# register_writeback

==> register_writeback/pdn.png <==
(2 px per µm) Pins as bars on the die edge.
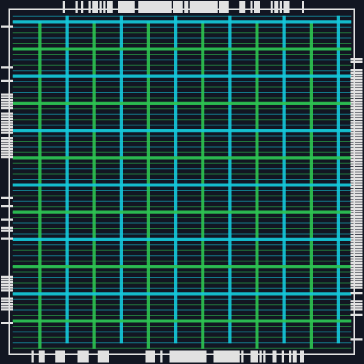

**src/rtl/register_writeback_pkg.sv**
```systemverilog
// Shared types for the integer register-file writeback path: request bundles, FIFO entries
// and the write/read port views of the register file.
package register_writeback_pkg;

  localparam int XLEN = 32;
  localparam int RAW  = 5;

  typedef struct packed {
    logic            valid;
    logic [RAW-1:0]  addr;
    logic [XLEN-1:0] data;
  } writeback_in_type;

  typedef struct packed {
    logic [XLEN-1:0] rdata1;
    logic [XLEN-1:0] rdata2;
    logic [XLEN-1:0] pending;
    logic            empty;
    logic            s1_ready;
  } writeback_out_type;

  typedef struct packed {
    logic            valid;
    logic [RAW-1:0]  addr;
    logic [XLEN-1:0] data;
  } wb_fifo_entry_type;

  typedef struct packed {
    logic            wren;
    logic [RAW-1:0]  waddr;
    logic [XLEN-1:0] wdata;
  } register_write_in_type;

  typedef struct packed {
    logic           rden;
    logic [RAW-1:0] raddr;
  } register_read_in_type;

  function automatic logic [XLEN-1:0] reg_bit(input logic [RAW-1:0] addr);
    return XLEN'(1) << addr;
  endfunction

endpackage

```
**src/rtl/register_writeback_fifo.sv**
```systemverilog
// Circular buffer for long-latency writeback results, with kill-by-address and a
// youngest-valid-entry search used by the read-port forwarding.
module writeback_fifo
  import register_writeback_pkg::*;
#(
  parameter int DEPTH = 4
) (
  input  logic                     i_clk,
  input  logic                     i_rst_n,
  input  writeback_in_type         i_push,
  input  logic                     i_pop,
  input  logic                     i_kill_valid,
  input  logic [RAW-1:0]           i_kill_addr,
  input  logic [RAW-1:0]           i_match_addr1,
  input  logic [RAW-1:0]           i_match_addr2,
  output wb_fifo_entry_type        o_head,
  output wb_fifo_entry_type        o_entries [DEPTH],
  output logic                     o_full,
  output logic                     o_occupied,
  output logic                     o_hit1,
  output logic [$clog2(DEPTH)-1:0] o_hit_idx1,
  output logic                     o_hit2,
  output logic [$clog2(DEPTH)-1:0] o_hit_idx2
);

  localparam int PW = $clog2(DEPTH);
  localparam int CW = PW + 1;

  wb_fifo_entry_type r_entries [DEPTH];
  logic [PW-1:0]     r_rd_ptr;
  logic [PW-1:0]     r_wr_ptr;
  logic [CW-1:0]     r_count;
  logic              w_push;
  logic              w_pop;

  assign o_full     = (r_count == CW'(DEPTH));
  assign o_occupied = (r_count != '0);
  assign w_push     = i_push.valid && !o_full;
  assign w_pop      = i_pop && o_occupied;
  assign o_head     = r_entries[r_rd_ptr];
  assign o_entries  = r_entries;

  // The push assignment comes last so it overrides a kill that matched the stale slot contents.
  always_ff @(posedge i_clk or negedge i_rst_n) begin
    if (!i_rst_n) begin
      r_rd_ptr <= '0;
      r_wr_ptr <= '0;
      r_count  <= '0;
      for (int i = 0; i < DEPTH; i++) r_entries[i] <= '0;
    end else begin
      for (int i = 0; i < DEPTH; i++) begin
        if (i_kill_valid && r_entries[i].addr == i_kill_addr) r_entries[i].valid <= 1'b0;
      end
      if (w_pop) begin
        r_entries[r_rd_ptr].valid <= 1'b0;
        r_rd_ptr <= r_rd_ptr + 1'b1;
      end
      if (w_push) begin
        r_entries[r_wr_ptr] <= '{valid: !(i_kill_valid && i_kill_addr == i_push.addr),
                                 addr:  i_push.addr,
                                 data:  i_push.data};
        r_wr_ptr <= r_wr_ptr + 1'b1;
      end
      r_count <= r_count + CW'(w_push) - CW'(w_pop);
    end
  end

  // Walk oldest to youngest so the final hit is the youngest valid entry.
  always_comb begin
    logic [PW-1:0] v_idx;
    v_idx      = '0;
    o_hit1     = 1'b0;
    o_hit_idx1 = '0;
    o_hit2     = 1'b0;
    o_hit_idx2 = '0;
    for (int k = 0; k < DEPTH; k++) begin
      v_idx = r_rd_ptr + PW'(k);
      if (r_entries[v_idx].valid && r_entries[v_idx].addr == i_match_addr1) begin
        o_hit1     = 1'b1;
        o_hit_idx1 = v_idx;
      end
      if (r_entries[v_idx].valid && r_entries[v_idx].addr == i_match_addr2) begin
        o_hit2     = 1'b1;
        o_hit_idx2 = v_idx;
      end
    end
  end

endmodule

```
**src/rtl/register_writeback.sv**
```systemverilog
// Register-file writer: merges commit-path and buffered long-latency results onto the single
// write port, and forwards in-flight values to both read ports.
module register_writeback
  import register_writeback_pkg::*;
#(
  parameter int DEPTH = 4
) (
  input  logic            i_clk,
  input  logic            i_rst_n,
  input  logic            i_s0_valid,
  input  logic [RAW-1:0]  i_s0_addr,
  input  logic [XLEN-1:0] i_s0_data,
  input  logic            i_s1_valid,
  output logic            o_s1_ready,
  input  logic [RAW-1:0]  i_s1_addr,
  input  logic [XLEN-1:0] i_s1_data,
  output logic            o_wren,
  output logic [RAW-1:0]  o_waddr,
  output logic [XLEN-1:0] o_wdata,
  input  logic            i_rden1,
  input  logic            i_rden2,
  input  logic [RAW-1:0]  i_raddr1,
  input  logic [RAW-1:0]  i_raddr2,
  input  logic [XLEN-1:0] i_rf_rdata1,
  input  logic [XLEN-1:0] i_rf_rdata2,
  output logic [XLEN-1:0] o_rdata1,
  output logic [XLEN-1:0] o_rdata2,
  output logic [XLEN-1:0] o_pending,
  output logic            o_empty
);

  localparam int PW = $clog2(DEPTH);

  writeback_in_type      w_s0;
  writeback_in_type      w_push;
  register_read_in_type  w_rd1;
  register_read_in_type  w_rd2;
  register_write_in_type r_wb;
  writeback_out_type     w_out;
  wb_fifo_entry_type     w_head;
  wb_fifo_entry_type     w_entries [DEPTH];
  logic                  w_full;
  logic                  w_occupied;
  logic                  w_pop;
  logic                  w_s1_ready;
  logic                  w_hit1;
  logic                  w_hit2;
  logic [PW-1:0]         w_hit_idx1;
  logic [PW-1:0]         w_hit_idx2;

  // Writes to x0 are accepted but never become live requests.
  assign w_s0       = '{valid: i_s0_valid && (i_s0_addr != '0), addr: i_s0_addr, data: i_s0_data};
  assign w_s1_ready = i_rst_n && !w_full;
  assign w_push     = '{valid: i_s1_valid && w_s1_ready && (i_s1_addr != '0),
                        addr:  i_s1_addr,
                        data:  i_s1_data};
  assign w_pop      = !w_s0.valid && w_occupied;
  assign w_rd1      = '{rden: i_rden1, raddr: i_raddr1};
  assign w_rd2      = '{rden: i_rden2, raddr: i_raddr2};

  writeback_fifo #(.DEPTH(DEPTH)) u_fifo (
    .i_clk         (i_clk),
    .i_rst_n       (i_rst_n),
    .i_push        (w_push),
    .i_pop         (w_pop),
    .i_kill_valid  (w_s0.valid),
    .i_kill_addr   (w_s0.addr),
    .i_match_addr1 (i_raddr1),
    .i_match_addr2 (i_raddr2),
    .o_head        (w_head),
    .o_entries     (w_entries),
    .o_full        (w_full),
    .o_occupied    (w_occupied),
    .o_hit1        (w_hit1),
    .o_hit_idx1    (w_hit_idx1),
    .o_hit2        (w_hit2),
    .o_hit_idx2    (w_hit_idx2)
  );

  always_ff @(posedge i_clk or negedge i_rst_n) begin
    if (!i_rst_n) begin
      r_wb <= '0;
    end else if (w_s0.valid) begin
      r_wb <= '{wren: 1'b1, waddr: w_s0.addr, wdata: w_s0.data};
    end else if (w_pop && w_head.valid) begin
      r_wb <= '{wren: 1'b1, waddr: w_head.addr, wdata: w_head.data};
    end else begin
      r_wb <= '0;
    end
  end

  function automatic logic [XLEN-1:0] forward(input register_read_in_type  rd,
                                              input writeback_in_type      s0,
                                              input logic                  hit,
                                              input logic [XLEN-1:0]       hit_data,
                                              input register_write_in_type wb,
                                              input logic [XLEN-1:0]       rf_data);
    logic [XLEN-1:0] v_res;
    if (!rd.rden || rd.raddr == '0)              v_res = '0;
    else if (s0.valid && s0.addr == rd.raddr)    v_res = s0.data;
    else if (hit)                                v_res = hit_data;
    else if (wb.wren && wb.waddr == rd.raddr)    v_res = wb.wdata;
    else                                         v_res = rf_data;
    return v_res;
  endfunction

  always_comb begin
    w_out          = '0;
    w_out.s1_ready = w_s1_ready;
    w_out.empty    = 1'b1;
    for (int i = 0; i < DEPTH; i++) begin
      if (w_entries[i].valid) begin
        w_out.pending = w_out.pending | reg_bit(w_entries[i].addr);
        w_out.empty   = 1'b0;
      end
    end
    w_out.pending[0] = 1'b0;
    w_out.rdata1 = forward(w_rd1, w_s0, w_hit1, w_entries[w_hit_idx1].data, r_wb, i_rf_rdata1);
    w_out.rdata2 = forward(w_rd2, w_s0, w_hit2, w_entries[w_hit_idx2].data, r_wb, i_rf_rdata2);
  end

  assign o_s1_ready = w_out.s1_ready;
  assign o_wren     = r_wb.wren;
  assign o_waddr    = r_wb.waddr;
  assign o_wdata    = r_wb.wdata;
  assign o_rdata1   = w_out.rdata1;
  assign o_rdata2   = w_out.rdata2;
  assign o_pending  = w_out.pending;
  assign o_empty    = w_out.empty;

endmodule
```
**config.mk**
```make
export PLATFORM = sky130hd
export DESIGN_NAME = register_writeback
export DESIGN_NICKNAME = d
export VERILOG_FILES = /design/src/rtl/register_writeback_pkg.sv /design/src/rtl/register_writeback_fifo.sv /design/src/rtl/register_writeback.sv
export SDC_FILE = /design/constraint.sdc
export NUM_CORES = 1
export LEC_CHECK = 0
export CORE_UTILIZATION = 56
export DETAILED_ROUTE_END_ITERATION = 10
export DONT_BUFFER_PORTS = 1
export PLACE_DENSITY = 0.71
export SYNTH_ARGS = -nofsm -noshare
export SYNTH_HDL_FRONTEND = slang
export SYNTH_SLANG_ARGS = --single-unit
```
**constraint.sdc**
```tcl
create_clock -name i_clk -period 11.4 [get_ports i_clk]
set_clock_uncertainty 0.2 [all_clocks]
set_input_delay 1.14 -clock i_clk [delete_from_list [all_inputs] [get_ports i_clk]]
set_output_delay 1.14 -clock i_clk [all_outputs]
set_load 0.005 [all_outputs]
```
# tx_link_arbiter

$ cat src/rtl/tx_link_arbiter.sv
// ---------------------------------------------------------------------------
// tx_link_arbiter
//   Round-robin arbiter that shares one 8-bit strobed transmit port among
//   NREQ requesters. Each granted word is sequenced as
//   IDLE -> SETUP -> STROBE -> GAP -> IDLE.
//
// Ports
//   hz100    in   system clock (rising edge)
//   reset    in   asynchronous active-low reset
//   req      in   per-requester level request
//   data     in   requester i's byte on data[8i+7:8i]
//   txready  in   peer ready; only looked at in IDLE
//   ack      out  one-hot, one-cycle pulse when a byte is captured
//   txdata   out  byte on the transmit port
//   txclk    out  transmit strobe (registered)
//   busy     out  high whenever not IDLE
//   gnt_id   out  index of the current / most recent winner
// ---------------------------------------------------------------------------
module tx_link_arbiter #(
  parameter  int NREQ       = 4,
  parameter  int STROBE_CYC = 2,
  parameter  int GAP_CYC    = 1,
  localparam int GW         = (NREQ > 1) ? $clog2(NREQ) : 1
) (
  input  logic              hz100,
  input  logic              reset,
  input  logic [NREQ-1:0]   req,
  input  logic [NREQ*8-1:0] data,
  input  logic              txready,
  output logic [NREQ-1:0]   ack,
  output logic [7:0]        txdata,
  output logic              txclk,
  output logic              busy,
  output logic [GW-1:0]     gnt_id
);

  localparam logic [1:0] ST_IDLE   = 2'd0;
  localparam logic [1:0] ST_SETUP  = 2'd1;
  localparam logic [1:0] ST_STROBE = 2'd2;
  localparam logic [1:0] ST_GAP    = 2'd3;

  localparam logic [3:0] STROBE_LOAD = 4'(STROBE_CYC - 1);
  localparam logic [3:0] GAP_LOAD    = 4'(GAP_CYC - 1);

  logic [1:0]      state_q, state_d;
  logic [3:0]      cnt_q, cnt_d;
  logic [GW-1:0]   last_q, last_d;
  logic [GW-1:0]   gnt_q, gnt_d;
  logic [7:0]      txdata_q, txdata_d;
  logic            txclk_q, txclk_d;
  logic [NREQ-1:0] ack_q, ack_d;

  // Unpack the flat data bus into one byte per requester.
  logic [7:0] data_b [NREQ];
  genvar gi;
  generate
    for (gi = 0; gi < NREQ; gi++) begin : g_unpack
      assign data_b[gi] = data[8*gi +: 8];
    end
  endgenerate

  // Round-robin pick: lowest requesting index above last grant if any,
  // otherwise wrap to the lowest requesting index overall.
  logic          any_req, hi_found;
  logic [GW-1:0] lowest_any, lowest_hi, win_idx;

  always_comb begin
    any_req    = 1'b0;
    hi_found   = 1'b0;
    lowest_any = '0;
    lowest_hi  = '0;
    for (int i = NREQ - 1; i >= 0; i--) begin
      if (req[i]) begin
        any_req    = 1'b1;
        lowest_any = GW'(i);
        if (GW'(i) > last_q) begin
          hi_found  = 1'b1;
          lowest_hi = GW'(i);
        end
      end
    end
    win_idx = hi_found ? lowest_hi : lowest_any;
  end

  always_comb begin
    state_d  = state_q;
    cnt_d    = cnt_q;
    last_d   = last_q;
    gnt_d    = gnt_q;
    txdata_d = txdata_q;
    txclk_d  = txclk_q;
    ack_d    = '0;
    case (state_q)
      ST_IDLE: begin
        if (txready && any_req) begin
          state_d  = ST_SETUP;
          txdata_d = data_b[win_idx];
          gnt_d    = win_idx;
          last_d   = win_idx;
          ack_d    = {{(NREQ-1){1'b0}}, 1'b1} << win_idx;
        end
      end
      ST_SETUP: begin
        state_d = ST_STROBE;
        cnt_d   = STROBE_LOAD;
        txclk_d = 1'b1;
      end
      ST_STROBE: begin
        if (cnt_q == 4'd0) begin
          state_d = ST_GAP;
          cnt_d   = GAP_LOAD;
          txclk_d = 1'b0;
        end else begin
          cnt_d = cnt_q - 4'd1;
        end
      end
      ST_GAP: begin
        if (cnt_q == 4'd0) begin
          state_d = ST_IDLE;
        end else begin
          cnt_d = cnt_q - 4'd1;
        end
      end
      default: state_d = ST_IDLE;
    endcase
  end

  always_ff @(posedge hz100 or negedge reset) begin
    if (!reset) begin
      state_q  <= ST_IDLE;
      cnt_q    <= '0;
      last_q   <= GW'(NREQ - 1);
      gnt_q    <= '0;
      txdata_q <= '0;
      txclk_q  <= 1'b0;
      ack_q    <= '0;
    end else begin
      state_q  <= state_d;
      cnt_q    <= cnt_d;
      last_q   <= last_d;
      gnt_q    <= gnt_d;
      txdata_q <= txdata_d;
      txclk_q  <= txclk_d;
      ack_q    <= ack_d;
    end
  end

  assign ack    = ack_q;
  assign txdata = txdata_q;
  assign txclk  = txclk_q;
  assign gnt_id = gnt_q;
  assign busy   = (state_q != ST_IDLE);

endmodule

$ cat config.mk
export PLATFORM = sky130hd
export DESIGN_NAME = tx_link_arbiter
export DESIGN_NICKNAME = d
export VERILOG_FILES = /design/src/rtl/tx_link_arbiter.sv
export SDC_FILE = /design/constraint.sdc
export NUM_CORES = 1
export LEC_CHECK = 0
export ABC_CLOCK_PERIOD_IN_PS = 2100
export CORE_MARGIN = 1.5
export CORE_UTILIZATION = 42
export DETAILED_ROUTE_END_ITERATION = 10
export PLACE_DENSITY = 0.76
export SLEW_MARGIN = 20
export SYNTH_ARGS = -nofsm -noshare
export SYNTH_HDL_FRONTEND = slang
export SYNTH_SLANG_ARGS = --single-unit
$ cat constraint.sdc
create_clock -name hz100 -period 2.1 [get_ports hz100]
set_input_delay 0.63 -clock hz100 [delete_from_list [all_inputs] [get_ports hz100]]
set_output_delay 0.63 -clock hz100 [all_outputs]
set_load 0.05 [all_outputs]

## Gallery

Routed clock nets over the placement.
panel A
(3 px per µm)
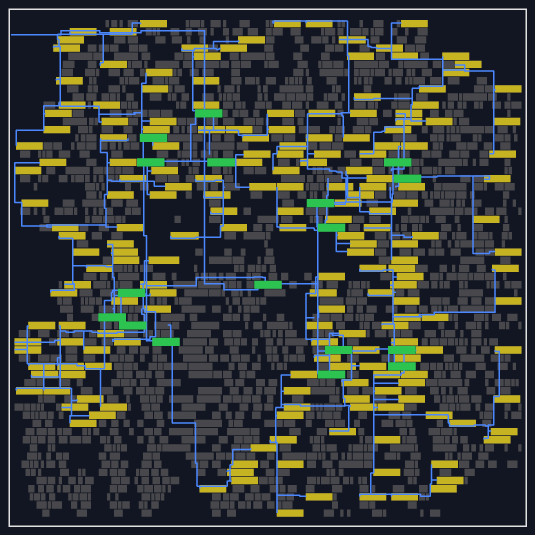
panel B
(10 px per µm)
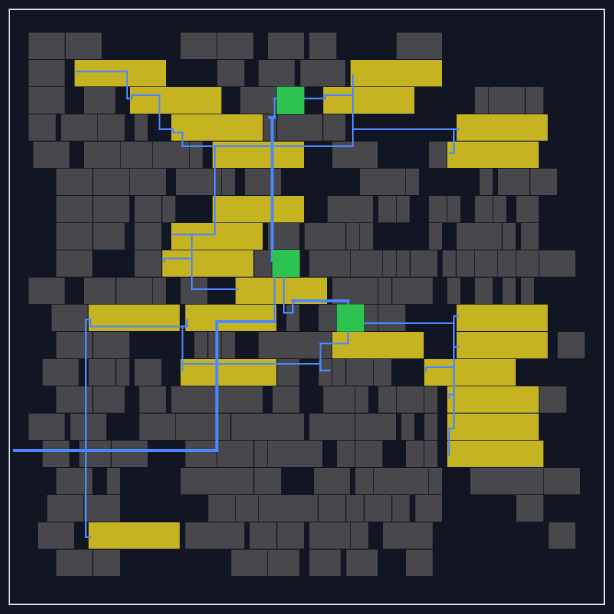
| picture | from |
|---|---|
| panel B | tx_link_arbiter |
| panel A | register_writeback |

Key to panel B:
[cells driving clock nets] green | count: 3
[clock wires] blue | length: 256 µm
[flip-flops] yellow | count: 23
routed clock nets: 4

==> register_writeback/cell_classes.png <==
(1.5 px per µm) Fill, decap, tap and diode cells in grey.
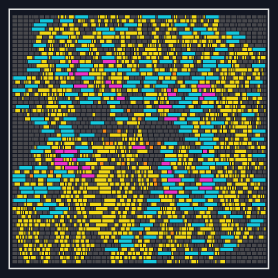
[all other logic] yellow | cells: 1298 | share of their area: 65%
[other buffers and delay cells] orange | cells: 20 | share of their area: 0.92%
[clock drivers and dummy loads] magenta | cells: 32 | share of their area: 3.7%
[flip-flops] cyan | cells: 197 | share of their area: 30%
fraction of standard cell area that is sequential: 29.5%
core area: 28100 µm²
Placement Rows: 61
post-layout utilization of the core: 59.6%
post-route design area: 16700 µm²

Notes on register_writeback/pdn.png above:
[VDD] cyan
[VSS] green
rows: 61
met1 rails: 62
met5 straps: 12
met4 straps: 12
die height: 172 µm
worst-case vdd ir drop: 0.209 mV
Horiz. Die Dim: 172 µm

==> results.cfg, register_writeback <==
; flow metrics
[power]
seqPwrFrac_pct = 34.5
sw_frac_of_total_pct = 45.8

[worst_setup_path]
rr_startpoint = u_fifo.r_rd_ptr[0]

[finish]
regArea_um2 = 4930
non_clock_buffer_area_share_pct = 0.897
fin_cells = 1925
inverters_excl_clock = 44

[logic_synthesis]
post_synth_most_frequent_cells = nand2_1 (220), dfrtp_1 (197), mux2_2 (149), clkbuf_1 (129), mux2i_1 (98)
yosysTopAreaCell = dfrtp_1

[floorplan]
initial_utilization_pct = 57.5

[grt]
initial_antenna_violation_count = 0

[detailed_routing]
route.detailed.drc = 0

[run]
warning_count = 34

[status]
status = completed

[clock_network]
ctsResizeCount = 0
## register_writeback: through the flow
step                      cell area [µm²]  utilization, %  worst slack (ps)
after floorplan                     16100               -              5970
after global placement              16100            57.4              4760
after detailed placement            16100            57.4              4700
after CTS                           16700            59.6              4200
after global routing                16700            59.6              3760
final                               16700            59.6              4110
## register_writeback: flip-flops by register name, summed over array words and instances (netlist names)
signal,flops
o_waddr,5
o_wdata,32
o_wren,1
u_fifo.o_entries,152
u_fifo.r_count,3
u_fifo.r_rd_ptr,2
u_fifo.r_wr_ptr,2
==> tx_link_arbiter/pdn.png <==
(6 px per µm) Pins as bars on the die edge.
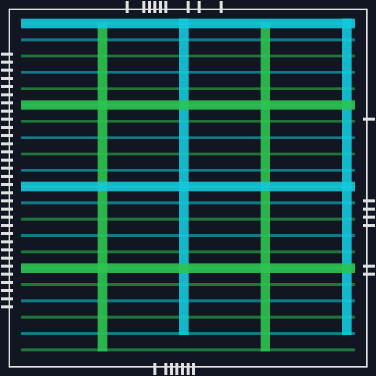
[VDD] cyan
[VSS] green
met4 straps: 4
met1 rails: 21
met5 straps: 4
signal pins: 55
rows: 20
core area: 3030 µm²
worst-case vdd ir drop: 0.648 mV
Horiz. Die Dim: 59.4 µm
die height: 59.4 µm

==> results.cfg, tx_link_arbiter <==
; flow metrics
[status]
status = completed

[power]
sw_frac_of_total_pct = 46.9
pwr_density_cell_nw_per_um2 = 1300
p_leak_nw = 0.990
finalPower_w = 0.00274

[logic_synthesis]
asr_flop_ratio_synth_pct = 100
netlist_logic_family_top = AND-OR/OR-AND gates

[worst_setup_path]
crit_end = ack[0]
end_of_the_worst_register_to_register_path = ack[0]

[sta]
report.final.hold_viol_count = 0
slew_headroom_pct = 66.6
report.final.setup_viol = 0

[finish]
diodes = 0
final_layout_size_suffix_gt1_share_pct = 24.4

[detailed_routing]
drt-initial-drc-count = 59
finalWirelength_um = 3650
route.detailed.drc = 0

[clock_network]
clock.latency.late_pin_ps = 310
cts-buffers-inserted = 3
cts.sinks = 23
clk_pin_slew_ps = 120
ctsResizeCount = 3
tritoncts = yes

[run]
max_cap_violations = 0

[grt]
globalRoute.busiestLayer = met2

[placement]
gp_congestion = 0.826
place_area_um2 = 2000

[floorplan]
boundaryPins = 55
die-area_um2 = 3520
==> tx_link_arbiter: sequential cells by signal, indices dropped and copies added (netlist names) <==
| register | flops |
|---|---|
| ack | 4 |
| cnt_q | 4 |
| gnt_id | 2 |
| last_q | 2 |
| state_q | 2 |
| txclk | 1 |
| txdata | 8 |
==> tx_link_arbiter: layout make-up <==
cell class                      instances  area [µm²]  share of cell area, %
Sequential cell                        23         578                   27.5
Timing Repair Buffer                   69         678                   32.2
Multi-Input combinational cell        102         742                   35.2
Clock buffer                            4        26.3                   1.25
Tap cell                               44        55.1                   2.61
Inverter                                7        26.3                   1.25

# bcd_display_scan

==> bcd_display_scan/clock_map.png <==
(6 px per µm)
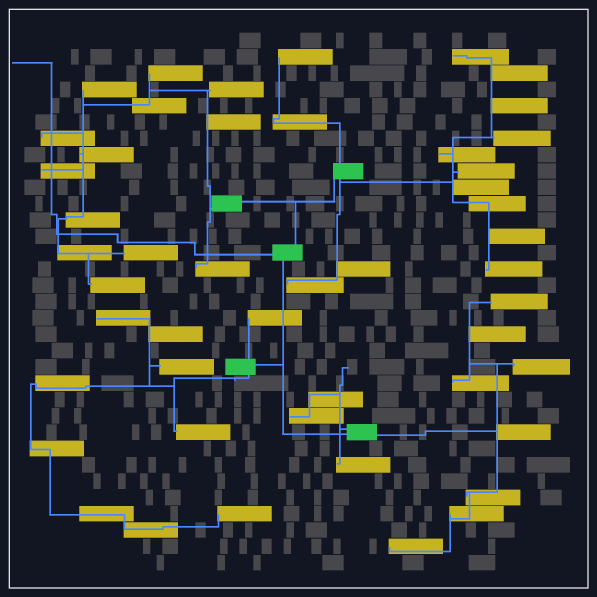

===== src/rtl/bcd_display_scan.sv =====
// rtl/bcd_display_scan.sv - multiplexed 7-segment scanner for packed BCD
// One digit is lit per DRIVE phase, with a DEAD gap between digits; the input is snapshotted per frame.
module bcd_display_scan #(
  parameter int DIGITS = 5,
  parameter int DWELL  = 1000,
  parameter int DEAD   = 16
) (
  input  logic                  clk,
  input  logic                  reset,
  input  logic [4*DIGITS-1:0]   value,
  input  logic                  enable,
  input  logic                  blank_lz,
  output logic [6:0]            seg,
  output logic [DIGITS-1:0]     an,
  output logic                  frame_done
);

  localparam int MAXC = (DWELL > DEAD) ? DWELL : DEAD;
  localparam int CW   = (MAXC > 1) ? $clog2(MAXC) : 1;
  localparam int IW   = (DIGITS > 1) ? $clog2(DIGITS) : 1;
  localparam logic [CW-1:0] DEAD_LAST  = CW'(DEAD - 1);
  localparam logic [CW-1:0] DWELL_LAST = CW'(DWELL - 1);
  localparam logic [IW-1:0] IDX_LAST   = IW'(DIGITS - 1);
  localparam logic [6:0]    SEG_OFF    = 7'b1111111;

  typedef enum logic [1:0] {S_IDLE, S_DEAD, S_DRIVE} state_t;

  state_t               state, state_n;
  logic [IW-1:0]        idx, idx_n;
  logic [CW-1:0]        cnt, cnt_n;
  logic [4*DIGITS-1:0]  snap, snap_n;
  logic [6:0]           seg_n;
  logic [DIGITS-1:0]    an_n;
  logic                 fd_n;
  logic [DIGITS-1:0]    blank;
  logic                 lz_run;
  logic [3:0]           cur_digit;

  function automatic logic [6:0] decode(input logic [3:0] d);
    case (d)
      4'd0:    decode = 7'b1000000;
      4'd1:    decode = 7'b1111001;
      4'd2:    decode = 7'b0100100;
      4'd3:    decode = 7'b0110000;
      4'd4:    decode = 7'b0011001;
      4'd5:    decode = 7'b0010010;
      4'd6:    decode = 7'b0000010;
      4'd7:    decode = 7'b1111000;
      4'd8:    decode = 7'b0000000;
      4'd9:    decode = 7'b0010000;
      default: decode = 7'b0111111;
    endcase
  endfunction

  // A digit blanks only while every more-significant digit is a true zero; invalid codes break the run.
  always_comb begin
    blank  = '0;
    lz_run = blank_lz;
    for (int i = DIGITS - 1; i >= 1; i--) begin
      lz_run   = lz_run && (snap[4*i +: 4] == 4'd0);
      blank[i] = lz_run;
    end
  end

  assign cur_digit = snap[4*idx +: 4];

  always_comb begin
    state_n = state;
    idx_n   = idx;
    cnt_n   = cnt;
    snap_n  = snap;
    seg_n   = SEG_OFF;
    an_n    = '1;
    fd_n    = 1'b0;
    case (state)
      S_IDLE: begin
        if (enable) begin
          state_n = S_DEAD;
          idx_n   = '0;
          cnt_n   = '0;
          snap_n  = value;
        end
      end
      S_DEAD: begin
        if (cnt == DEAD_LAST) begin
          state_n = S_DRIVE;
          cnt_n   = '0;
        end else begin
          cnt_n = cnt + 1'b1;
        end
      end
      S_DRIVE: begin
        an_n[idx] = 1'b0;
        seg_n     = blank[idx] ? SEG_OFF : decode(cur_digit);
        if (cnt == DWELL_LAST) begin
          state_n = S_DEAD;
          cnt_n   = '0;
          if (idx == IDX_LAST) begin
            idx_n  = '0;
            snap_n = value;
            fd_n   = 1'b1;
          end else begin
            idx_n = idx + 1'b1;
          end
        end else begin
          cnt_n = cnt + 1'b1;
        end
      end
      default: state_n = S_IDLE;
    endcase
    // Disable overrides everything, including a frame-end snapshot; frame_done is left alone.
    if (!enable) begin
      state_n = S_IDLE;
      idx_n   = '0;
      cnt_n   = '0;
      snap_n  = snap;
    end
  end

  always_ff @(posedge clk or posedge reset) begin
    if (reset) begin
      state      <= S_IDLE;
      idx        <= '0;
      cnt        <= '0;
      snap       <= '0;
      seg        <= SEG_OFF;
      an         <= '1;
      frame_done <= 1'b0;
    end else begin
      state      <= state_n;
      idx        <= idx_n;
      cnt        <= cnt_n;
      snap       <= snap_n;
      seg        <= seg_n;
      an         <= an_n;
      frame_done <= fd_n;
    end
  end

endmodule


===== config.mk =====
export PLATFORM = sky130hd
export DESIGN_NAME = bcd_display_scan
export DESIGN_NICKNAME = d
export VERILOG_FILES = /design/src/rtl/bcd_display_scan.sv
export SDC_FILE = /design/constraint.sdc
export NUM_CORES = 1
export LEC_CHECK = 0
export ABC_AREA = 1
export CAP_MARGIN = 20
export CELL_PAD_IN_SITES_DETAIL_PLACEMENT = 2
export CELL_PAD_IN_SITES_GLOBAL_PLACEMENT = 2
export CORE_MARGIN = 2
export CORE_UTILIZATION = 32
export CTS_CLUSTER_DIAMETER = 30
export DETAILED_ROUTE_END_ITERATION = 6
export GPL_ROUTABILITY_DRIVEN = 0
export PLACE_DENSITY_LB_ADDON = 0.12
export SLEW_MARGIN = 20
export SYNTH_ARGS = -nofsm -noshare
export SYNTH_HDL_FRONTEND = slang
export SYNTH_SLANG_ARGS = --single-unit

===== constraint.sdc =====
create_clock -name clk -period 1.8 [get_ports clk]
set_input_delay 0.54 -clock clk [delete_from_list [all_inputs] [get_ports clk]]
set_output_delay 0.54 -clock clk [all_outputs]
set_load 0.005 [all_outputs]

# nibmul_pipe_arbiter

[src/rtl/nibmul_pipe_arbiter.sv]
// Two-requester round-robin front end feeding a two-stage add / nibble-multiply
// pipeline with valid/ready stall control and per-requester result counters.
module nibmul_pipe_arbiter #(
    parameter int DATA_W = 8,
    parameter int CNT_W  = 16
) (
    input  logic              clk,
    input  logic              rst_n,
    input  logic              hold,
    input  logic              req0_valid,
    input  logic [DATA_W-1:0] req0_a,
    input  logic [DATA_W-1:0] req0_b,
    output logic              req0_ready,
    input  logic              req1_valid,
    input  logic [DATA_W-1:0] req1_a,
    input  logic [DATA_W-1:0] req1_b,
    output logic              req1_ready,
    output logic              res_valid,
    output logic [DATA_W-1:0] res_data,
    output logic              res_id,
    input  logic              res_ready,
    output logic              busy,
    output logic [CNT_W-1:0]  done_cnt0,
    output logic [CNT_W-1:0]  done_cnt1
);

    typedef enum logic {
        ID_REQ0 = 1'b0,
        ID_REQ1 = 1'b1
    } req_id_e;

    logic              v1;
    logic              v2;
    req_id_e           id1;
    req_id_e           id2;
    req_id_e           last_id;
    logic [DATA_W-1:0] p1;
    logic [DATA_W-1:0] p2;

    logic              s1_en;
    logic              s2_en;
    logic              grant_valid;
    req_id_e           grant_id;
    logic [DATA_W-1:0] sel_a;
    logic [DATA_W-1:0] sel_b;

    // Low nibble times high nibble, zero-extended back to the full byte.
    function automatic logic [DATA_W-1:0] nib_mul(input logic [DATA_W-1:0] x);
        logic [DATA_W-1:0] lo;
        logic [DATA_W-1:0] hi;
        lo = '0;
        hi = '0;
        lo[3:0] = x[3:0];
        hi[3:0] = x[7:4];
        return lo * hi;
    endfunction

    assign s2_en = !v2 || res_ready;
    assign s1_en = !v1 || s2_en;

    // rst_n gates the grant so both readies stay low throughout reset.
    always_comb begin
        grant_valid = 1'b0;
        grant_id    = ID_REQ0;
        if (rst_n && s1_en && !hold) begin
            unique case ({req1_valid, req0_valid})
                2'b01: begin
                    grant_valid = 1'b1;
                    grant_id    = ID_REQ0;
                end
                2'b10: begin
                    grant_valid = 1'b1;
                    grant_id    = ID_REQ1;
                end
                2'b11: begin
                    grant_valid = 1'b1;
                    grant_id    = (last_id == ID_REQ0) ? ID_REQ1 : ID_REQ0;
                end
                default: begin
                    grant_valid = 1'b0;
                    grant_id    = ID_REQ0;
                end
            endcase
        end
    end

    always_comb begin
        sel_a = req0_a;
        sel_b = req0_b;
        if (grant_id == ID_REQ1) begin
            sel_a = req1_a;
            sel_b = req1_b;
        end
    end

    assign req0_ready = grant_valid && (grant_id == ID_REQ0);
    assign req1_ready = grant_valid && (grant_id == ID_REQ1);

    always_ff @(posedge clk or negedge rst_n) begin
        if (!rst_n) begin
            v1      <= 1'b0;
            id1     <= ID_REQ0;
            p1      <= '0;
            last_id <= ID_REQ1;
        end else if (s1_en) begin
            v1 <= grant_valid;
            if (grant_valid) begin
                id1     <= grant_id;
                p1      <= sel_a + sel_b;
                last_id <= grant_id;
            end
        end
    end

    always_ff @(posedge clk or negedge rst_n) begin
        if (!rst_n) begin
            v2  <= 1'b0;
            id2 <= ID_REQ0;
            p2  <= '0;
        end else if (s2_en) begin
            v2  <= v1;
            id2 <= id1;
            p2  <= nib_mul(p1);
        end
    end

    always_ff @(posedge clk or negedge rst_n) begin
        if (!rst_n) begin
            done_cnt0 <= '0;
            done_cnt1 <= '0;
        end else if (v2 && res_ready) begin
            if (id2 == ID_REQ0) begin
                done_cnt0 <= done_cnt0 + CNT_W'(1);
            end else begin
                done_cnt1 <= done_cnt1 + CNT_W'(1);
            end
        end
    end

    assign res_valid = v2;
    assign res_id    = id2;
    assign res_data  = nib_mul(p2);
    assign busy      = v1 || v2;

endmodule

[config.mk]
export PLATFORM = sky130hd
export DESIGN_NAME = nibmul_pipe_arbiter
export DESIGN_NICKNAME = d
export VERILOG_FILES = /design/src/rtl/nibmul_pipe_arbiter.sv
export SDC_FILE = /design/constraint.sdc
export NUM_CORES = 1
export LEC_CHECK = 0
export ABC_CLOCK_PERIOD_IN_PS = 7900
export CORE_MARGIN = 2
export CORE_UTILIZATION = 40
export DETAILED_ROUTE_END_ITERATION = 6
export PLACE_DENSITY = 0.73
export SYNTH_ARGS = -nofsm -noshare
export SYNTH_HDL_FRONTEND = slang
export SYNTH_SLANG_ARGS = --single-unit
[constraint.sdc]
create_clock -name clk -period 7.9 [get_ports clk]
set_input_delay 1.185 -clock clk [delete_from_list [all_inputs] [get_ports clk]]
set_output_delay 1.185 -clock clk [all_outputs]
set_load 0.02 [all_outputs]
==> bcd_display_scan/metal_stack.png <==
(4 px per µm) Only two layers are drawn.
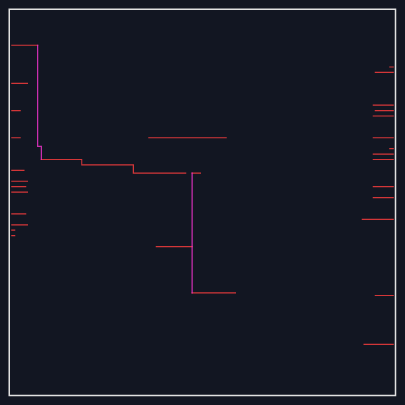
[met4] magenta | wire length: 59.4 µm
[met3] red | wire length: 183 µm
GRT Total Usage: 18.0%
wirelength, routed: 7920 µm
routed wirelength normalized by instance count: 15.7 µm
total vias in the final route: 2434

==> bcd_display_scan/cell_classes.png <==
(3 px per µm) Fill, decap, tap and diode cells in grey.
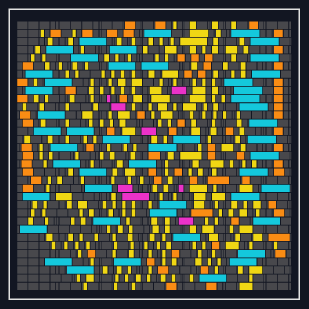
[other buffers and delay cells] orange | cells: 68 | share of their area: 18%
[clock drivers and dummy loads] magenta | cells: 8 | share of their area: 3.0%
[flip-flops] cyan | cells: 48 | share of their area: 35%
[all other logic] yellow | cells: 277 | share of their area: 44%
fraction of standard cell area that is sequential: 34.1%
Placement Rows: 33
core area: 8220 µm²
post-route design area: 3580 µm²
post-layout utilization of the core: 43.6%

Notes on bcd_display_scan/clock_map.png above:
[flip-flops] yellow | count: 48
[clock wires] blue | length: 702 µm
[cells driving clock nets] green | count: 5
flops lie: all over the die
routed clock nets: 6
setup clock skew after layout: 6.58 ps
fraction of power consumed by the clock network: 16.6%
Worst-Skew Late Latency: 300 ps

==> results.cfg, bcd_display_scan <==
; flow metrics
[logic_synthesis]
post_synth.cell_area_avg_um2 = 8.12
post_synth_xor_area_fraction_pct = 0.644

[hold_path]
hold-path-endpoint = snap[10]

[finish]
non_clock_buffer_count = 68
area.share.combinational_pct = 36.4
fin_cells = 506

[worst_setup_path]
timing.setup.critical_path_class = reg2reg
rr_startpoint = idx[2]
reg2reg_slack_ps = 5

[detailed_routing]
wl_met1_um = 3800
viasPerCell = 4.81

[grt]
grt_max_degree = 49

[floorplan]
boundaryPins = 37
initial_utilization_pct = 33.1

[status]
status = completed

[power]
power-top-group = combinational cells
bcd_display_scan: registers in the layout, indices dropped and copies added, names as in the netlist:
name,count
snap,20
cnt,10
seg,7
an,5
idx,3
state,2
frame_done,1
bcd_display_scan: worst reg2reg max path: stages, from the launching register on:
cell     delay (ps)
dfrtp_2         480
inv_2            80
nor3_4          240
nand2_1         120
nand2_2          90
nor2_4           60
buf_4           140
ha_1            190
inv_1            60
nand2_1          80
nand3_1         100
nand3_1          80
==> nibmul_pipe_arbiter/metal_stack.png <==
(4 px per µm) Only two layers are drawn.
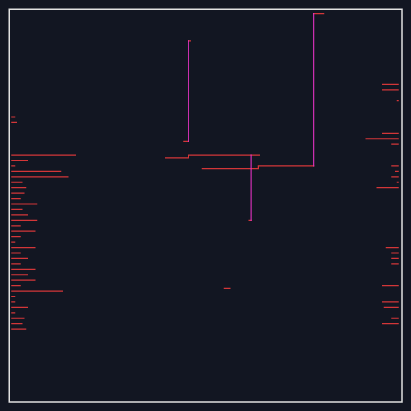
[met4] magenta | wire length: 79.6 µm
[met3] red | wire length: 262 µm
total vias in the final route: 2729
routed wirelength normalized by instance count: 11.5 µm

==> results.cfg, nibmul_pipe_arbiter <==
; flow metrics
[logic_synthesis]
post_synth_num_cell_types = 47
cells_yosys = 371
asr_flop_ratio_synth_pct = 100
syn_area_um2 = 3520
post_synth_xor_area_fraction_pct = 10.7

[worst_setup_path]
crit_end = res_data[7]
worstPathCellList = nand2_1 > fa_1 > inv_1 > fa_1 > ha_1 > a21o_1 > a21oi_1 > o21bai_1 > a21oi_1 > xnor2_1 > clkdlybuf4s50_1

[hold_path]
hold-path-endpoint = last_id

[finish]
final_layout_size_suffix_gt1_share_pct = 5.05

[power]
pwr-share-clk_pct = 16.5
power.net_switching_w = 0.000339

[status]
status = completed

[floorplan]
fp.coreArea_um2 = 8640
die-area_um2 = 9570

[clock_network]
clk_pin_slew_ps = 100

[detailed_routing]
finalWirelength_um = 6500
route.antenna.remaining_nets = 0
-- nibmul_pipe_arbiter: power by group through the flow --
stage	combinational, W	sequential [W]	clock (W)
floorplan	0.000227	0.000399	0
global placement	0.000371	0.000388	0
detailed placement	0.000378	0.000392	0
CTS	0.000383	0.000386	0.000157
global route	0.000427	0.000396	0.000169
finish	0.000376	0.000386	0.000151

==> gallery <==
PDN straps and rails.
(4 px per µm) Pins as bars on the die edge.
Plate I
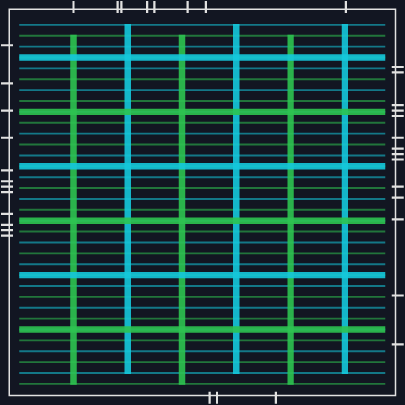
Plate II
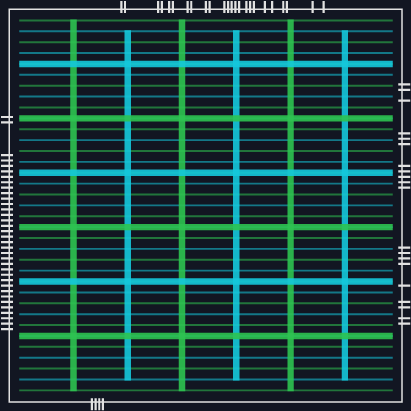
- Plate I = bcd_display_scan
- Plate II = nibmul_pipe_arbiter
- most pins: Plate II

Key to Plate II:
[VDD] cyan
[VSS] green
met1 rails: 35
met5 straps: 6


# result_dump_controller

[src/rtl/kryp_dump_pkg.sv]
// rtl/kryp_dump_pkg.sv - shared constants and state encoding for the result dump controller
// Purpose: state encoding, stream byte width and RAM read latency shared by the
//          result dump controller and its helpers.
// Ports:   none (package).
package kryp_dump_pkg;

  localparam logic [2:0] ST_IDLE    = 3'd0;
  localparam logic [2:0] ST_READ    = 3'd1;
  localparam logic [2:0] ST_WAIT    = 3'd2;
  localparam logic [2:0] ST_SEND_HI = 3'd3;
  localparam logic [2:0] ST_SEND_LO = 3'd4;
  localparam logic [2:0] ST_FINISH  = 3'd5;

  localparam int BYTE_WIDTH     = 8;
  localparam int RAM_RD_LATENCY = 1;

  typedef enum logic [2:0] {
    S_IDLE    = ST_IDLE,
    S_READ    = ST_READ,
    S_WAIT    = ST_WAIT,
    S_SEND_HI = ST_SEND_HI,
    S_SEND_LO = ST_SEND_LO,
    S_FINISH  = ST_FINISH
  } dump_state_t;

endpackage

[src/rtl/rising_edge_detect.sv]
// rtl/rising_edge_detect.sv - single-cycle pulse on a 0->1 transition of a level flag
// Purpose: flags the cycle in which IN is 1 and was 0 on the previous clock.
//          The history register resets to 0, so a flag already high when reset
//          releases produces a pulse on the first cycle after reset.
// Ports:   MAIN_CLOCK - clock
//          RESET      - synchronous active-high reset
//          IN         - level input being watched
//          PULSE      - high while IN=1 and the previous sample was 0
module rising_edge_detect (
  input  logic MAIN_CLOCK,
  input  logic RESET,
  input  logic IN,
  output logic PULSE
);

  logic prev;

  always_ff @(posedge MAIN_CLOCK) begin
    if (RESET) prev <= 1'b0;
    else       prev <= IN;
  end

  assign PULSE = IN & ~prev;

endmodule

[src/rtl/result_dump_controller.sv]
// rtl/result_dump_controller.sv - streams the result matrix out of data RAM as bytes after the CPU finishes
// Purpose: on a rising PROCESS_DONE, reads ROWS*COLS words from RESULT_BASE
//          upwards (row-major, address wraps) through a spare RAM read port and
//          emits each word high byte first on a valid/ready byte stream.
// Ports:   MAIN_CLOCK, RESET          - clock, synchronous active-high reset
//          PROCESS_DONE               - CPU finished flag (level)
//          RAM_ADDR, RAM_RD_EN        - read request, data returned next cycle
//          RAM_DATA                   - read data
//          OUT_BYTE, OUT_VALID        - stream byte and its valid
//          OUT_READY                  - consumer accepts OUT_BYTE
//          DUMP_BUSY, DUMP_DONE       - dump in progress / finished (held until re-arm)
module result_dump_controller
  import kryp_dump_pkg::*;
#(
  parameter int                    ADDR_WIDTH  = 16,
  parameter int                    DATA_WIDTH  = 16,
  parameter logic [ADDR_WIDTH-1:0] RESULT_BASE = 16'd0,
  parameter int                    ROWS        = 3,
  parameter int                    COLS        = 3
) (
  input  logic                  MAIN_CLOCK,
  input  logic                  RESET,
  input  logic                  PROCESS_DONE,
  output logic [ADDR_WIDTH-1:0] RAM_ADDR,
  output logic                  RAM_RD_EN,
  input  logic [DATA_WIDTH-1:0] RAM_DATA,
  output logic [BYTE_WIDTH-1:0] OUT_BYTE,
  output logic                  OUT_VALID,
  input  logic                  OUT_READY,
  output logic                  DUMP_BUSY,
  output logic                  DUMP_DONE
);

  localparam int NUM_ELEMS = ROWS * COLS;
  localparam int CNT_W     = $clog2(NUM_ELEMS + 1);
  localparam logic [CNT_W-1:0] LAST_ELEM = CNT_W'(NUM_ELEMS - 1);

  dump_state_t           state;
  logic [CNT_W-1:0]      elem_cnt;
  logic [BYTE_WIDTH-1:0] lo_byte;
  logic                  trigger;

  rising_edge_detect u_done_edge (
    .MAIN_CLOCK (MAIN_CLOCK),
    .RESET      (RESET),
    .IN         (PROCESS_DONE),
    .PULSE      (trigger)
  );

  // RAM_ADDR doubles as the element address counter. The high byte goes
  // straight to OUT_BYTE when the word arrives, so only the low byte is kept.
  always_ff @(posedge MAIN_CLOCK) begin
    if (RESET) begin
      state     <= S_IDLE;
      RAM_ADDR  <= RESULT_BASE;
      RAM_RD_EN <= 1'b0;
      OUT_BYTE  <= '0;
      OUT_VALID <= 1'b0;
      DUMP_BUSY <= 1'b0;
      DUMP_DONE <= 1'b0;
      elem_cnt  <= '0;
      lo_byte   <= '0;
    end else begin
      RAM_RD_EN <= 1'b0;
      case (state)
        S_IDLE: begin
          if (trigger) begin
            elem_cnt  <= '0;
            RAM_ADDR  <= RESULT_BASE;
            DUMP_BUSY <= 1'b1;
            RAM_RD_EN <= 1'b1;
            state     <= S_READ;
          end
        end
        S_READ: begin
          state <= S_WAIT;
        end
        S_WAIT: begin
          lo_byte   <= RAM_DATA[BYTE_WIDTH-1:0];
          OUT_BYTE  <= RAM_DATA[DATA_WIDTH-1 -: BYTE_WIDTH];
          OUT_VALID <= 1'b1;
          state     <= S_SEND_HI;
        end
        S_SEND_HI: begin
          if (OUT_READY) begin
            OUT_BYTE <= lo_byte;
            state    <= S_SEND_LO;
          end
        end
        S_SEND_LO: begin
          if (OUT_READY) begin
            OUT_VALID <= 1'b0;
            if (elem_cnt == LAST_ELEM) begin
              DUMP_BUSY <= 1'b0;
              DUMP_DONE <= 1'b1;
              state     <= S_FINISH;
            end else begin
              elem_cnt  <= elem_cnt + 1'b1;
              RAM_ADDR  <= RAM_ADDR + 1'b1;
              RAM_RD_EN <= 1'b1;
              state     <= S_READ;
            end
          end
        end
        S_FINISH: begin
          // Re-arm only once the CPU flag drops, so a held flag never repeats the dump.
          if (!PROCESS_DONE) begin
            DUMP_DONE <= 1'b0;
            state     <= S_IDLE;
          end
        end
        default: state <= S_IDLE;
      endcase
    end
  end

endmodule

[config.mk]
export PLATFORM = sky130hd
export DESIGN_NAME = result_dump_controller
export DESIGN_NICKNAME = d
export VERILOG_FILES = /design/src/rtl/kryp_dump_pkg.sv /design/src/rtl/rising_edge_detect.sv /design/src/rtl/result_dump_controller.sv
export SDC_FILE = /design/constraint.sdc
export NUM_CORES = 1
export LEC_CHECK = 0
export ABC_AREA = 0
export ABC_CLOCK_PERIOD_IN_PS = 2300
export CAP_MARGIN = 20
export CORE_MARGIN = 2
export CORE_UTILIZATION = 60
export DETAILED_ROUTE_END_ITERATION = 10
export DONT_BUFFER_PORTS = 1
export GPL_ROUTABILITY_DRIVEN = 0
export PLACE_DENSITY = 0.87
export SLEW_MARGIN = 20
export SYNTH_ARGS = -nofsm -noshare
export SYNTH_HDL_FRONTEND = slang
export SYNTH_SLANG_ARGS = --single-unit
[constraint.sdc]
create_clock -name MAIN_CLOCK -period 2.3 [get_ports MAIN_CLOCK]
set_clock_uncertainty 0.15 [all_clocks]
set_input_delay 0.23 -clock MAIN_CLOCK [delete_from_list [all_inputs] [get_ports MAIN_CLOCK]]
set_output_delay 0.23 -clock MAIN_CLOCK [all_outputs]
set_load 0.005 [all_outputs]
# contactor_sequencer

--- config.mk ---
export PLATFORM = sky130hd
export DESIGN_NAME = contactor_sequencer
export DESIGN_NICKNAME = d
export VERILOG_FILES = /design/src/rtl/contactor_sequencer.sv
export SDC_FILE = /design/constraint.sdc
export NUM_CORES = 1
export LEC_CHECK = 0
export ABC_AREA = 1
export CORE_UTILIZATION = 30
export DETAILED_ROUTE_END_ITERATION = 7
export PLACE_DENSITY = 0.47
export REMOVE_ABC_BUFFERS = 1
export SLEW_MARGIN = 10
export SYNTH_ARGS = -nofsm -noshare
export SYNTH_HDL_FRONTEND = slang
export SYNTH_SLANG_ARGS = --single-unit
--- constraint.sdc ---
create_clock -name clk -period 2.25 [get_ports clk]
set_input_delay 0.45 -clock clk [delete_from_list [all_inputs] [get_ports clk]]
set_output_delay 0.45 -clock clk [all_outputs]
set_load 0.02 [all_outputs]
--- src/rtl/contactor_sequencer.sv ---
// contactor_sequencer
//   Drives the precharge and main contactors of a battery pack in response
//   to the pack fault FSM and a host enable. The normal sequence is
//   OPEN -> PRECHARGE -> CLOSING -> CLOSED -> OPENING -> OPEN. Every
//   transition that depends on contactor feedback has a timeout. A trip
//   (fault or shutdown) forces an orderly open and latches a cause code.
//   A latched cause parks the block in LOCKOUT until the host clears it.
//
// Optional build macro: CONTACTOR_FB_SYNC_EN
//   When defined, main_fb, pre_fb and precharge_done each pass through a
//   2-flop synchronizer (reset to 0) before use.
//
// Ports
//   clk            in   system clock, rising edge
//   reset          in   asynchronous active-high reset
//   fault_state    in   [1:0] 00 NORMAL, 01 WARNING, 1x FAULT
//   shutdown_req   in   hard shutdown request
//   enable_req     in   host connect request (level)
//   precharge_done in   bus voltage inside the precharge window
//   main_fb        in   main contactor aux feedback, 1 = closed
//   pre_fb         in   precharge contactor aux feedback, 1 = closed
//   clear_latch    in   host lockout clear (single-cycle pulse)
//   pre_close      out  precharge contactor drive
//   main_close     out  main contactor drive
//   ready          out  pack connected (CLOSED)
//   warn           out  CLOSED while fault_state is WARNING
//   seq_state      out  [2:0] 0 OPEN,1 PRECHARGE,2 CLOSING,3 CLOSED,
//                       4 OPENING,5 LOCKOUT
//   fault_code     out  [2:0] latched trip cause, 0 = none
module contactor_sequencer #(
   parameter int PRECHARGE_TIMEOUT = 100,
   parameter int FB_TIMEOUT        = 20,
   parameter int TIMER_W           = 16
) (
   input  logic       clk,
   input  logic       reset,
   input  logic [1:0] fault_state,
   input  logic       shutdown_req,
   input  logic       enable_req,
   input  logic       precharge_done,
   input  logic       main_fb,
   input  logic       pre_fb,
   input  logic       clear_latch,
   output logic       pre_close,
   output logic       main_close,
   output logic       ready,
   output logic       warn,
   output logic [2:0] seq_state,
   output logic [2:0] fault_code
);

   typedef enum logic [2:0] {
      ST_OPEN      = 3'd0,
      ST_PRECHARGE = 3'd1,
      ST_CLOSING   = 3'd2,
      ST_CLOSED    = 3'd3,
      ST_OPENING   = 3'd4,
      ST_LOCKOUT   = 3'd5
   } state_t;

   localparam logic [2:0] CODE_NONE   = 3'd0;
   localparam logic [2:0] CODE_FAULT  = 3'd1;
   localparam logic [2:0] CODE_SHDN   = 3'd2;
   localparam logic [2:0] CODE_PCHG_T = 3'd3;
   localparam logic [2:0] CODE_CLOSE  = 3'd4;
   localparam logic [2:0] CODE_WELD   = 3'd5;

   localparam logic [TIMER_W-1:0] PCHG_LAST = TIMER_W'(PRECHARGE_TIMEOUT - 1);
   localparam logic [TIMER_W-1:0] FB_LAST   = TIMER_W'(FB_TIMEOUT - 1);

   state_t             state_q, state_d;
   logic [TIMER_W-1:0] timer_q, timer_d;
   logic [2:0]         code_q, code_d;
   logic               main_fb_prev_q;

   logic main_fb_s, pre_fb_s, pchg_done_s;

`ifdef CONTACTOR_FB_SYNC_EN
   logic [2:0] sync1_q, sync2_q;
   always_ff @(posedge clk or posedge reset) begin
      if (reset) begin
         sync1_q <= 3'b000;
         sync2_q <= 3'b000;
      end else begin
         sync1_q <= {main_fb, pre_fb, precharge_done};
         sync2_q <= sync1_q;
      end
   end
   assign {main_fb_s, pre_fb_s, pchg_done_s} = sync2_q;
`else
   assign main_fb_s   = main_fb;
   assign pre_fb_s    = pre_fb;
   assign pchg_done_s = precharge_done;
`endif

   logic       trip;
   logic [2:0] trip_code;
   logic       main_fb_fall;

   assign trip         = shutdown_req | fault_state[1];
   // Shutdown outranks FAULT when both are present.
   assign trip_code    = shutdown_req ? CODE_SHDN : CODE_FAULT;
   assign main_fb_fall = main_fb_prev_q & ~main_fb_s;

   always_ff @(posedge clk or posedge reset) begin
      if (reset) begin
         state_q        <= ST_OPEN;
         timer_q        <= '0;
         code_q         <= CODE_NONE;
         main_fb_prev_q <= 1'b0;
      end else begin
         state_q        <= state_d;
         timer_q        <= timer_d;
         code_q         <= code_d;
         main_fb_prev_q <= main_fb_s;
      end
   end

   always_comb begin
      state_d = state_q;
      code_d  = code_q;
      unique case (state_q)
         ST_OPEN: begin
            if (enable_req && !trip) state_d = ST_PRECHARGE;
         end
         ST_PRECHARGE: begin
            if (trip) begin
               state_d = ST_OPENING;
               if (code_q == CODE_NONE) code_d = trip_code;
            end else if (!enable_req) begin
               state_d = ST_OPENING;
            end else if (pchg_done_s) begin
               state_d = ST_CLOSING;
            end else if (timer_q == PCHG_LAST) begin
               state_d = ST_OPENING;
               if (code_q == CODE_NONE) code_d = CODE_PCHG_T;
            end
         end
         ST_CLOSING: begin
            if (trip) begin
               state_d = ST_OPENING;
               if (code_q == CODE_NONE) code_d = trip_code;
            end else if (main_fb_s) begin
               state_d = ST_CLOSED;
            end else if (timer_q == FB_LAST) begin
               state_d = ST_OPENING;
               if (code_q == CODE_NONE) code_d = CODE_CLOSE;
            end
         end
         ST_CLOSED: begin
            if (trip) begin
               state_d = ST_OPENING;
               if (code_q == CODE_NONE) code_d = trip_code;
            end else if (!enable_req) begin
               state_d = ST_OPENING;
            end else if (main_fb_fall) begin
               state_d = ST_OPENING;
               if (code_q == CODE_NONE) code_d = CODE_CLOSE;
            end
         end
         ST_OPENING: begin
            if (!main_fb_s && !pre_fb_s) begin
               state_d = (code_q != CODE_NONE) ? ST_LOCKOUT : ST_OPEN;
            end else if (timer_q == FB_LAST) begin
               // A stuck contactor is the most serious cause; it replaces
               // whatever was latched before.
               state_d = ST_LOCKOUT;
               code_d  = CODE_WELD;
            end
         end
         ST_LOCKOUT: begin
            if (clear_latch && !trip && fault_state == 2'b00) begin
               state_d = ST_OPEN;
               code_d  = CODE_NONE;
            end
         end
         default: begin
            state_d = ST_OPEN;
         end
      endcase

      if (state_d != state_q)  timer_d = '0;
      else if (timer_q == '1)  timer_d = timer_q;
      else                     timer_d = timer_q + TIMER_W'(1);
   end

   assign pre_close  = (state_q == ST_PRECHARGE) | (state_q == ST_CLOSING);
   assign main_close = (state_q == ST_CLOSING) | (state_q == ST_CLOSED);
   assign ready      = (state_q == ST_CLOSED);
   assign warn       = (state_q == ST_CLOSED) & (fault_state == 2'b01);
   assign seq_state  = state_q;
   assign fault_code = code_q;

endmodule

# multiplier_control

==> config.mk <==
export PLATFORM = sky130hd
export DESIGN_NAME = multiplier_control
export DESIGN_NICKNAME = d
export VERILOG_FILES = /design/src/rtl/multiplier_control.sv
export SDC_FILE = /design/constraint.sdc
export NUM_CORES = 1
export LEC_CHECK = 0
export ABC_AREA = 1
export CAP_MARGIN = 20
export CORE_MARGIN = 5
export CORE_UTILIZATION = 42
export CTS_CLUSTER_SIZE = 25
export DETAILED_ROUTE_END_ITERATION = 6
export PLACE_DENSITY = 0.79
export SLEW_MARGIN = 10
export SYNTH_ARGS = -nofsm -noshare
export SYNTH_HDL_FRONTEND = slang
export SYNTH_SLANG_ARGS = --single-unit
export TNS_END_PERCENT = 10
==> constraint.sdc <==
create_clock -name clk -period 1.3 [get_ports clk]
set_input_delay 0.26 -clock clk [delete_from_list [all_inputs] [get_ports clk]]
set_output_delay 0.26 -clock clk [all_outputs]
set_load 0.05 [all_outputs]
==> src/rtl/multiplier_control.sv <==
// Sequencer for the 32-bit shift-add multiplier datapath: loads the operands,
// runs 32 test/add/shift iterations, and flags completion or a cycle-budget timeout.
module multiplier_control #(
  parameter int CYCLE_W = 7,
  parameter int TIMEOUT = 100
) (
  input  logic               clk,
  input  logic               rst,
  input  logic               start,
  input  logic               write,
  input  logic               less32,
  output logic               load,
  output logic               add,
  output logic               shr,
  output logic               incr,
  output logic               busy,
  output logic               done,
  output logic               err,
  output logic [CYCLE_W-1:0] cycles,
  output logic [6:0]         state_dbg
);

  localparam logic [6:0] S_IDLE  = 7'b000_0001;
  localparam logic [6:0] S_LOAD  = 7'b000_0010;
  localparam logic [6:0] S_TEST  = 7'b000_0100;
  localparam logic [6:0] S_ADD   = 7'b000_1000;
  localparam logic [6:0] S_SHIFT = 7'b001_0000;
  localparam logic [6:0] S_DONE  = 7'b010_0000;
  localparam logic [6:0] S_ERR   = 7'b100_0000;

  localparam logic [CYCLE_W-1:0] CYC_MAX   = {CYCLE_W{1'b1}};
  localparam logic [CYCLE_W-1:0] CYC_ONE   = CYCLE_W'(1);
  localparam logic [CYCLE_W-1:0] TIMEOUT_C = CYCLE_W'(TIMEOUT);

  logic [6:0]         state_q, state_d;
  logic [CYCLE_W-1:0] cycles_q, cycles_d;
  logic [CYCLE_W-1:0] cycles_inc;
  logic               active;

  assign active     = |(state_q & (S_LOAD | S_TEST | S_ADD | S_SHIFT));
  assign cycles_inc = (cycles_q == CYC_MAX) ? cycles_q : cycles_q + CYC_ONE;

  always_comb begin
    state_d  = state_q;
    cycles_d = cycles_q;
    case (state_q)
      S_IDLE: begin
        if (start) begin
          state_d  = S_LOAD;
          cycles_d = '0;
        end
      end
      S_LOAD:  state_d = S_TEST;
      S_TEST: begin
        if (!less32)    state_d = S_DONE;
        else if (write) state_d = S_ADD;
        else            state_d = S_SHIFT;
      end
      S_ADD:   state_d = S_SHIFT;
      S_SHIFT: state_d = S_TEST;
      S_DONE:  state_d = S_IDLE;
      S_ERR:   state_d = S_IDLE;
      default: state_d = S_IDLE;
    endcase
    // A finishing TEST beats a coincident timeout: the result is already valid.
    if (active) begin
      cycles_d = cycles_inc;
      if ((cycles_inc == TIMEOUT_C) && (state_d != S_DONE)) state_d = S_ERR;
    end
  end

  always_ff @(posedge clk or negedge rst) begin
    if (!rst) begin
      state_q  <= S_IDLE;
      cycles_q <= '0;
    end else begin
      state_q  <= state_d;
      cycles_q <= cycles_d;
    end
  end

  // Straight decodes of one-hot flop bits so load (an async datapath input) cannot glitch.
  assign load      = state_q[1];
  assign add       = state_q[3];
  assign shr       = state_q[4];
  assign incr      = state_q[4];
  assign busy      = |state_q[4:1];
  assign done      = state_q[5];
  assign err       = state_q[6];
  assign cycles    = cycles_q;
  assign state_dbg = state_q;

endmodule
==> result_dump_controller/metal_stack.png <==
(6 px per µm) Only two layers are drawn.
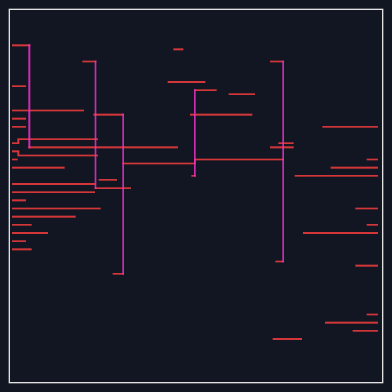
[met3] red | wire length: 302 µm
[met4] magenta | wire length: 112 µm
total vias in the final route: 1751
GRT Total Usage: 24.1%
routed wirelength normalized by instance count: 15.4 µm

==> results.cfg, result_dump_controller <==
; flow metrics
[status]
status = completed

[sta]
worst_slack_setup_final_ps = 181
layout_min_cycle_time_ps = 2120
report.final.setup_viol = 0
tns_ps = 0
grt_setup_unrepaired = false

[hold_path]
hold_path_class = in2reg
hold_path_startpoint = RESET

[logic_synthesis]
yosysTopAreaCell = dfxtp_1
post_synth_main_area_contributors = dfxtp_1 (44%), mux2i_1 (8.9%), a21oi_1 (4.7%)
post_synth_most_frequent_cells = dfxtp_1 (44), nor2_1 (23), a21oi_1 (19), mux2i_1 (18)
mux_area_share_pct = 8.93
post_synthesis_sequential_area_ratio_pct = 43.7
post-synth-top-area-fraction_pct = 43.7
syn_area_um2 = 2020
floorplan.nets = 245
synthesized_instance_count = 222
postSynth.topFlopCell = dfxtp_1

[grt]
grtUsageMet1_pct = 26.0
grt_pass1_wl_um = 6730

[worst_setup_path]
worstPathCellList = and2_0 > o2111ai_2 > or4_1 > a21oi_1
timing.critical_path.buf_inv = 0
rr_startpoint = state[2]
crit_end = RAM_ADDR[15]
cp_num_cells = 4

[clock_network]
cts_buffer_depth = 2
htree_num_levels = 2

[power]
pwr_density_cell_nw_per_um2 = 803
p_leak_nw = 0.830

[finish]
final_net_count = 264
## result_dump_controller: layout make-up
cell class                 instances  area (µm²)  share of cell area (%)
inverter                           6        22.5                   0.973
clock buffer                       5        37.5                    1.62
tap                               46        57.6                    2.49
timing repair buffer              27         250                    10.8
sequential                        44         881                    38.1
multi-input combinational        157        1050                    45.2
clock inverter                     3        18.8                   0.811
## result_dump_controller: layer usage
layer	wire length, µm	vias to the layer above
li1	-	858
met1	1760	825
met2	2270	56
met3	301	12
met4	112	0
met5	0	-
==> contactor_sequencer/final_placement.png <==
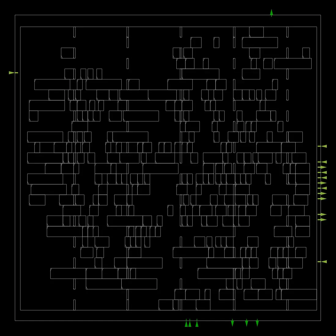
count of placed standard cells in the final layout, fillers left out: 364
post-layout utilization of the core: 40.4%
core area: 5640 µm²
Placement Rows: 27
fraction of standard cell area that is sequential: 25.4%

==> results.cfg, contactor_sequencer <==
; flow metrics
[worst_setup_path]
timing.reg2reg.worst_path_depth = 13
critPathSlowestCell = clkdlybuf4s50_1
crit_path_end_kind = output port
worstPathCellList = clkdlybuf4s50_1 > nor3_1 > clkdlybuf4s50_1
critical_path.startpoint = fault_state[1]

[detailed_routing]
finalWirelength_um = 4200
route.antenna.remaining_nets = 0

[floorplan]
boundaryPins = 20

[power]
max-vdd-ir-drop_mv = 0.471
pwr-share-clk_pct = 13.7
power-top-group = combinational cells

[finish]
largest_class = multi-input combinational cells
registers.top_by_ff_count = timer_q
final_net_count = 306
layout.cells.most_common_list = nand2_1 (57), nor2_1 (37), inv_1 (25)
diodes = 0
non_clock_buffer_count = 41

[sta]
slew_headroom_pct = 74.2
report.final.setup_viol = 0

[grt]
grt_pass1_wl_um = 7200

[logic_synthesis]
asr_flop_ratio_synth_pct = 100

[status]
status = completed

[clock_network]
clk_pin_slew_ps = 100
contactor_sequencer: kinds of logic after synthesis:
kind of cell,count (synthesis),share of synthesized area [%]
and+or+nand+nor,158,44.5
buffers and inverters,36,9.30
DFF,23,32.2
AOI/OAI and AO/OA,19,6.01
xor gates and xnor gates,11,5.38
adders and majority gates,3,2.10
muxes,1,0.559
contactor_sequencer: layer usage:
layer | up-vias | track usage, % | share of wire, %
met3 | 2 | 3.22 | 2.6
met1 | 744 | 17.8 | 47
met5 | - | 0 | 0
met2 | 19 | 26.6 | 50
li1 | 862 | - | -
met4 | 0 | 2.55 | 0.36
==> multiplier_control/final_placement.png <==
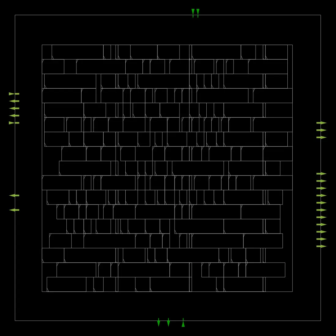
core area: 2170 µm²
Tapcells: 28
number of fillers in the final layout: 130
Placement Rows: 17
fraction of standard cell area that is sequential: 20.1%

==> results.cfg, multiplier_control <==
; flow metrics
[finish]
clkbuf_count = 4
layout_area_growth_over_synthesis_pct = 93.3
lay_top_count = inv_1

[power]
max-vdd-ir-drop_mv = 2.08
combinationalPower_w = 0.00318

[placement]
place_ws_ps = -160

[status]
violated_checks = setup timing
status = complete, but fails checks

[sta]
worst_slack_setup_final_ps = -238
report.final.setup_viol = 18
final_min_period_over_clock_period_pct = 118

[logic_synthesis]
post_synth.cell_area_avg_um2 = 7.22
post_synth_xor_area_fraction_pct = 0.933
post_synth_main_area_contributors = dfrtp_1 (35%), nand2_1 (11%), inv_1 (10%)
ys_sh_aoi_pct = 6.67
postSynth.topFlopCell = dfrtp_1
mux_area_share_pct = 0

[floorplan]
die-area_um2 = 3280

[grt]
grt_pass1_wl_um = 4950

[worst_setup_path]
critical_path.max_fanout = 3
end_of_the_worst_register_to_register_path = state_dbg[0]
multiplier_control: stage by stage:
stage	hold slack [ps]	total power, W	util, %	TNS (ps)	instances
after floorplan	-35.6	0.00217	-	-1990	130
after global placement	583	0.00352	74.3	-332	203
after detailed placement	590	0.00359	74.3	-791	203
after CTS	272	0.00408	78.5	-1350	209
after global routing	273	0.00455	83.6	-3150	213
final	259	0.00432	83.6	-1890	213
multiplier_control: routing by layer:
metal,vias to the layer above,routed length (µm),GRT usage (%)
met5,-,0,0
met4,0,100,8.28
met3,9,132,3.39
met2,34,1750,40.0
met1,496,1160,18.9
li1,512,-,-

# counter_bank

==> counter_bank/final_placement.png <==
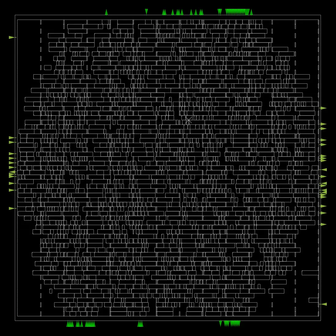

<file path="src/rtl/counter_bank_pkg.sv">
// Shared types and helpers for the counter bank: counting mode and channel-index width.
package counter_bank_pkg;

    typedef enum logic {
        MODE_WRAP = 1'b0,
        MODE_SAT  = 1'b1
    } mode_e;

    // Width of a channel index; never narrower than one bit so single-channel builds still have a port.
    function automatic int ch_w(input int n);
        return (n > 1) ? $clog2(n) : 1;
    endfunction

endpackage

</file>
<file path="src/rtl/counter_channel.sv">
// One event counter: programmable limit, wrap/saturate mode, sticky overflow and registered wrap pulse.
module counter_channel
    import counter_bank_pkg::*;
#(
    parameter int          WIDTH       = 32,
    parameter int unsigned MAX_DEFAULT = 1000
) (
    input  logic             clk,
    input  logic             rst_n,
    input  logic             inc,
    input  logic             clr,
    input  logic             cfg_we,
    input  logic [WIDTH-1:0] cfg_max,
    input  logic             cfg_sat,
    input  logic             rd_clr,
    output logic [WIDTH-1:0] count,
    output logic             ovf,
    output logic             wrap
);

    logic [WIDTH-1:0] limit;
    mode_e            mode;
    logic             hit;

    // Compare against the registered limit, so a same-cycle config write only affects later incs.
    assign hit = inc && (count >= limit);

    always_ff @(posedge clk or negedge rst_n) begin
        if (!rst_n) begin
            count <= '0;
            limit <= WIDTH'(MAX_DEFAULT);
            mode  <= MODE_WRAP;
            ovf   <= 1'b0;
            wrap  <= 1'b0;
        end else begin
            if (cfg_we) begin
                limit <= cfg_max;
                mode  <= mode_e'(cfg_sat);
            end

            wrap <= hit && !clr;

            if (clr) begin
                count <= '0;
            end else if (hit) begin
                if (mode == MODE_WRAP) begin
                    count <= '0;
                end
            end else if (inc) begin
                count <= count + WIDTH'(1);
            end

            // clr beats everything; an overflow event beats read-to-clear.
            if (clr) begin
                ovf <= 1'b0;
            end else if (hit) begin
                ovf <= 1'b1;
            end else if (rd_clr) begin
                ovf <= 1'b0;
            end
        end
    end

endmodule

</file>
<file path="src/rtl/counter_bank.sv">
// Bank of CHANNELS event counters with a single-entry valid/ready read port.
// Optional COUNTER_BANK_SNAPSHOT_EN adds a snap input and a shadow bank that reads are served from.
module counter_bank
    import counter_bank_pkg::*;
#(
    parameter int          CHANNELS    = 4,
    parameter int          WIDTH       = 32,
    parameter int unsigned MAX_DEFAULT = 1000
) (
    input  logic                          clk,
    input  logic                          rst_n,
    input  logic [CHANNELS-1:0]           inc,
    input  logic [CHANNELS-1:0]           clr,
    input  logic                          cfg_we,
    input  logic [ch_w(CHANNELS)-1:0]     cfg_ch,
    input  logic [WIDTH-1:0]              cfg_max,
    input  logic                          cfg_sat,
`ifdef COUNTER_BANK_SNAPSHOT_EN
    input  logic                          snap,
`endif
    input  logic                          rd_valid,
    input  logic [ch_w(CHANNELS)-1:0]     rd_ch,
    output logic                          rd_ready,
    output logic                          rsp_valid,
    input  logic                          rsp_ready,
    output logic [WIDTH-1:0]              rsp_count,
    output logic                          rsp_ovf,
    output logic [CHANNELS-1:0]           wrap
);

    localparam int CW = ch_w(CHANNELS);

    // Handshake: a request transfers on rd_valid && rd_ready; the response transfers on
    // rsp_valid && rsp_ready. The response register is the only buffer, so a new request
    // is taken only when it is empty or being drained in the same cycle.

    logic [WIDTH-1:0]    live_count [CHANNELS];
    logic [CHANNELS-1:0] live_ovf;
    logic [CHANNELS-1:0] cfg_sel;
    logic [CHANNELS-1:0] rd_clr;
    logic                rd_fire;
    logic [WIDTH-1:0]    sel_count;
    logic                sel_ovf;

    assign rd_ready = !rsp_valid || rsp_ready;
    assign rd_fire  = rd_valid && rd_ready;

    for (genvar g = 0; g < CHANNELS; g++) begin : g_ch
        // Out-of-range indices match no channel, so such writes and reads fall through harmlessly.
        assign cfg_sel[g] = cfg_we && (cfg_ch == CW'(g));
        assign rd_clr[g]  = rd_fire && (rd_ch == CW'(g));

        counter_channel #(
            .WIDTH       (WIDTH),
            .MAX_DEFAULT (MAX_DEFAULT)
        ) u_channel (
            .clk     (clk),
            .rst_n   (rst_n),
            .inc     (inc[g]),
            .clr     (clr[g]),
            .cfg_we  (cfg_sel[g]),
            .cfg_max (cfg_max),
            .cfg_sat (cfg_sat),
            .rd_clr  (rd_clr[g]),
            .count   (live_count[g]),
            .ovf     (live_ovf[g]),
            .wrap    (wrap[g])
        );
    end

`ifdef COUNTER_BANK_SNAPSHOT_EN
    logic [WIDTH-1:0]    shadow_count [CHANNELS];
    logic [CHANNELS-1:0] shadow_ovf;

    always_ff @(posedge clk or negedge rst_n) begin
        if (!rst_n) begin
            for (int i = 0; i < CHANNELS; i++) begin
                shadow_count[i] <= '0;
            end
            shadow_ovf <= '0;
        end else if (snap) begin
            for (int i = 0; i < CHANNELS; i++) begin
                shadow_count[i] <= live_count[i];
            end
            shadow_ovf <= live_ovf;
        end
    end

    always_comb begin
        sel_count = '0;
        sel_ovf   = 1'b0;
        for (int i = 0; i < CHANNELS; i++) begin
            if (rd_ch == CW'(i)) begin
                sel_count = shadow_count[i];
                sel_ovf   = shadow_ovf[i];
            end
        end
    end
`else
    always_comb begin
        sel_count = '0;
        sel_ovf   = 1'b0;
        for (int i = 0; i < CHANNELS; i++) begin
            if (rd_ch == CW'(i)) begin
                sel_count = live_count[i];
                sel_ovf   = live_ovf[i];
            end
        end
    end
`endif

    always_ff @(posedge clk or negedge rst_n) begin
        if (!rst_n) begin
            rsp_valid <= 1'b0;
            rsp_count <= '0;
            rsp_ovf   <= 1'b0;
        end else if (rd_fire) begin
            rsp_valid <= 1'b1;
            rsp_count <= sel_count;
            rsp_ovf   <= sel_ovf;
        end else if (rsp_ready) begin
            rsp_valid <= 1'b0;
        end
    end

endmodule

</file>
<file path="config.mk">
export PLATFORM = sky130hd
export DESIGN_NAME = counter_bank
export DESIGN_NICKNAME = d
export VERILOG_FILES = /design/src/rtl/counter_bank_pkg.sv /design/src/rtl/counter_channel.sv /design/src/rtl/counter_bank.sv
export SDC_FILE = /design/constraint.sdc
export NUM_CORES = 1
export LEC_CHECK = 0
export CORE_UTILIZATION = 55
export DETAILED_ROUTE_END_ITERATION = 10
export GPL_ROUTABILITY_DRIVEN = 0
export GPL_TIMING_DRIVEN = 0
export PLACE_DENSITY = 0.74
export SYNTH_ARGS = -nofsm -noshare
export SYNTH_HDL_FRONTEND = slang
export SYNTH_SLANG_ARGS = --single-unit
</file>
<file path="constraint.sdc">
create_clock -name clk -period 4 [get_ports clk]
set_clock_uncertainty 0.05 [all_clocks]
set_input_delay 0.8 -clock clk [delete_from_list [all_inputs] [get_ports clk]]
set_output_delay 0.8 -clock clk [all_outputs]
set_load 0.02 [all_outputs]
</file>
# uart_tx_queue

File: src/rtl/uart_tx_queue.sv
// Circular byte FIFO that launches one UART frame at a time via a toggle trigger.
// Define UART_TXQ_TIMEOUT_EN to abandon frames whose finish never arrives.
module uart_tx_queue #(
    parameter int DEPTH   = 16,
    parameter int ADDR_W  = 4,
    parameter int TIMEOUT = 2000000
) (
    input  logic            sysclk,
    input  logic            reset,
    input  logic            wr_en,
    input  logic [7:0]      wr_data,
    output logic            full,
    output logic            empty,
    output logic [ADDR_W:0] count,
    output logic            busy,
    output logic            overflow,
    input  logic            clr_ovf,
    output logic            timeout,
    output logic [7:0]      tx_data,
    output logic            tx_trigger,
    output logic            tx_enable,
    input  logic            tx_finish
);

    localparam logic [1:0] IDLE      = 2'd0;
    localparam logic [1:0] LOAD      = 2'd1;
    localparam logic [1:0] WAIT_DONE = 2'd2;

    localparam logic [ADDR_W:0] FULL_COUNT = (ADDR_W + 1)'(DEPTH);

    logic [1:0]        state;
    logic [1:0]        state_nx;
    logic [7:0]        mem [DEPTH];
    logic [ADDR_W-1:0] rd_ptr;
    logic [ADDR_W-1:0] wr_ptr;
    logic [ADDR_W:0]   count_q;
    logic              finish_q;
    logic              fin_rise;
    logic              pop;
    logic              push;
    logic              drop;
    logic              frame_abandon;

    assign full      = (count_q == FULL_COUNT);
    assign empty     = (count_q == '0);
    assign count     = count_q;
    assign busy      = (state != IDLE);
    assign tx_enable = (state == LOAD) || (state == WAIT_DONE);

    // A full queue still accepts a write on the pop edge because a slot frees up.
    assign pop      = (state == IDLE) && !empty;
    assign push     = wr_en && (!full || pop);
    assign drop     = wr_en && full && !pop;
    assign fin_rise = tx_finish && !finish_q;

`ifdef UART_TXQ_TIMEOUT_EN
    localparam int TMO_W = $clog2(TIMEOUT + 1);
    localparam logic [TMO_W-1:0] TMO_LAST = TMO_W'(TIMEOUT - 1);

    logic [TMO_W-1:0] tmo_cnt;
    logic             timeout_q;

    // The frame is dropped on the edge where the count would reach TIMEOUT.
    assign frame_abandon = (state == WAIT_DONE) && !fin_rise && (tmo_cnt == TMO_LAST);
    assign timeout       = timeout_q;

    always_ff @(posedge sysclk or negedge reset) begin
        if (!reset) begin
            tmo_cnt <= '0;
        end else if (state != WAIT_DONE) begin
            tmo_cnt <= '0;
        end else begin
            tmo_cnt <= tmo_cnt + 1'b1;
        end
    end

    always_ff @(posedge sysclk or negedge reset) begin
        if (!reset) begin
            timeout_q <= 1'b0;
        end else if (clr_ovf) begin
            timeout_q <= 1'b0;
        end else if (frame_abandon) begin
            timeout_q <= 1'b1;
        end
    end
`else
    localparam int unused_timeout = TIMEOUT;

    assign frame_abandon = 1'b0;
    assign timeout       = 1'b0;
`endif

    always_comb begin
        state_nx = state;
        case (state)
            IDLE:      if (!empty) state_nx = LOAD;
            LOAD:      state_nx = WAIT_DONE;
            WAIT_DONE: if (fin_rise || frame_abandon) state_nx = IDLE;
            default:   state_nx = IDLE;
        endcase
    end

    always_ff @(posedge sysclk or negedge reset) begin
        if (!reset) begin
            state    <= IDLE;
            finish_q <= 1'b0;
        end else begin
            state    <= state_nx;
            finish_q <= tx_finish;
        end
    end

    always_ff @(posedge sysclk or negedge reset) begin
        if (!reset) begin
            rd_ptr  <= '0;
            wr_ptr  <= '0;
            count_q <= '0;
        end else begin
            if (pop) rd_ptr <= rd_ptr + 1'b1;
            if (push) wr_ptr <= wr_ptr + 1'b1;
            if (push && !pop) begin
                count_q <= count_q + 1'b1;
            end else if (pop && !push) begin
                count_q <= count_q - 1'b1;
            end
        end
    end

    always_ff @(posedge sysclk) begin
        if (push) mem[wr_ptr] <= wr_data;
    end

    // tx_data is loaded one edge ahead of the toggle so it is stable when sampled.
    always_ff @(posedge sysclk or negedge reset) begin
        if (!reset) begin
            tx_data    <= 8'h00;
            tx_trigger <= 1'b0;
        end else begin
            if (pop) tx_data <= mem[rd_ptr];
            if (state == LOAD) tx_trigger <= ~tx_trigger;
        end
    end

    always_ff @(posedge sysclk or negedge reset) begin
        if (!reset) begin
            overflow <= 1'b0;
        end else if (clr_ovf) begin
            overflow <= 1'b0;
        end else if (drop) begin
            overflow <= 1'b1;
        end
    end

endmodule
File: config.mk
export PLATFORM = sky130hd
export DESIGN_NAME = uart_tx_queue
export DESIGN_NICKNAME = d
export VERILOG_FILES = /design/src/rtl/uart_tx_queue.sv
export SDC_FILE = /design/constraint.sdc
export NUM_CORES = 1
export LEC_CHECK = 0
export CORE_ASPECT_RATIO = 0.6
export CORE_MARGIN = 8
export CORE_UTILIZATION = 54
export CTS_CLUSTER_SIZE = 30
export DETAILED_ROUTE_END_ITERATION = 10
export PLACE_DENSITY = 0.73
export SYNTH_ARGS = -nofsm -noshare
export SYNTH_HDL_FRONTEND = slang
export SYNTH_SLANG_ARGS = --single-unit
File: constraint.sdc
create_clock -name sysclk -period 2.9 [get_ports sysclk]
set_input_delay 0.87 -clock sysclk [delete_from_list [all_inputs] [get_ports sysclk]]
set_output_delay 0.87 -clock sysclk [all_outputs]
set_load 0.01 [all_outputs]
# note_recorder

## config.mk

```make
export PLATFORM = sky130hd
export DESIGN_NAME = note_recorder
export DESIGN_NICKNAME = d
export VERILOG_FILES = /design/src/rtl/note_recorder.sv
export SDC_FILE = /design/constraint.sdc
export NUM_CORES = 1
export LEC_CHECK = 0
export CORE_ASPECT_RATIO = 1.75
export CORE_MARGIN = 10
export CORE_UTILIZATION = 50
export DETAILED_ROUTE_END_ITERATION = 16
export DONT_BUFFER_PORTS = 1
export PLACE_DENSITY = 0.71
export SETUP_SLACK_MARGIN = 0.1
export SYNTH_ARGS = -nofsm -noshare
export SYNTH_HDL_FRONTEND = slang
export SYNTH_SLANG_ARGS = --single-unit
```

## constraint.sdc

```tcl
create_clock -name clk -period 4.1 [get_ports clk]
set_input_delay 1.23 -clock clk [delete_from_list [all_inputs] [get_ports clk]]
set_output_delay 1.23 -clock clk [all_outputs]
set_load 0.02 [all_outputs]
```

## src/rtl/note_recorder.sv

```systemverilog
// Run-length recorder for the free-play note stream: samples the live note on a
// slow tick into {note,dur} entries and replays them in place of the live note.
module note_recorder #(
  parameter int         DEPTH     = 32,
  parameter int         TICK_DIV  = 10_000_000,
  parameter int         MAX_DUR   = 255,
  parameter logic [2:0] REST_CODE = 3'd0
) (
  input  logic                       clk,
  input  logic                       rst,
  input  logic [2:0]                 num_note,
  input  logic                       rec_start,
  input  logic                       play_start,
  input  logic                       stop,
  output logic [2:0]                 play_note,
  output logic                       playing,
  output logic                       recording,
  output logic                       full,
  output logic [$clog2(DEPTH):0]     length,
  output logic [1:0]                 fsm_state
);

  localparam int AW = $clog2(DEPTH);
  localparam int CW = $clog2(TICK_DIV + 1);
  localparam logic [CW-1:0] TICK_LAST = CW'(TICK_DIV - 1);
  localparam logic [7:0]    MAX_D     = 8'(MAX_DUR);
  localparam logic [AW:0]   DEPTH_L   = (AW + 1)'(DEPTH);

  typedef enum logic [1:0] {IDLE = 2'd0, REC = 2'd1, PLAY = 2'd2} state_t;

  state_t        state;
  logic [CW-1:0] cnt;
  logic [2:0]    cur_note;
  logic [7:0]    dur;
  logic [AW-1:0] idx;
  logic [7:0]    remain;
  logic [10:0]   mem [DEPTH];

  logic          tick;
  logic          extend;
  logic          rec_we;
  logic [AW:0]   len_inc;
  logic [AW:0]   idx_nxt;
  logic [10:0]   first_entry;
  logic [10:0]   next_entry;

  assign fsm_state = state;

  always_comb begin
    tick        = (cnt == TICK_LAST);
    extend      = (num_note == cur_note) && (dur < MAX_D);
    // A run is only committed when it holds at least one tick.
    rec_we      = (state == REC) && (dur != 8'd0) && (stop || (tick && !extend));
    len_inc     = length + 1'b1;
    idx_nxt     = {1'b0, idx} + 1'b1;
    first_entry = mem[0];
    next_entry  = mem[idx_nxt[AW-1:0]];
  end

  always_ff @(posedge clk) begin
    if (rec_we) mem[length[AW-1:0]] <= {cur_note, dur};
  end

  always_ff @(posedge clk or posedge rst) begin
    if (rst) begin
      state     <= IDLE;
      cnt       <= '0;
      cur_note  <= 3'd0;
      dur       <= 8'd0;
      idx       <= '0;
      remain    <= 8'd0;
      play_note <= REST_CODE;
      playing   <= 1'b0;
      recording <= 1'b0;
      full      <= 1'b0;
      length    <= '0;
    end else begin
      // Idle holds the divider at zero, so each start restarts the tick phase.
      cnt <= (state == IDLE || tick) ? '0 : cnt + 1'b1;
      case (state)
        IDLE: begin
          if (rec_start) begin
            length    <= '0;
            full      <= 1'b0;
            cur_note  <= num_note;
            dur       <= 8'd0;
            recording <= 1'b1;
            state     <= REC;
          end else if (play_start && length != '0) begin
            idx       <= '0;
            remain    <= first_entry[7:0];
            play_note <= first_entry[10:8];
            playing   <= 1'b1;
            state     <= PLAY;
          end
        end
        REC: begin
          if (stop) begin
            if (rec_we) begin
              length <= len_inc;
              full   <= (len_inc == DEPTH_L);
            end
            recording <= 1'b0;
            state     <= IDLE;
          end else if (tick) begin
            if (extend) begin
              dur <= dur + 8'd1;
            end else begin
              if (rec_we) begin
                length <= len_inc;
                if (len_inc == DEPTH_L) begin
                  full      <= 1'b1;
                  recording <= 1'b0;
                  state     <= IDLE;
                end
              end
              cur_note <= num_note;
              dur      <= 8'd1;
            end
          end
        end
        PLAY: begin
          if (stop) begin
            play_note <= REST_CODE;
            playing   <= 1'b0;
            state     <= IDLE;
          end else if (tick) begin
            if (remain > 8'd1) begin
              remain <= remain - 8'd1;
            end else if (idx_nxt < length) begin
              idx       <= idx_nxt[AW-1:0];
              remain    <= next_entry[7:0];
              play_note <= next_entry[10:8];
            end else begin
              play_note <= REST_CODE;
              playing   <= 1'b0;
              state     <= IDLE;
            end
          end
        end
        default: begin
          playing   <= 1'b0;
          recording <= 1'b0;
          state     <= IDLE;
        end
      endcase
    end
  end

endmodule

```

# vga_scan_ctrl

--- src/rtl/vga_pkg.sv ---
// Shared timing defaults, polarity constants, width helper and RGB packing
// order for the VGA scan controller.
package vga_pkg;

  // 640x480@60 timing, 25.175 MHz pixel rate
  localparam int DEF_H_SYNC = 96;
  localparam int DEF_H_BP   = 48;
  localparam int DEF_H_ACT  = 640;
  localparam int DEF_H_FP   = 16;
  localparam int DEF_V_SYNC = 2;
  localparam int DEF_V_BP   = 33;
  localparam int DEF_V_ACT  = 480;
  localparam int DEF_V_FP   = 10;

  localparam int POL_LOW  = 0;
  localparam int POL_HIGH = 1;

  // Channel slots inside a packed {r,g,b} word, counted from the LSB.
  localparam int RGB_R_SLOT = 2;
  localparam int RGB_G_SLOT = 1;
  localparam int RGB_B_SLOT = 0;

  function automatic int width_of(input int n);
    return (n <= 1) ? 1 : $clog2(n);
  endfunction

endpackage

--- src/rtl/vga_sync_delay.sv ---
// Enable-qualified shift register of configurable depth; re-aligns the raw
// sync/active bits with video-memory read data.
module vga_sync_delay #(
  parameter int             DEPTH   = 1,
  parameter int             W       = 1,
  parameter logic [W-1:0]   RST_VAL = '0
) (
  input  logic         clock,
  input  logic         resetn,
  input  logic         en,
  input  logic [W-1:0] d,
  output logic [W-1:0] q
);

  if (DEPTH == 0) begin : g_pass
    logic unused_ctrl;
    assign unused_ctrl = ^{clock, resetn, en};
    assign q = d;
  end else begin : g_pipe
    logic [W-1:0] pipe [DEPTH];

    always_ff @(posedge clock or negedge resetn) begin
      if (!resetn) begin
        for (int i = 0; i < DEPTH; i++) pipe[i] <= RST_VAL;
      end else if (en) begin
        pipe[0] <= d;
        for (int i = 1; i < DEPTH; i++) pipe[i] <= pipe[i-1];
      end
    end

    assign q = pipe[DEPTH-1];
  end

endmodule

--- src/rtl/vga_scan_ctrl.sv ---
// Parametrised VGA timing generator: scan counters, pixel address stage,
// latency-matched sync/blank pipeline and registered pin outputs.
module vga_scan_ctrl
  import vga_pkg::*;
#(
  parameter int H_SYNC = DEF_H_SYNC,
  parameter int H_BP   = DEF_H_BP,
  parameter int H_ACT  = DEF_H_ACT,
  parameter int H_FP   = DEF_H_FP,
  parameter int V_SYNC = DEF_V_SYNC,
  parameter int V_BP   = DEF_V_BP,
  parameter int V_ACT  = DEF_V_ACT,
  parameter int V_FP   = DEF_V_FP,
  parameter int HS_POL = POL_LOW,
  parameter int VS_POL = POL_LOW,
  parameter int CW     = 8,
  parameter int RD_LAT = 1,
  parameter int FC_W   = 16,
  parameter logic [3*CW-1:0] BLANK_RGB = '0
) (
  input  logic                         clock,
  input  logic                         resetn,
  input  logic                         pix_en,
  input  logic [3*CW-1:0]              vga_data,
  output logic [width_of(H_ACT)-1:0]   h_addr,
  output logic [width_of(V_ACT)-1:0]   v_addr,
  output logic                         addr_req,
  output logic                         hsync,
  output logic                         vsync,
  output logic                         valid,
  output logic [CW-1:0]                vga_r,
  output logic [CW-1:0]                vga_g,
  output logic [CW-1:0]                vga_b,
  output logic                         line_start,
  output logic                         frame_start,
  output logic [FC_W-1:0]              frame_cnt
);

  localparam int H_TOTAL = H_SYNC + H_BP + H_ACT + H_FP;
  localparam int V_TOTAL = V_SYNC + V_BP + V_ACT + V_FP;
  localparam int HCW = width_of(H_TOTAL);
  localparam int VCW = width_of(V_TOTAL);
  localparam int HAW = width_of(H_ACT);
  localparam int VAW = width_of(V_ACT);
  localparam int H_ACT_START = H_SYNC + H_BP;
  localparam int V_ACT_START = V_SYNC + V_BP;
  localparam logic HS_ON = (HS_POL != 0);
  localparam logic VS_ON = (VS_POL != 0);

  if (RD_LAT < 0 || RD_LAT > 4 || H_SYNC < 1 || H_BP < 1 || H_ACT < 1 || H_FP < 1 ||
      V_SYNC < 1 || V_BP < 1 || V_ACT < 1 || V_FP < 1 || CW < 1 || FC_W < 1) begin : g_bad_cfg
    $error("vga_scan_ctrl: RD_LAT outside 0..4 or a zero-width timing region");
  end

  logic [HCW-1:0] h_cnt;
  logic [VCW-1:0] v_cnt;
  logic           h_last, v_last;
  logic           h_act, v_act;
  logic           hs_raw, vs_raw;
  logic [2:0]     raw_bits, dly_bits;
  logic [3*CW-1:0] rgb_q;

  assign h_last = (h_cnt == HCW'(H_TOTAL - 1));
  assign v_last = (v_cnt == VCW'(V_TOTAL - 1));

  always_ff @(posedge clock or negedge resetn) begin
    if (!resetn) begin
      h_cnt     <= '0;
      v_cnt     <= '0;
      frame_cnt <= '0;
    end else if (pix_en) begin
      if (h_last) begin
        h_cnt <= '0;
        if (v_last) begin
          v_cnt     <= '0;
          frame_cnt <= frame_cnt + FC_W'(1);
        end else begin
          v_cnt <= v_cnt + VCW'(1);
        end
      end else begin
        h_cnt <= h_cnt + HCW'(1);
      end
    end
  end

  // Address stage reads the counter registers directly: no extra latency.
  always_comb begin
    h_act    = (h_cnt >= HCW'(H_ACT_START)) && (h_cnt < HCW'(H_ACT_START + H_ACT));
    v_act    = (v_cnt >= VCW'(V_ACT_START)) && (v_cnt < VCW'(V_ACT_START + V_ACT));
    hs_raw   = (h_cnt < HCW'(H_SYNC));
    vs_raw   = (v_cnt < VCW'(V_SYNC));
    addr_req = h_act && v_act;
    h_addr   = h_act ? HAW'(h_cnt - HCW'(H_ACT_START)) : '0;
    v_addr   = v_act ? VAW'(v_cnt - VCW'(V_ACT_START)) : '0;
  end

  assign line_start  = pix_en && (h_cnt == '0);
  assign frame_start = line_start && (v_cnt == '0);

  assign raw_bits = {hs_raw, vs_raw, addr_req};

  vga_sync_delay #(
    .DEPTH  (RD_LAT),
    .W      (3),
    .RST_VAL(3'b000)
  ) u_sync_delay (
    .clock (clock),
    .resetn(resetn),
    .en    (pix_en),
    .d     (raw_bits),
    .q     (dly_bits)
  );

  // Final register adds the one pix_en cycle that pairs with the memory read.
  always_ff @(posedge clock or negedge resetn) begin
    if (!resetn) begin
      hsync <= ~HS_ON;
      vsync <= ~VS_ON;
      valid <= 1'b0;
      rgb_q <= BLANK_RGB;
    end else if (pix_en) begin
      hsync <= dly_bits[2] ? HS_ON : ~HS_ON;
      vsync <= dly_bits[1] ? VS_ON : ~VS_ON;
      valid <= dly_bits[0];
      rgb_q <= dly_bits[0] ? vga_data : BLANK_RGB;
    end
  end

  assign vga_r = rgb_q[RGB_R_SLOT*CW +: CW];
  assign vga_g = rgb_q[RGB_G_SLOT*CW +: CW];
  assign vga_b = rgb_q[RGB_B_SLOT*CW +: CW];

endmodule

--- config.mk ---
export PLATFORM = sky130hd
export DESIGN_NAME = vga_scan_ctrl
export DESIGN_NICKNAME = d
export VERILOG_FILES = /design/src/rtl/vga_pkg.sv /design/src/rtl/vga_sync_delay.sv /design/src/rtl/vga_scan_ctrl.sv
export SDC_FILE = /design/constraint.sdc
export NUM_CORES = 1
export LEC_CHECK = 0
export CORE_MARGIN = 8
export CORE_UTILIZATION = 49
export CTS_CLUSTER_DIAMETER = 120
export DETAILED_ROUTE_END_ITERATION = 16
export PLACE_DENSITY = 0.83
export SYNTH_ARGS = -nofsm -noshare
export SYNTH_HDL_FRONTEND = slang
export SYNTH_SLANG_ARGS = --single-unit
--- constraint.sdc ---
create_clock -name clock -period 2.6 [get_ports clock]
set_input_delay 0.52 -clock clock [delete_from_list [all_inputs] [get_ports clock]]
set_output_delay 0.52 -clock clock [all_outputs]
set_load 0.05 [all_outputs]
# mmu_feeder

`src/rtl/mmu_feeder.sv`:
```
// Upstream sequencer for the NxN systolic MMU: buffers one weight matrix and
// one activation matrix, then streams weight load, skewed wavefront and drain.
module mmu_feeder #(
    parameter int N            = 4,
    parameter int DW           = 8,
    parameter int DRAIN_CYCLES = 4
) (
    input  logic                  clk,
    input  logic                  rst_n,
    input  logic                  wr_en,
    input  logic                  wr_sel,
    input  logic [$clog2(N)-1:0]  wr_row,
    input  logic [N*DW-1:0]       wr_data,
    input  logic                  start,
    output logic                  busy,
    output logic                  done,
    output logic                  mmu_control,
    output logic [N*DW-1:0]       mmu_wt_arr,
    output logic [N*DW-1:0]       mmu_data_arr
);

    localparam int AW = $clog2(N);
    localparam int CW = $clog2(2*N + DRAIN_CYCLES + 1);
    localparam logic [CW-1:0] W_LAST = CW'(N - 1);
    localparam logic [CW-1:0] F_LAST = CW'(2*N - 2);
    localparam logic [CW-1:0] D_LAST =
        CW'((DRAIN_CYCLES > 0) ? DRAIN_CYCLES - 1 : 0);

    typedef enum logic [2:0] {
        IDLE,
        LOAD_W,
        FEED,
        DRAIN,
        DONE
    } state_t;

    state_t          r_state;
    logic [CW-1:0]   r_cnt;
    logic [N*DW-1:0] r_w [N];
    logic [N*DW-1:0] r_x [N];

    logic            w_wr_ok;
    logic [N*DW-1:0] w_w0;
    logic [AW-1:0]   w_wi;
    logic [CW-1:0]   w_t;
    logic [N*DW-1:0] w_feed;

    assign w_wr_ok = wr_en && (r_state == IDLE);

    // Row 0 goes out on the start edge, so a same-edge write must bypass.
    assign w_w0 = (w_wr_ok && !wr_sel && wr_row == '0) ? wr_data : r_w[0];
    assign w_wi = AW'(r_cnt + CW'(1));
    assign w_t  = (r_state == FEED) ? r_cnt + CW'(1) : '0;

    // Wavefront slot t: lane k carries element (t-k) of activation row k.
    always_comb begin
        w_feed = '0;
        for (int k = 0; k < N; k++) begin
            for (int j = 0; j < N; j++) begin
                if (int'(w_t) == k + j)
                    w_feed[k*DW +: DW] = r_x[k][j*DW +: DW];
            end
        end
    end

    always_ff @(posedge clk) begin
        if (!rst_n) begin
            r_state      <= IDLE;
            r_cnt        <= '0;
            busy         <= 1'b0;
            done         <= 1'b0;
            mmu_control  <= 1'b0;
            mmu_wt_arr   <= '0;
            mmu_data_arr <= '0;
            for (int k = 0; k < N; k++) begin
                r_w[k] <= '0;
                r_x[k] <= '0;
            end
        end else begin
            done         <= 1'b0;
            mmu_control  <= 1'b0;
            mmu_wt_arr   <= '0;
            mmu_data_arr <= '0;
            if (w_wr_ok) begin
                if (wr_sel)
                    r_x[wr_row] <= wr_data;
                else
                    r_w[wr_row] <= wr_data;
            end
            unique case (r_state)
                IDLE: begin
                    if (start) begin
                        r_state     <= LOAD_W;
                        r_cnt       <= '0;
                        busy        <= 1'b1;
                        mmu_control <= 1'b1;
                        mmu_wt_arr  <= w_w0;
                    end
                end
                LOAD_W: begin
                    if (r_cnt == W_LAST) begin
                        r_state      <= FEED;
                        r_cnt        <= '0;
                        mmu_data_arr <= w_feed;
                    end else begin
                        r_cnt       <= r_cnt + CW'(1);
                        mmu_control <= 1'b1;
                        mmu_wt_arr  <= r_w[w_wi];
                    end
                end
                FEED: begin
                    if (r_cnt == F_LAST) begin
                        r_cnt <= '0;
                        if (DRAIN_CYCLES == 0) begin
                            r_state <= DONE;
                            busy    <= 1'b0;
                            done    <= 1'b1;
                        end else begin
                            r_state <= DRAIN;
                        end
                    end else begin
                        r_cnt        <= r_cnt + CW'(1);
                        mmu_data_arr <= w_feed;
                    end
                end
                DRAIN: begin
                    if (r_cnt == D_LAST) begin
                        r_state <= DONE;
                        r_cnt   <= '0;
                        busy    <= 1'b0;
                        done    <= 1'b1;
                    end else begin
                        r_cnt <= r_cnt + CW'(1);
                    end
                end
                DONE: begin
                    r_state <= IDLE;
                end
                default: begin
                    r_state <= IDLE;
                end
            endcase
        end
    end

endmodule

```
`config.mk`:
```
export PLATFORM = sky130hd
export DESIGN_NAME = mmu_feeder
export DESIGN_NICKNAME = d
export VERILOG_FILES = /design/src/rtl/mmu_feeder.sv
export SDC_FILE = /design/constraint.sdc
export NUM_CORES = 1
export LEC_CHECK = 0
export ABC_CLOCK_PERIOD_IN_PS = 5500
export CAP_MARGIN = 10
export CELL_PAD_IN_SITES_DETAIL_PLACEMENT = 0
export CELL_PAD_IN_SITES_GLOBAL_PLACEMENT = 1
export CORE_MARGIN = 2
export CORE_UTILIZATION = 40
export DETAILED_ROUTE_END_ITERATION = 8
export PLACE_DENSITY = 0.7
export RECOVER_POWER = 50
export SKIP_CTS_REPAIR_TIMING = 1
export SYNTH_ARGS = -nofsm -noshare
export SYNTH_HDL_FRONTEND = slang
export SYNTH_SLANG_ARGS = --single-unit
export TNS_END_PERCENT = 10
```
`constraint.sdc`:
```
create_clock -name clk -period 5.5 [get_ports clk]
set_clock_uncertainty 0.1 [all_clocks]
set_input_delay 0.55 -clock clk [delete_from_list [all_inputs] [get_ports clk]]
set_output_delay 0.55 -clock clk [all_outputs]
set_load 0.05 [all_outputs]
```
==> uart_tx_queue/metal_stack.png <==
(2 px per µm) Only two layers are drawn.
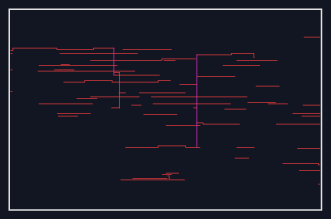
[met4] magenta | wire length: 77.5 µm
[met3] red | wire length: 988 µm
routed wirelength normalized by instance count: 21.2 µm
total vias in the final route: 3156
wirelength, routed: 12200 µm
GRT Total Usage: 17.1%

==> uart_tx_queue/cell_classes.png <==
(2 px per µm) Fill, decap, tap and diode cells in grey.
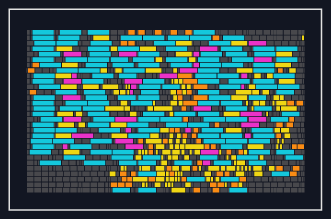
[all other logic] yellow | cells: 163 | share of their area: 23%
[flip-flops] cyan | cells: 154 | share of their area: 60%
[clock drivers and dummy loads] magenta | cells: 32 | share of their area: 8.2%
[other buffers and delay cells] orange | cells: 69 | share of their area: 8.8%
core area: 11300 µm²
Placement Rows: 30
post-route design area: 7670 µm²
post-layout utilization of the core: 67.7%
fraction of standard cell area that is sequential: 58.6%

==> results.cfg, uart_tx_queue <==
; flow metrics
[detailed_routing]
top_layer_used = met4
route.detailed.drc = 0

[logic_synthesis]
post_synth_and_or_nand_nor_area_fraction_pct = 4.62
yosysWarningCount = 0
post_synth_most_frequent_cells = edfxtp_1 (128), mux4_2 (29), dfrtp_1 (26), nand2_1 (21)

[sta]
final_min_period_over_clock_period_pct = 96.9
worst_slack_setup_final_ps = 89.1
max_clock_freq_ghz = 0.356
finalClockSkew_ps = 9.74

[worst_setup_path]
worstPathCellList = nor4_4 > and2b_4 > clkdlybuf4s50_1
end_of_the_worst_register_to_register_path = count[4]

[power]
power_frac_comb_pct = 33.6

[grt]
grt.met3_usage_pct = 5.41

[placement]
dpl.hpwl_um = 8380

[finish]
logic_area_um2 = 1660

[floorplan]
boundaryPins = 33

[status]
status = completed

[clock_network]
cts.sinks = 154
==> uart_tx_queue: power groups by stage <==
stage	logic, W	registers, W	clock network (W)
3_5_place_dp	0.00267	0.00305	0
5_1_grt	0.00290	0.00306	0.00240
3_3_place_gp	0.00259	0.00303	0
6_report	0.00267	0.00301	0.00227
4_1_cts	0.00269	0.00301	0.00232
2_1_floorplan	0.00171	0.00301	0
==> uart_tx_queue: area by class of cell <==
class	instances	share of cell area, %
Clock buffer	17	5.54
Clock inverter	15	2.45
Inverter	12	0.587
Multi-Input combinational cell	151	21.7
Sequential cell	154	58.6
Tap cell	160	2.61
Timing Repair Buffer	69	8.58
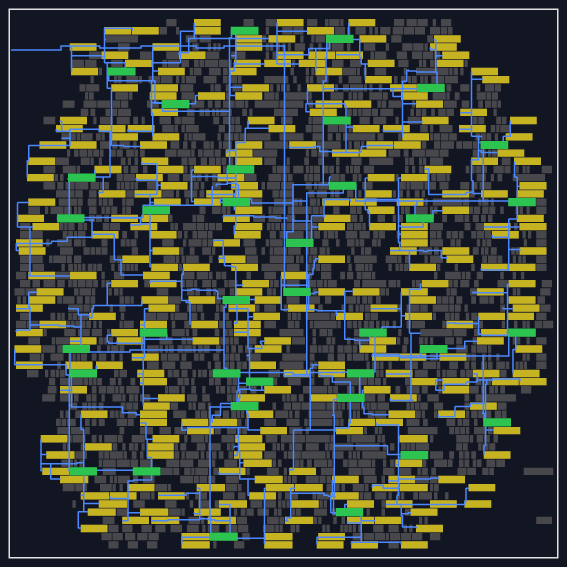
(counter_bank/clock_map.png)
(3 px per µm)
[cells driving clock nets] green | count: 35
[flip-flops] yellow | count: 302
[clock wires] blue | length: 3950 µm
flops lie: all over the die
fraction of power consumed by the clock network: 43.4%
Worst-Skew Late Latency: 520 ps

==> counter_bank/pdn.png <==
(2 px per µm) Pins as bars on the die edge.
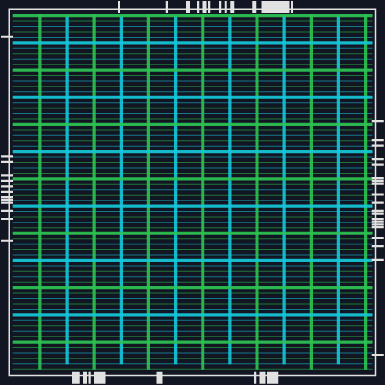
[VDD] cyan
[VSS] green
rows: 65
met5 straps: 13
die height: 182 µm
worst-case vdd ir drop: 0.278 mV
Horiz. Die Dim: 182 µm

Notes on counter_bank/final_placement.png above:
fraction of standard cell area that is sequential: 36.9%
core area: 31800 µm²
Tapcells: 435
number of sequential cells: 302

==> results.cfg, counter_bank <==
; flow metrics
[logic_synthesis]
yosysTopAreaCell = dfrtp_1
ys_sh_aoi_pct = 12.5
netlist_logic_family_top = simple AND/OR/NAND/NOR gates
synthesized_instance_count = 1862

[detailed_routing]
route.antenna.remaining_nets = 0
met3WireLength_um = 5120
route.vias.total = 15381
met2_wire_len_um = 24600
route.detailed.drc = 1

[finish]
layout_area_growth_over_synthesis_pct = 15.0

[sta]
report.final.hold_viol_count = 0
hold_ws_ps = 162

[grt]
grt.overflow.total = 0
grt_max_degree = 124

[status]
violated_checks = DRC
status = complete, but fails checks

[floorplan]
initial_utilization_pct = 56.3

[clock_network]
tritoncts = yes
clk_pin_slew_ps = 60

[worst_setup_path]
worstPathRequired_ps = 4390
## counter_bank: area by class of cell
class	count	area (µm²)	share of cell area, %
Multi-Input combinational cell	1320	9350	45.4
Sequential cell	302	7590	36.9
Clock buffer	46	977	4.75
Timing Repair Buffer	85	891	4.33
Inverter	168	631	3.06
Tap cell	435	544	2.64
Buffer	72	320	1.56
Clock inverter	17	278	1.35
## counter_bank: power breakdown
part	internal (W)	switching [W]
logic	0.000449	0.000644
clock network	0.00218	0.00132
registers	0.00334	0.000132
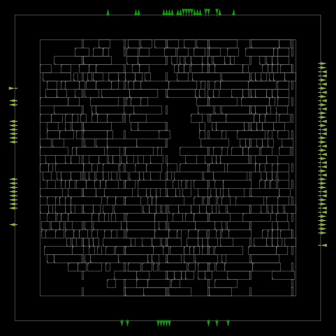
(vga_scan_ctrl/final_placement.png)
number of fillers in the final layout: 522
post-layout utilization of the core: 70.8%
count of placed standard cells in the final layout, fillers left out: 582
Tapcells: 99
number of sequential cells: 66

==> results.cfg, vga_scan_ctrl <==
; flow metrics
[detailed_routing]
first_pass_iters = 4
drt-initial-drc-count = 123
route.detailed.drc = 0

[worst_setup_path]
max_stage_delay_ps = 560
worstPathCellList = or4_4 > nor4b_4 > and4_4 > buf_12
timing.critical_path.buf_inv = 1
cp_num_cells = 4
critical_path.max_fanout = 2
worstPathRequired_ps = 2080

[power]
power_frac_comb_pct = 37.9
sw_frac_of_total_pct = 34.8
max-vdd-ir-drop_mv = 0.428

[sta]
finalClockSkew_ps = 10.8
final_min_period_over_clock_period_pct = 97.5
worst_slack_setup_final_ps = 65.5
hold_ws_ps = 250

[logic_synthesis]
post_synth.cell_area_avg_um2 = 9.31
synth_chip_area_um2 = 3510
syn_area_um2 = 3510
most_common_cell = dfrtp_1

[finish]
logic_area_um2 = 1730
diodes = 0
largest_class = multi-input combinational cells

[clock_network]
htree_num_levels = 3
cts-buffers-inserted = 9

[status]
status = completed

[placement]
gp_congestion = 0.971
## vga_scan_ctrl: state kept, by name (all words and copies together), names as in the netlist
name / flops
vsync: 1
valid: 1
hsync: 1
h_cnt: 10
u_sync_delay.q: 3
frame_cnt: 16
v_cnt: 10
rgb_q: 24
## vga_scan_ctrl: power groups by stage
stage / registers (W) / clock network [W] / logic (W)
global placement: 0.00116 / 0 / 0.00112
floorplan: 0.00115 / 0 / 0.000598
detailed placement: 0.00116 / 0 / 0.00113
finish: 0.00114 / 0.000817 / 0.00120
global route: 0.00115 / 0.000886 / 0.00127
CTS: 0.00114 / 0.000832 / 0.00117
==> mmu_feeder/clock_map.png <==
(3 px per µm)
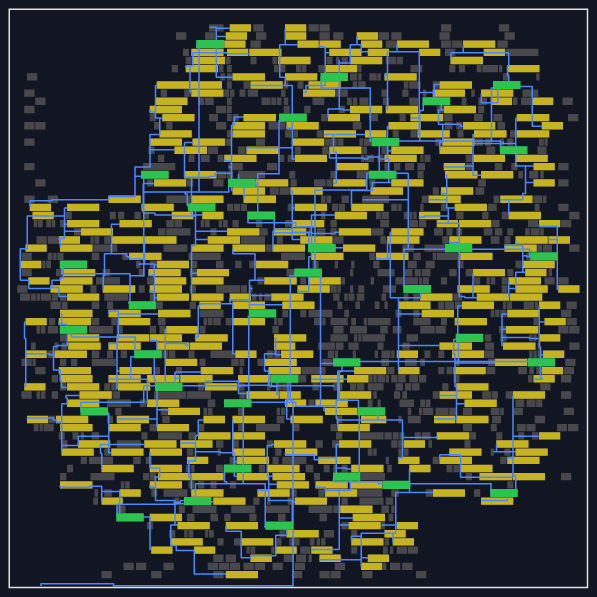
[cells driving clock nets] green | count: 37
[clock wires] blue | length: 4070 µm
[flip-flops] yellow | count: 330
flops lie: all over the die
routed clock nets: 38
Worst-Skew Late Latency: 520 ps
clock distribution power: 0.00249 W
fraction of power consumed by the clock network: 42.7%

==> results.cfg, mmu_feeder <==
; flow metrics
[status]
status = complete, but fails checks
violated_checks = capacitance limit, slew limit

[grt]
via_count_of_the_first_global_routing_pass = 8872
grt.met3_usage_pct = 3.26
globalRoute.busiestLayer = met2
initial_antenna_violation_count = 4
grt_max_degree = 65

[run]
max_cap_violations = 6

[sta]
final_max_tran_viols = 199
tns_ps = 0
max_clock_freq_ghz = 0.263

[detailed_routing]
wl_met1_um = 17400
route.antenna.remaining_nets = 0

[power]
power-top-group = registers

[floorplan]
well_tap_count = 455
boundaryPins = 106

[hold_path]
hold-path-endpoint = busy

[logic_synthesis]
post_synth_xor_area_fraction_pct = 0.309
floorplan.nets = 1093
edf_count = 256
netlist_logic_family_top = simple AND/OR/NAND/NOR gates
post-synth-top-area-fraction_pct = 54.2
most_common_cell = edfxtp_1

[worst_setup_path]
start_kind = input port
rr_startpoint = r_state[1]
timing.setup.critical_path_class = in2reg
crit_end = r_w[2][1]

[placement]
dpl.hpwl_um = 23400

[clock_network]
tritoncts = yes

[finish]
reg_top3 = r_w x128, r_x x128
==> mmu_feeder: critical path, delay by kind of cell <==
kind | cells | cell delay (ps)
buf+inv | 2 | 1620
simple gates | 4 | 1900
==> mmu_feeder: per-stage QoR <==
stage / cell area [µm²] / worst slack, ps / util, % / hold WS [ps] / instances
after global routing: 16900 / 1460 / 48.6 / 446 / 1625
after floorplan: 14200 / 1520 / - / 383 / 1052
after CTS: 16900 / 2090 / 48.8 / 409 / 1625
after detailed placement: 15700 / 1930 / 45.3 / 398 / 1557
after global placement: 15700 / 1960 / 45.3 / 406 / 1557
final: 16900 / 1690 / 48.6 / 400 / 1626
==> note_recorder/final_placement.png <==
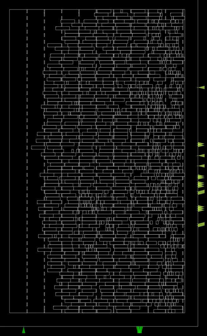
core area: 33900 µm²
post-layout utilization of the core: 56.8%
number of sequential cells: 414
Placement Rows: 89

==> note_recorder/pdn.png <==
(2 px per µm) Pins as bars on the die edge.
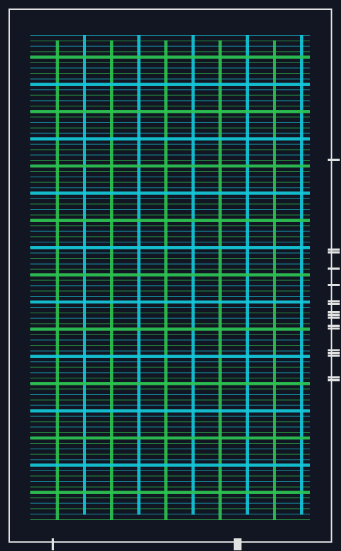
[VDD] cyan
[VSS] green
met5 straps: 17
met4 straps: 10
Horiz. Die Dim: 160 µm
die height: 266 µm

==> results.cfg, note_recorder <==
; flow metrics
[logic_synthesis]
post_synthesis_sequential_area_ratio_pct = 70.3
syn_area_um2 = 17200
postSynth.topFlopCell = edfxtp_1
post_synth_xor_area_fraction_pct = 1.78

[power]
p_int_w = 0.00771
seqPwrFrac_pct = 47.7
seq_cell_power_w = 0.00513

[placement]
place_ws_ps = 670
post-place-cells = 1468

[sta]
tns_ps = 0
worst_slack_setup_final_ps = 740
max_clock_freq_ghz = 0.298
grt_setup_unrepaired = false

[detailed_routing]
post_drt_wl_per_cell_um = 26.6

[worst_setup_path]
rr_startpoint = cnt[8]
critical_path_arrival_ps = 3610
critPathSlowestCell = a311oi_2

[grt]
grt_pass1_wl_um = 61800

[clock_network]
holdBufCountCts = 0

[status]
status = completed

[finish]
fin_cells = 1530
sh_seq_area_pct = 63.1
diodes = 0
==> note_recorder: sequential cells by signal (all words and copies together), names as in the netlist <==
name	flops
mem	352
cnt	24
dur	8
remain	8
length	6
idx	5
cur_note	3
play_note	3
fsm_state	2
full	1
playing	1
recording	1
==> note_recorder: metrics by stage <==
step           total power [W]  hold slack [ps]  util (%)
6_report                0.0108              506      56.8
5_1_grt                 0.0112              544      56.8
4_1_cts                 0.0108              508      56.8
3_5_place_dp           0.00758              498      53.5
3_3_place_gp           0.00754              490      53.5
2_1_floorplan          0.00682              469         -

# mips_controller

[src/rtl/mips_pkg.sv]
// Shared encodings for the multi-cycle MIPS control path: opcodes, functs,
// ALU operation codes, FSM state enum and the registered control bundle.
package mips_pkg;

  localparam logic [5:0] OP_RTYPE = 6'b000000;
  localparam logic [5:0] OP_LW    = 6'b100011;
  localparam logic [5:0] OP_SW    = 6'b101011;
  localparam logic [5:0] OP_BEQ   = 6'b000100;
  localparam logic [5:0] OP_ADDI  = 6'b001000;
  localparam logic [5:0] OP_SLTI  = 6'b001010;
  localparam logic [5:0] OP_J     = 6'b000010;
  localparam logic [5:0] OP_JAL   = 6'b000011;

  localparam logic [5:0] FN_ADD = 6'b100000;
  localparam logic [5:0] FN_SUB = 6'b100010;
  localparam logic [5:0] FN_AND = 6'b100100;
  localparam logic [5:0] FN_OR  = 6'b100101;
  localparam logic [5:0] FN_SLT = 6'b101010;
  localparam logic [5:0] FN_JR  = 6'b001000;

  localparam logic [2:0] ALU_ADD = 3'b010;
  localparam logic [2:0] ALU_SUB = 3'b110;
  localparam logic [2:0] ALU_AND = 3'b000;
  localparam logic [2:0] ALU_OR  = 3'b001;
  localparam logic [2:0] ALU_SLT = 3'b111;

  typedef enum logic [3:0] {
    S_FETCH, S_DECODE, S_MEM_ADDR, S_MEM_READ, S_MEM_WB, S_MEM_WRITE,
    S_R_EXEC, S_R_WB, S_I_EXEC, S_I_WB, S_BRANCH, S_JUMP, S_JAL, S_JR
  } state_t;

  // br marks the branch state, whose PC write is qualified by zero downstream.
  typedef struct packed {
    logic       pc_we;
    logic       iord;
    logic       mem_read;
    logic       mem_write;
    logic       ir_write;
    logic       reg_dst;
    logic       mem_to_reg;
    logic       reg_write;
    logic       alu_src_a;
    logic [1:0] alu_src_b;
    logic [2:0] alu_op;
    logic [1:0] pc_src;
    logic       br;
  } ctrl_t;

  function automatic ctrl_t ctrl_for(state_t st, logic [2:0] op);
    ctrl_t c;
    c = '0;
    case (st)
      S_FETCH: begin
        c.mem_read = 1'b1; c.ir_write = 1'b1; c.alu_src_b = 2'b01;
        c.alu_op = ALU_ADD; c.pc_we = 1'b1;
      end
      S_DECODE:    begin c.alu_src_b = 2'b11; c.alu_op = ALU_ADD; end
      S_MEM_ADDR:  begin c.alu_src_a = 1'b1; c.alu_src_b = 2'b10; c.alu_op = ALU_ADD; end
      S_MEM_READ:  begin c.mem_read = 1'b1; c.iord = 1'b1; end
      S_MEM_WB:    begin c.reg_write = 1'b1; c.mem_to_reg = 1'b1; end
      S_MEM_WRITE: begin c.mem_write = 1'b1; c.iord = 1'b1; end
      S_R_EXEC:    begin c.alu_src_a = 1'b1; c.alu_op = op; end
      S_R_WB:      begin c.reg_write = 1'b1; c.reg_dst = 1'b1; end
      S_I_EXEC:    begin c.alu_src_a = 1'b1; c.alu_src_b = 2'b10; c.alu_op = op; end
      S_I_WB:      c.reg_write = 1'b1;
      S_BRANCH: begin
        c.alu_src_a = 1'b1; c.alu_op = ALU_SUB; c.pc_src = 2'b10; c.br = 1'b1;
      end
      S_JUMP:      begin c.pc_src = 2'b01; c.pc_we = 1'b1; end
      S_JAL:       begin c.pc_src = 2'b01; c.pc_we = 1'b1; c.reg_write = 1'b1; end
      S_JR:        c.pc_we = 1'b1;
      default:     c = '0;
    endcase
    return c;
  endfunction

endpackage

[src/rtl/mips_controller_alu_control.sv]
// Funct field to ALU operation decode; func_ok is set only for the R-type
// arithmetic/logic functs (jr is resolved by the controller itself).
module alu_control
  import mips_pkg::*;
(
  input  logic [5:0] func,
  output logic [2:0] alu_op,
  output logic       func_ok
);

  always_comb begin
    alu_op  = ALU_ADD;
    func_ok = 1'b1;
    case (func)
      FN_ADD:  alu_op = ALU_ADD;
      FN_SUB:  alu_op = ALU_SUB;
      FN_AND:  alu_op = ALU_AND;
      FN_OR:   alu_op = ALU_OR;
      FN_SLT:  alu_op = ALU_SLT;
      default: func_ok = 1'b0;
    endcase
  end

endmodule

[src/rtl/mips_controller.sv]
// Multi-cycle MIPS control FSM. Control bits are registered alongside the state;
// MIPS_LINK_EN adds jal/jr (JAL and JR states, sel31/selPc/Jrsel).
module mips_controller
  import mips_pkg::*;
(
  input  logic       clk,
  input  logic       rst,
  input  logic [5:0] OPC,
  input  logic [5:0] Func,
  input  logic       zero,
  output logic       PCsel,
  output logic       IorD,
  output logic       MemRead,
  output logic       MemWrite,
  output logic       IRWrite,
  output logic       RegDst,
  output logic       sel31,
  output logic       MemToReg,
  output logic       selPc,
  output logic       RegWrite,
  output logic       ALUSrcA,
  output logic [1:0] ALUSrcB,
  output logic [2:0] ALU_operation,
  output logic [1:0] PCSrc,
  output logic       Jrsel,
  output logic       illegal
);

  state_t     state, nxt;
  ctrl_t      ctrl_q;
  logic [2:0] r_op, nxt_op;
  logic       r_ok, is_sw, nxt_sw, legal, en;

  alu_control u_alu_control (
    .func    (Func),
    .alu_op  (r_op),
    .func_ok (r_ok)
  );

  // OPC/Func are only trusted in DECODE; later states steer from registered flags.
  always_comb begin
    nxt    = S_FETCH;
    nxt_op = ALU_ADD;
    nxt_sw = is_sw;
    legal  = 1'b1;
    case (state)
      S_FETCH: nxt = S_DECODE;
      S_DECODE: begin
        case (OPC)
          OP_RTYPE: begin
            if (r_ok) begin
              nxt    = S_R_EXEC;
              nxt_op = r_op;
            end
`ifdef MIPS_LINK_EN
            else if (Func == FN_JR) nxt = S_JR;
`endif
            else legal = 1'b0;
          end
          OP_LW:   begin nxt = S_MEM_ADDR; nxt_sw = 1'b0; end
          OP_SW:   begin nxt = S_MEM_ADDR; nxt_sw = 1'b1; end
          OP_BEQ:  nxt = S_BRANCH;
          OP_ADDI: begin nxt = S_I_EXEC; nxt_op = ALU_ADD; end
          OP_SLTI: begin nxt = S_I_EXEC; nxt_op = ALU_SLT; end
          OP_J:    nxt = S_JUMP;
`ifdef MIPS_LINK_EN
          OP_JAL:  nxt = S_JAL;
`endif
          default: legal = 1'b0;
        endcase
      end
      S_MEM_ADDR: nxt = is_sw ? S_MEM_WRITE : S_MEM_READ;
      S_MEM_READ: nxt = S_MEM_WB;
      S_R_EXEC:   nxt = S_R_WB;
      S_I_EXEC:   nxt = S_I_WB;
      default:    nxt = S_FETCH;
    endcase
  end

`ifdef MIPS_LINK_EN
  logic sel31_q, selpc_q, jrsel_q;
`endif

  always_ff @(posedge clk) begin
    if (rst) begin
      state  <= S_FETCH;
      ctrl_q <= ctrl_for(S_FETCH, ALU_ADD);
      is_sw  <= 1'b0;
`ifdef MIPS_LINK_EN
      sel31_q <= 1'b0;
      selpc_q <= 1'b0;
      jrsel_q <= 1'b0;
`endif
    end else begin
      state  <= nxt;
      ctrl_q <= ctrl_for(nxt, nxt_op);
      is_sw  <= nxt_sw;
`ifdef MIPS_LINK_EN
      sel31_q <= (nxt == S_JAL);
      selpc_q <= (nxt == S_JAL);
      jrsel_q <= (nxt == S_JR);
`endif
    end
  end

  // Reset blanks every output, including the cycle it is raised mid-instruction.
  assign en            = ~rst;
  assign PCsel         = en & (ctrl_q.pc_we | (ctrl_q.br & zero));
  assign IorD          = en & ctrl_q.iord;
  assign MemRead       = en & ctrl_q.mem_read;
  assign MemWrite      = en & ctrl_q.mem_write;
  assign IRWrite       = en & ctrl_q.ir_write;
  assign RegDst        = en & ctrl_q.reg_dst;
  assign MemToReg      = en & ctrl_q.mem_to_reg;
  assign RegWrite      = en & ctrl_q.reg_write;
  assign ALUSrcA       = en & ctrl_q.alu_src_a;
  assign ALUSrcB       = en ? ctrl_q.alu_src_b : 2'b00;
  assign ALU_operation = en ? ctrl_q.alu_op : 3'b000;
  assign PCSrc         = en ? ctrl_q.pc_src : 2'b00;
  assign illegal       = en & (state == S_DECODE) & ~legal;

`ifdef MIPS_LINK_EN
  assign sel31 = en & sel31_q;
  assign selPc = en & selpc_q;
  assign Jrsel = en & jrsel_q;
`else
  assign sel31 = 1'b0;
  assign selPc = 1'b0;
  assign Jrsel = 1'b0;
`endif

endmodule

[config.mk]
export PLATFORM = sky130hd
export DESIGN_NAME = mips_controller
export DESIGN_NICKNAME = d
export VERILOG_FILES = /design/src/rtl/mips_pkg.sv /design/src/rtl/mips_controller_alu_control.sv /design/src/rtl/mips_controller.sv
export SDC_FILE = /design/constraint.sdc
export NUM_CORES = 1
export LEC_CHECK = 0
export CORE_MARGIN = 2
export CORE_UTILIZATION = 46
export DETAILED_ROUTE_END_ITERATION = 12
export PLACE_DENSITY = 0.79
export SKIP_CTS_REPAIR_TIMING = 1
export SLEW_MARGIN = 20
export SYNTH_ARGS = -nofsm -noshare
export SYNTH_HDL_FRONTEND = slang
export SYNTH_SLANG_ARGS = --single-unit
export TNS_END_PERCENT = 10
[constraint.sdc]
create_clock -name clk -period 3.7 [get_ports clk]
set_clock_uncertainty 0.2 [all_clocks]
set_input_delay 0.74 -clock clk [delete_from_list [all_inputs] [get_ports clk]]
set_output_delay 0.74 -clock clk [all_outputs]
set_load 0.02 [all_outputs]
==> mips_controller/pdn.png <==
(6 px per µm) Pins as bars on the die edge.
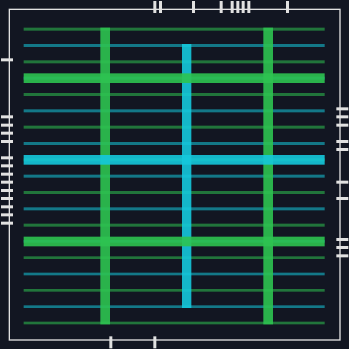
[VSS] green
[VDD] cyan
rows: 18
met5 straps: 3
signal pins: 35
met4 straps: 3
met1 rails: 19
core area: 2450 µm²
Horiz. Die Dim: 54.9 µm
die height: 54.9 µm

==> results.cfg <==
; flow metrics
[logic_synthesis]
synth_adder_area_share_pct = 0
register_bit_count_reported_by_yosys = 21
post_synth_most_frequent_cells = dfxtp_1 (21), nor2b_1 (16), nor2_1 (12), a21oi_1 (10), nor3_1 (9)
most_common_cell = dfxtp_1
syn_area_um2 = 1190

[sta]
max_clock_freq_ghz = 0.290
worst_slack_setup_final_ps = 247

[grt]
grt.overflow.total = 0

[clock_network]
clock.latency.late_pin_ps = 310

[worst_setup_path]
timing.reg2reg.worst_path_depth = 5
critical_path.max_fanout = 5
critical_path.startpoint = OPC[2]

[finish]
final_net_count = 193
fin_cells = 207
area.share.combinational_pct = 41.4
nFlopsAndLatches = 21

[power]
power_frac_comb_pct = 22.3
combinationalPower_w = 0.0000993

[detailed_routing]
route.antenna.remaining_nets = 0

[floorplan]
die-area_um2 = 3010

[status]
status = completed
-- cells in the final DEF (no fill, tap or decap), types with 4 or more instances in the layout --
master           netlist  final
clkdlybuf4s50_1        0     30
dfxtp_1               21     21
nor2b_1               16     16
buf_4                  3     16
nor2_1                12     12
a21oi_1               10     10
nor3_1                 9      9
a211oi_1               4      4
inv_1                  4      4
-- layer usage --
layer  track usage [%]  wire, µm  vias to the layer above
met1              20.8      1020                      531
met3              2.46       109                       11
met4              12.1        86                        0
met5                 0         0                        -
met2              37.3      1420                       47
li1                  -         -                      561


## Gallery

Cells coloured by class.
(a)
(1.5 px per µm) Fill, decap, tap and diode cells in grey.
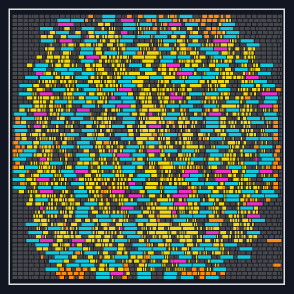
(b)
(4 px per µm) Fill, decap, tap and diode cells in grey.
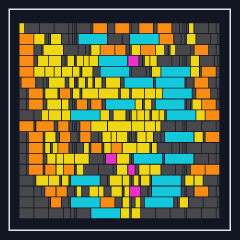
(c)
(1.5 px per µm) Fill, decap, tap and diode cells in grey.
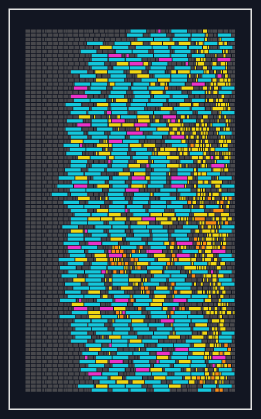
(d)
(4 px per µm) Fill, decap, tap and diode cells in grey.
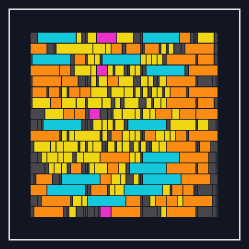
(e)
(3 px per µm) Fill, decap, tap and diode cells in grey.
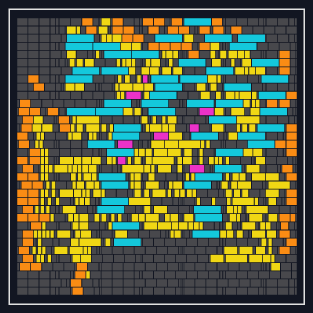
(f)
(1.5 px per µm) Fill, decap, tap and diode cells in grey.
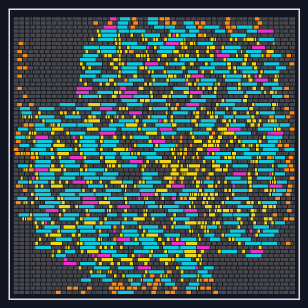
Of these, highest utilization: (d)
Of these, largest die: (c)
- nibmul_pipe_arbiter = (e)
- multiplier_control = (d)
- counter_bank = (a)
- mips_controller = (b)
- note_recorder = (c)
- mmu_feeder = (f)


==> gallery <==
PDN straps and rails.
picture 1
(6 px per µm) Pins as bars on the die edge.
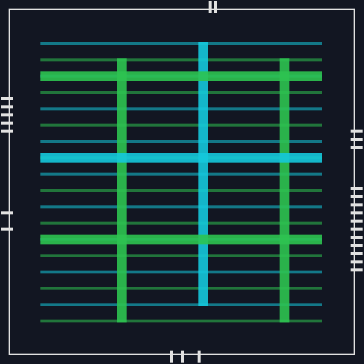
picture 2
(4 px per µm) Pins as bars on the die edge.
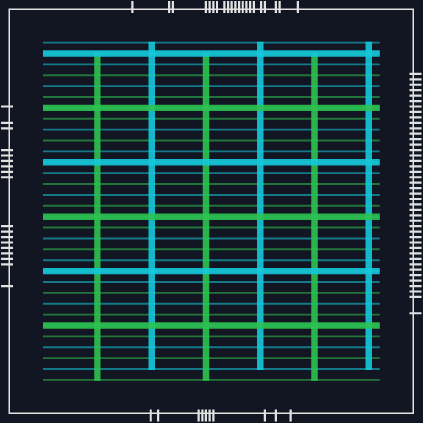
picture 3
(6 px per µm) Pins as bars on the die edge.
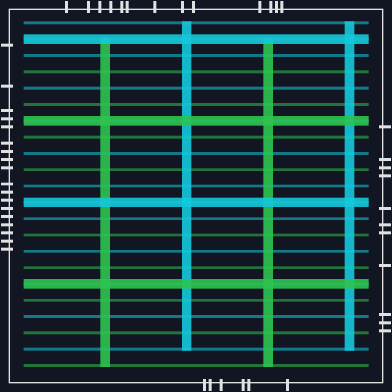
picture 4
(4 px per µm) Pins as bars on the die edge.
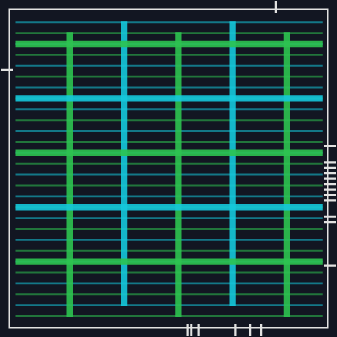
picture 5
(2 px per µm) Pins as bars on the die edge.
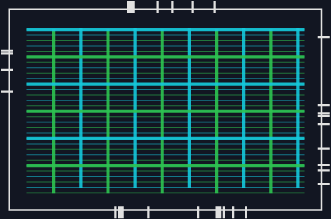
picture 6
(2 px per µm) Pins as bars on the die edge.
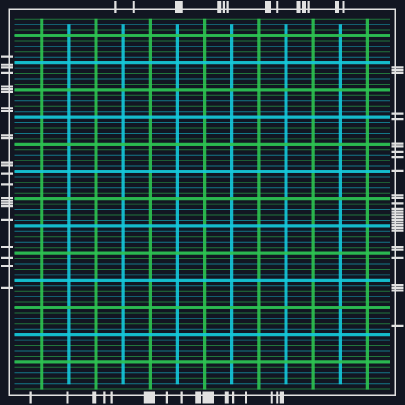
- vga_scan_ctrl = picture 2
- uart_tx_queue = picture 5
- contactor_sequencer = picture 4
- result_dump_controller = picture 3
- mmu_feeder = picture 6
- multiplier_control = picture 1
Of these, largest die: picture 6
Of these, fewest pins: picture 4

Key to picture 2:
[VDD] cyan
[VSS] green
signal pins: 92
met1 rails: 32
met5 straps: 6

Power figures rest on the tool's default switching activity, not on a simulated workload.
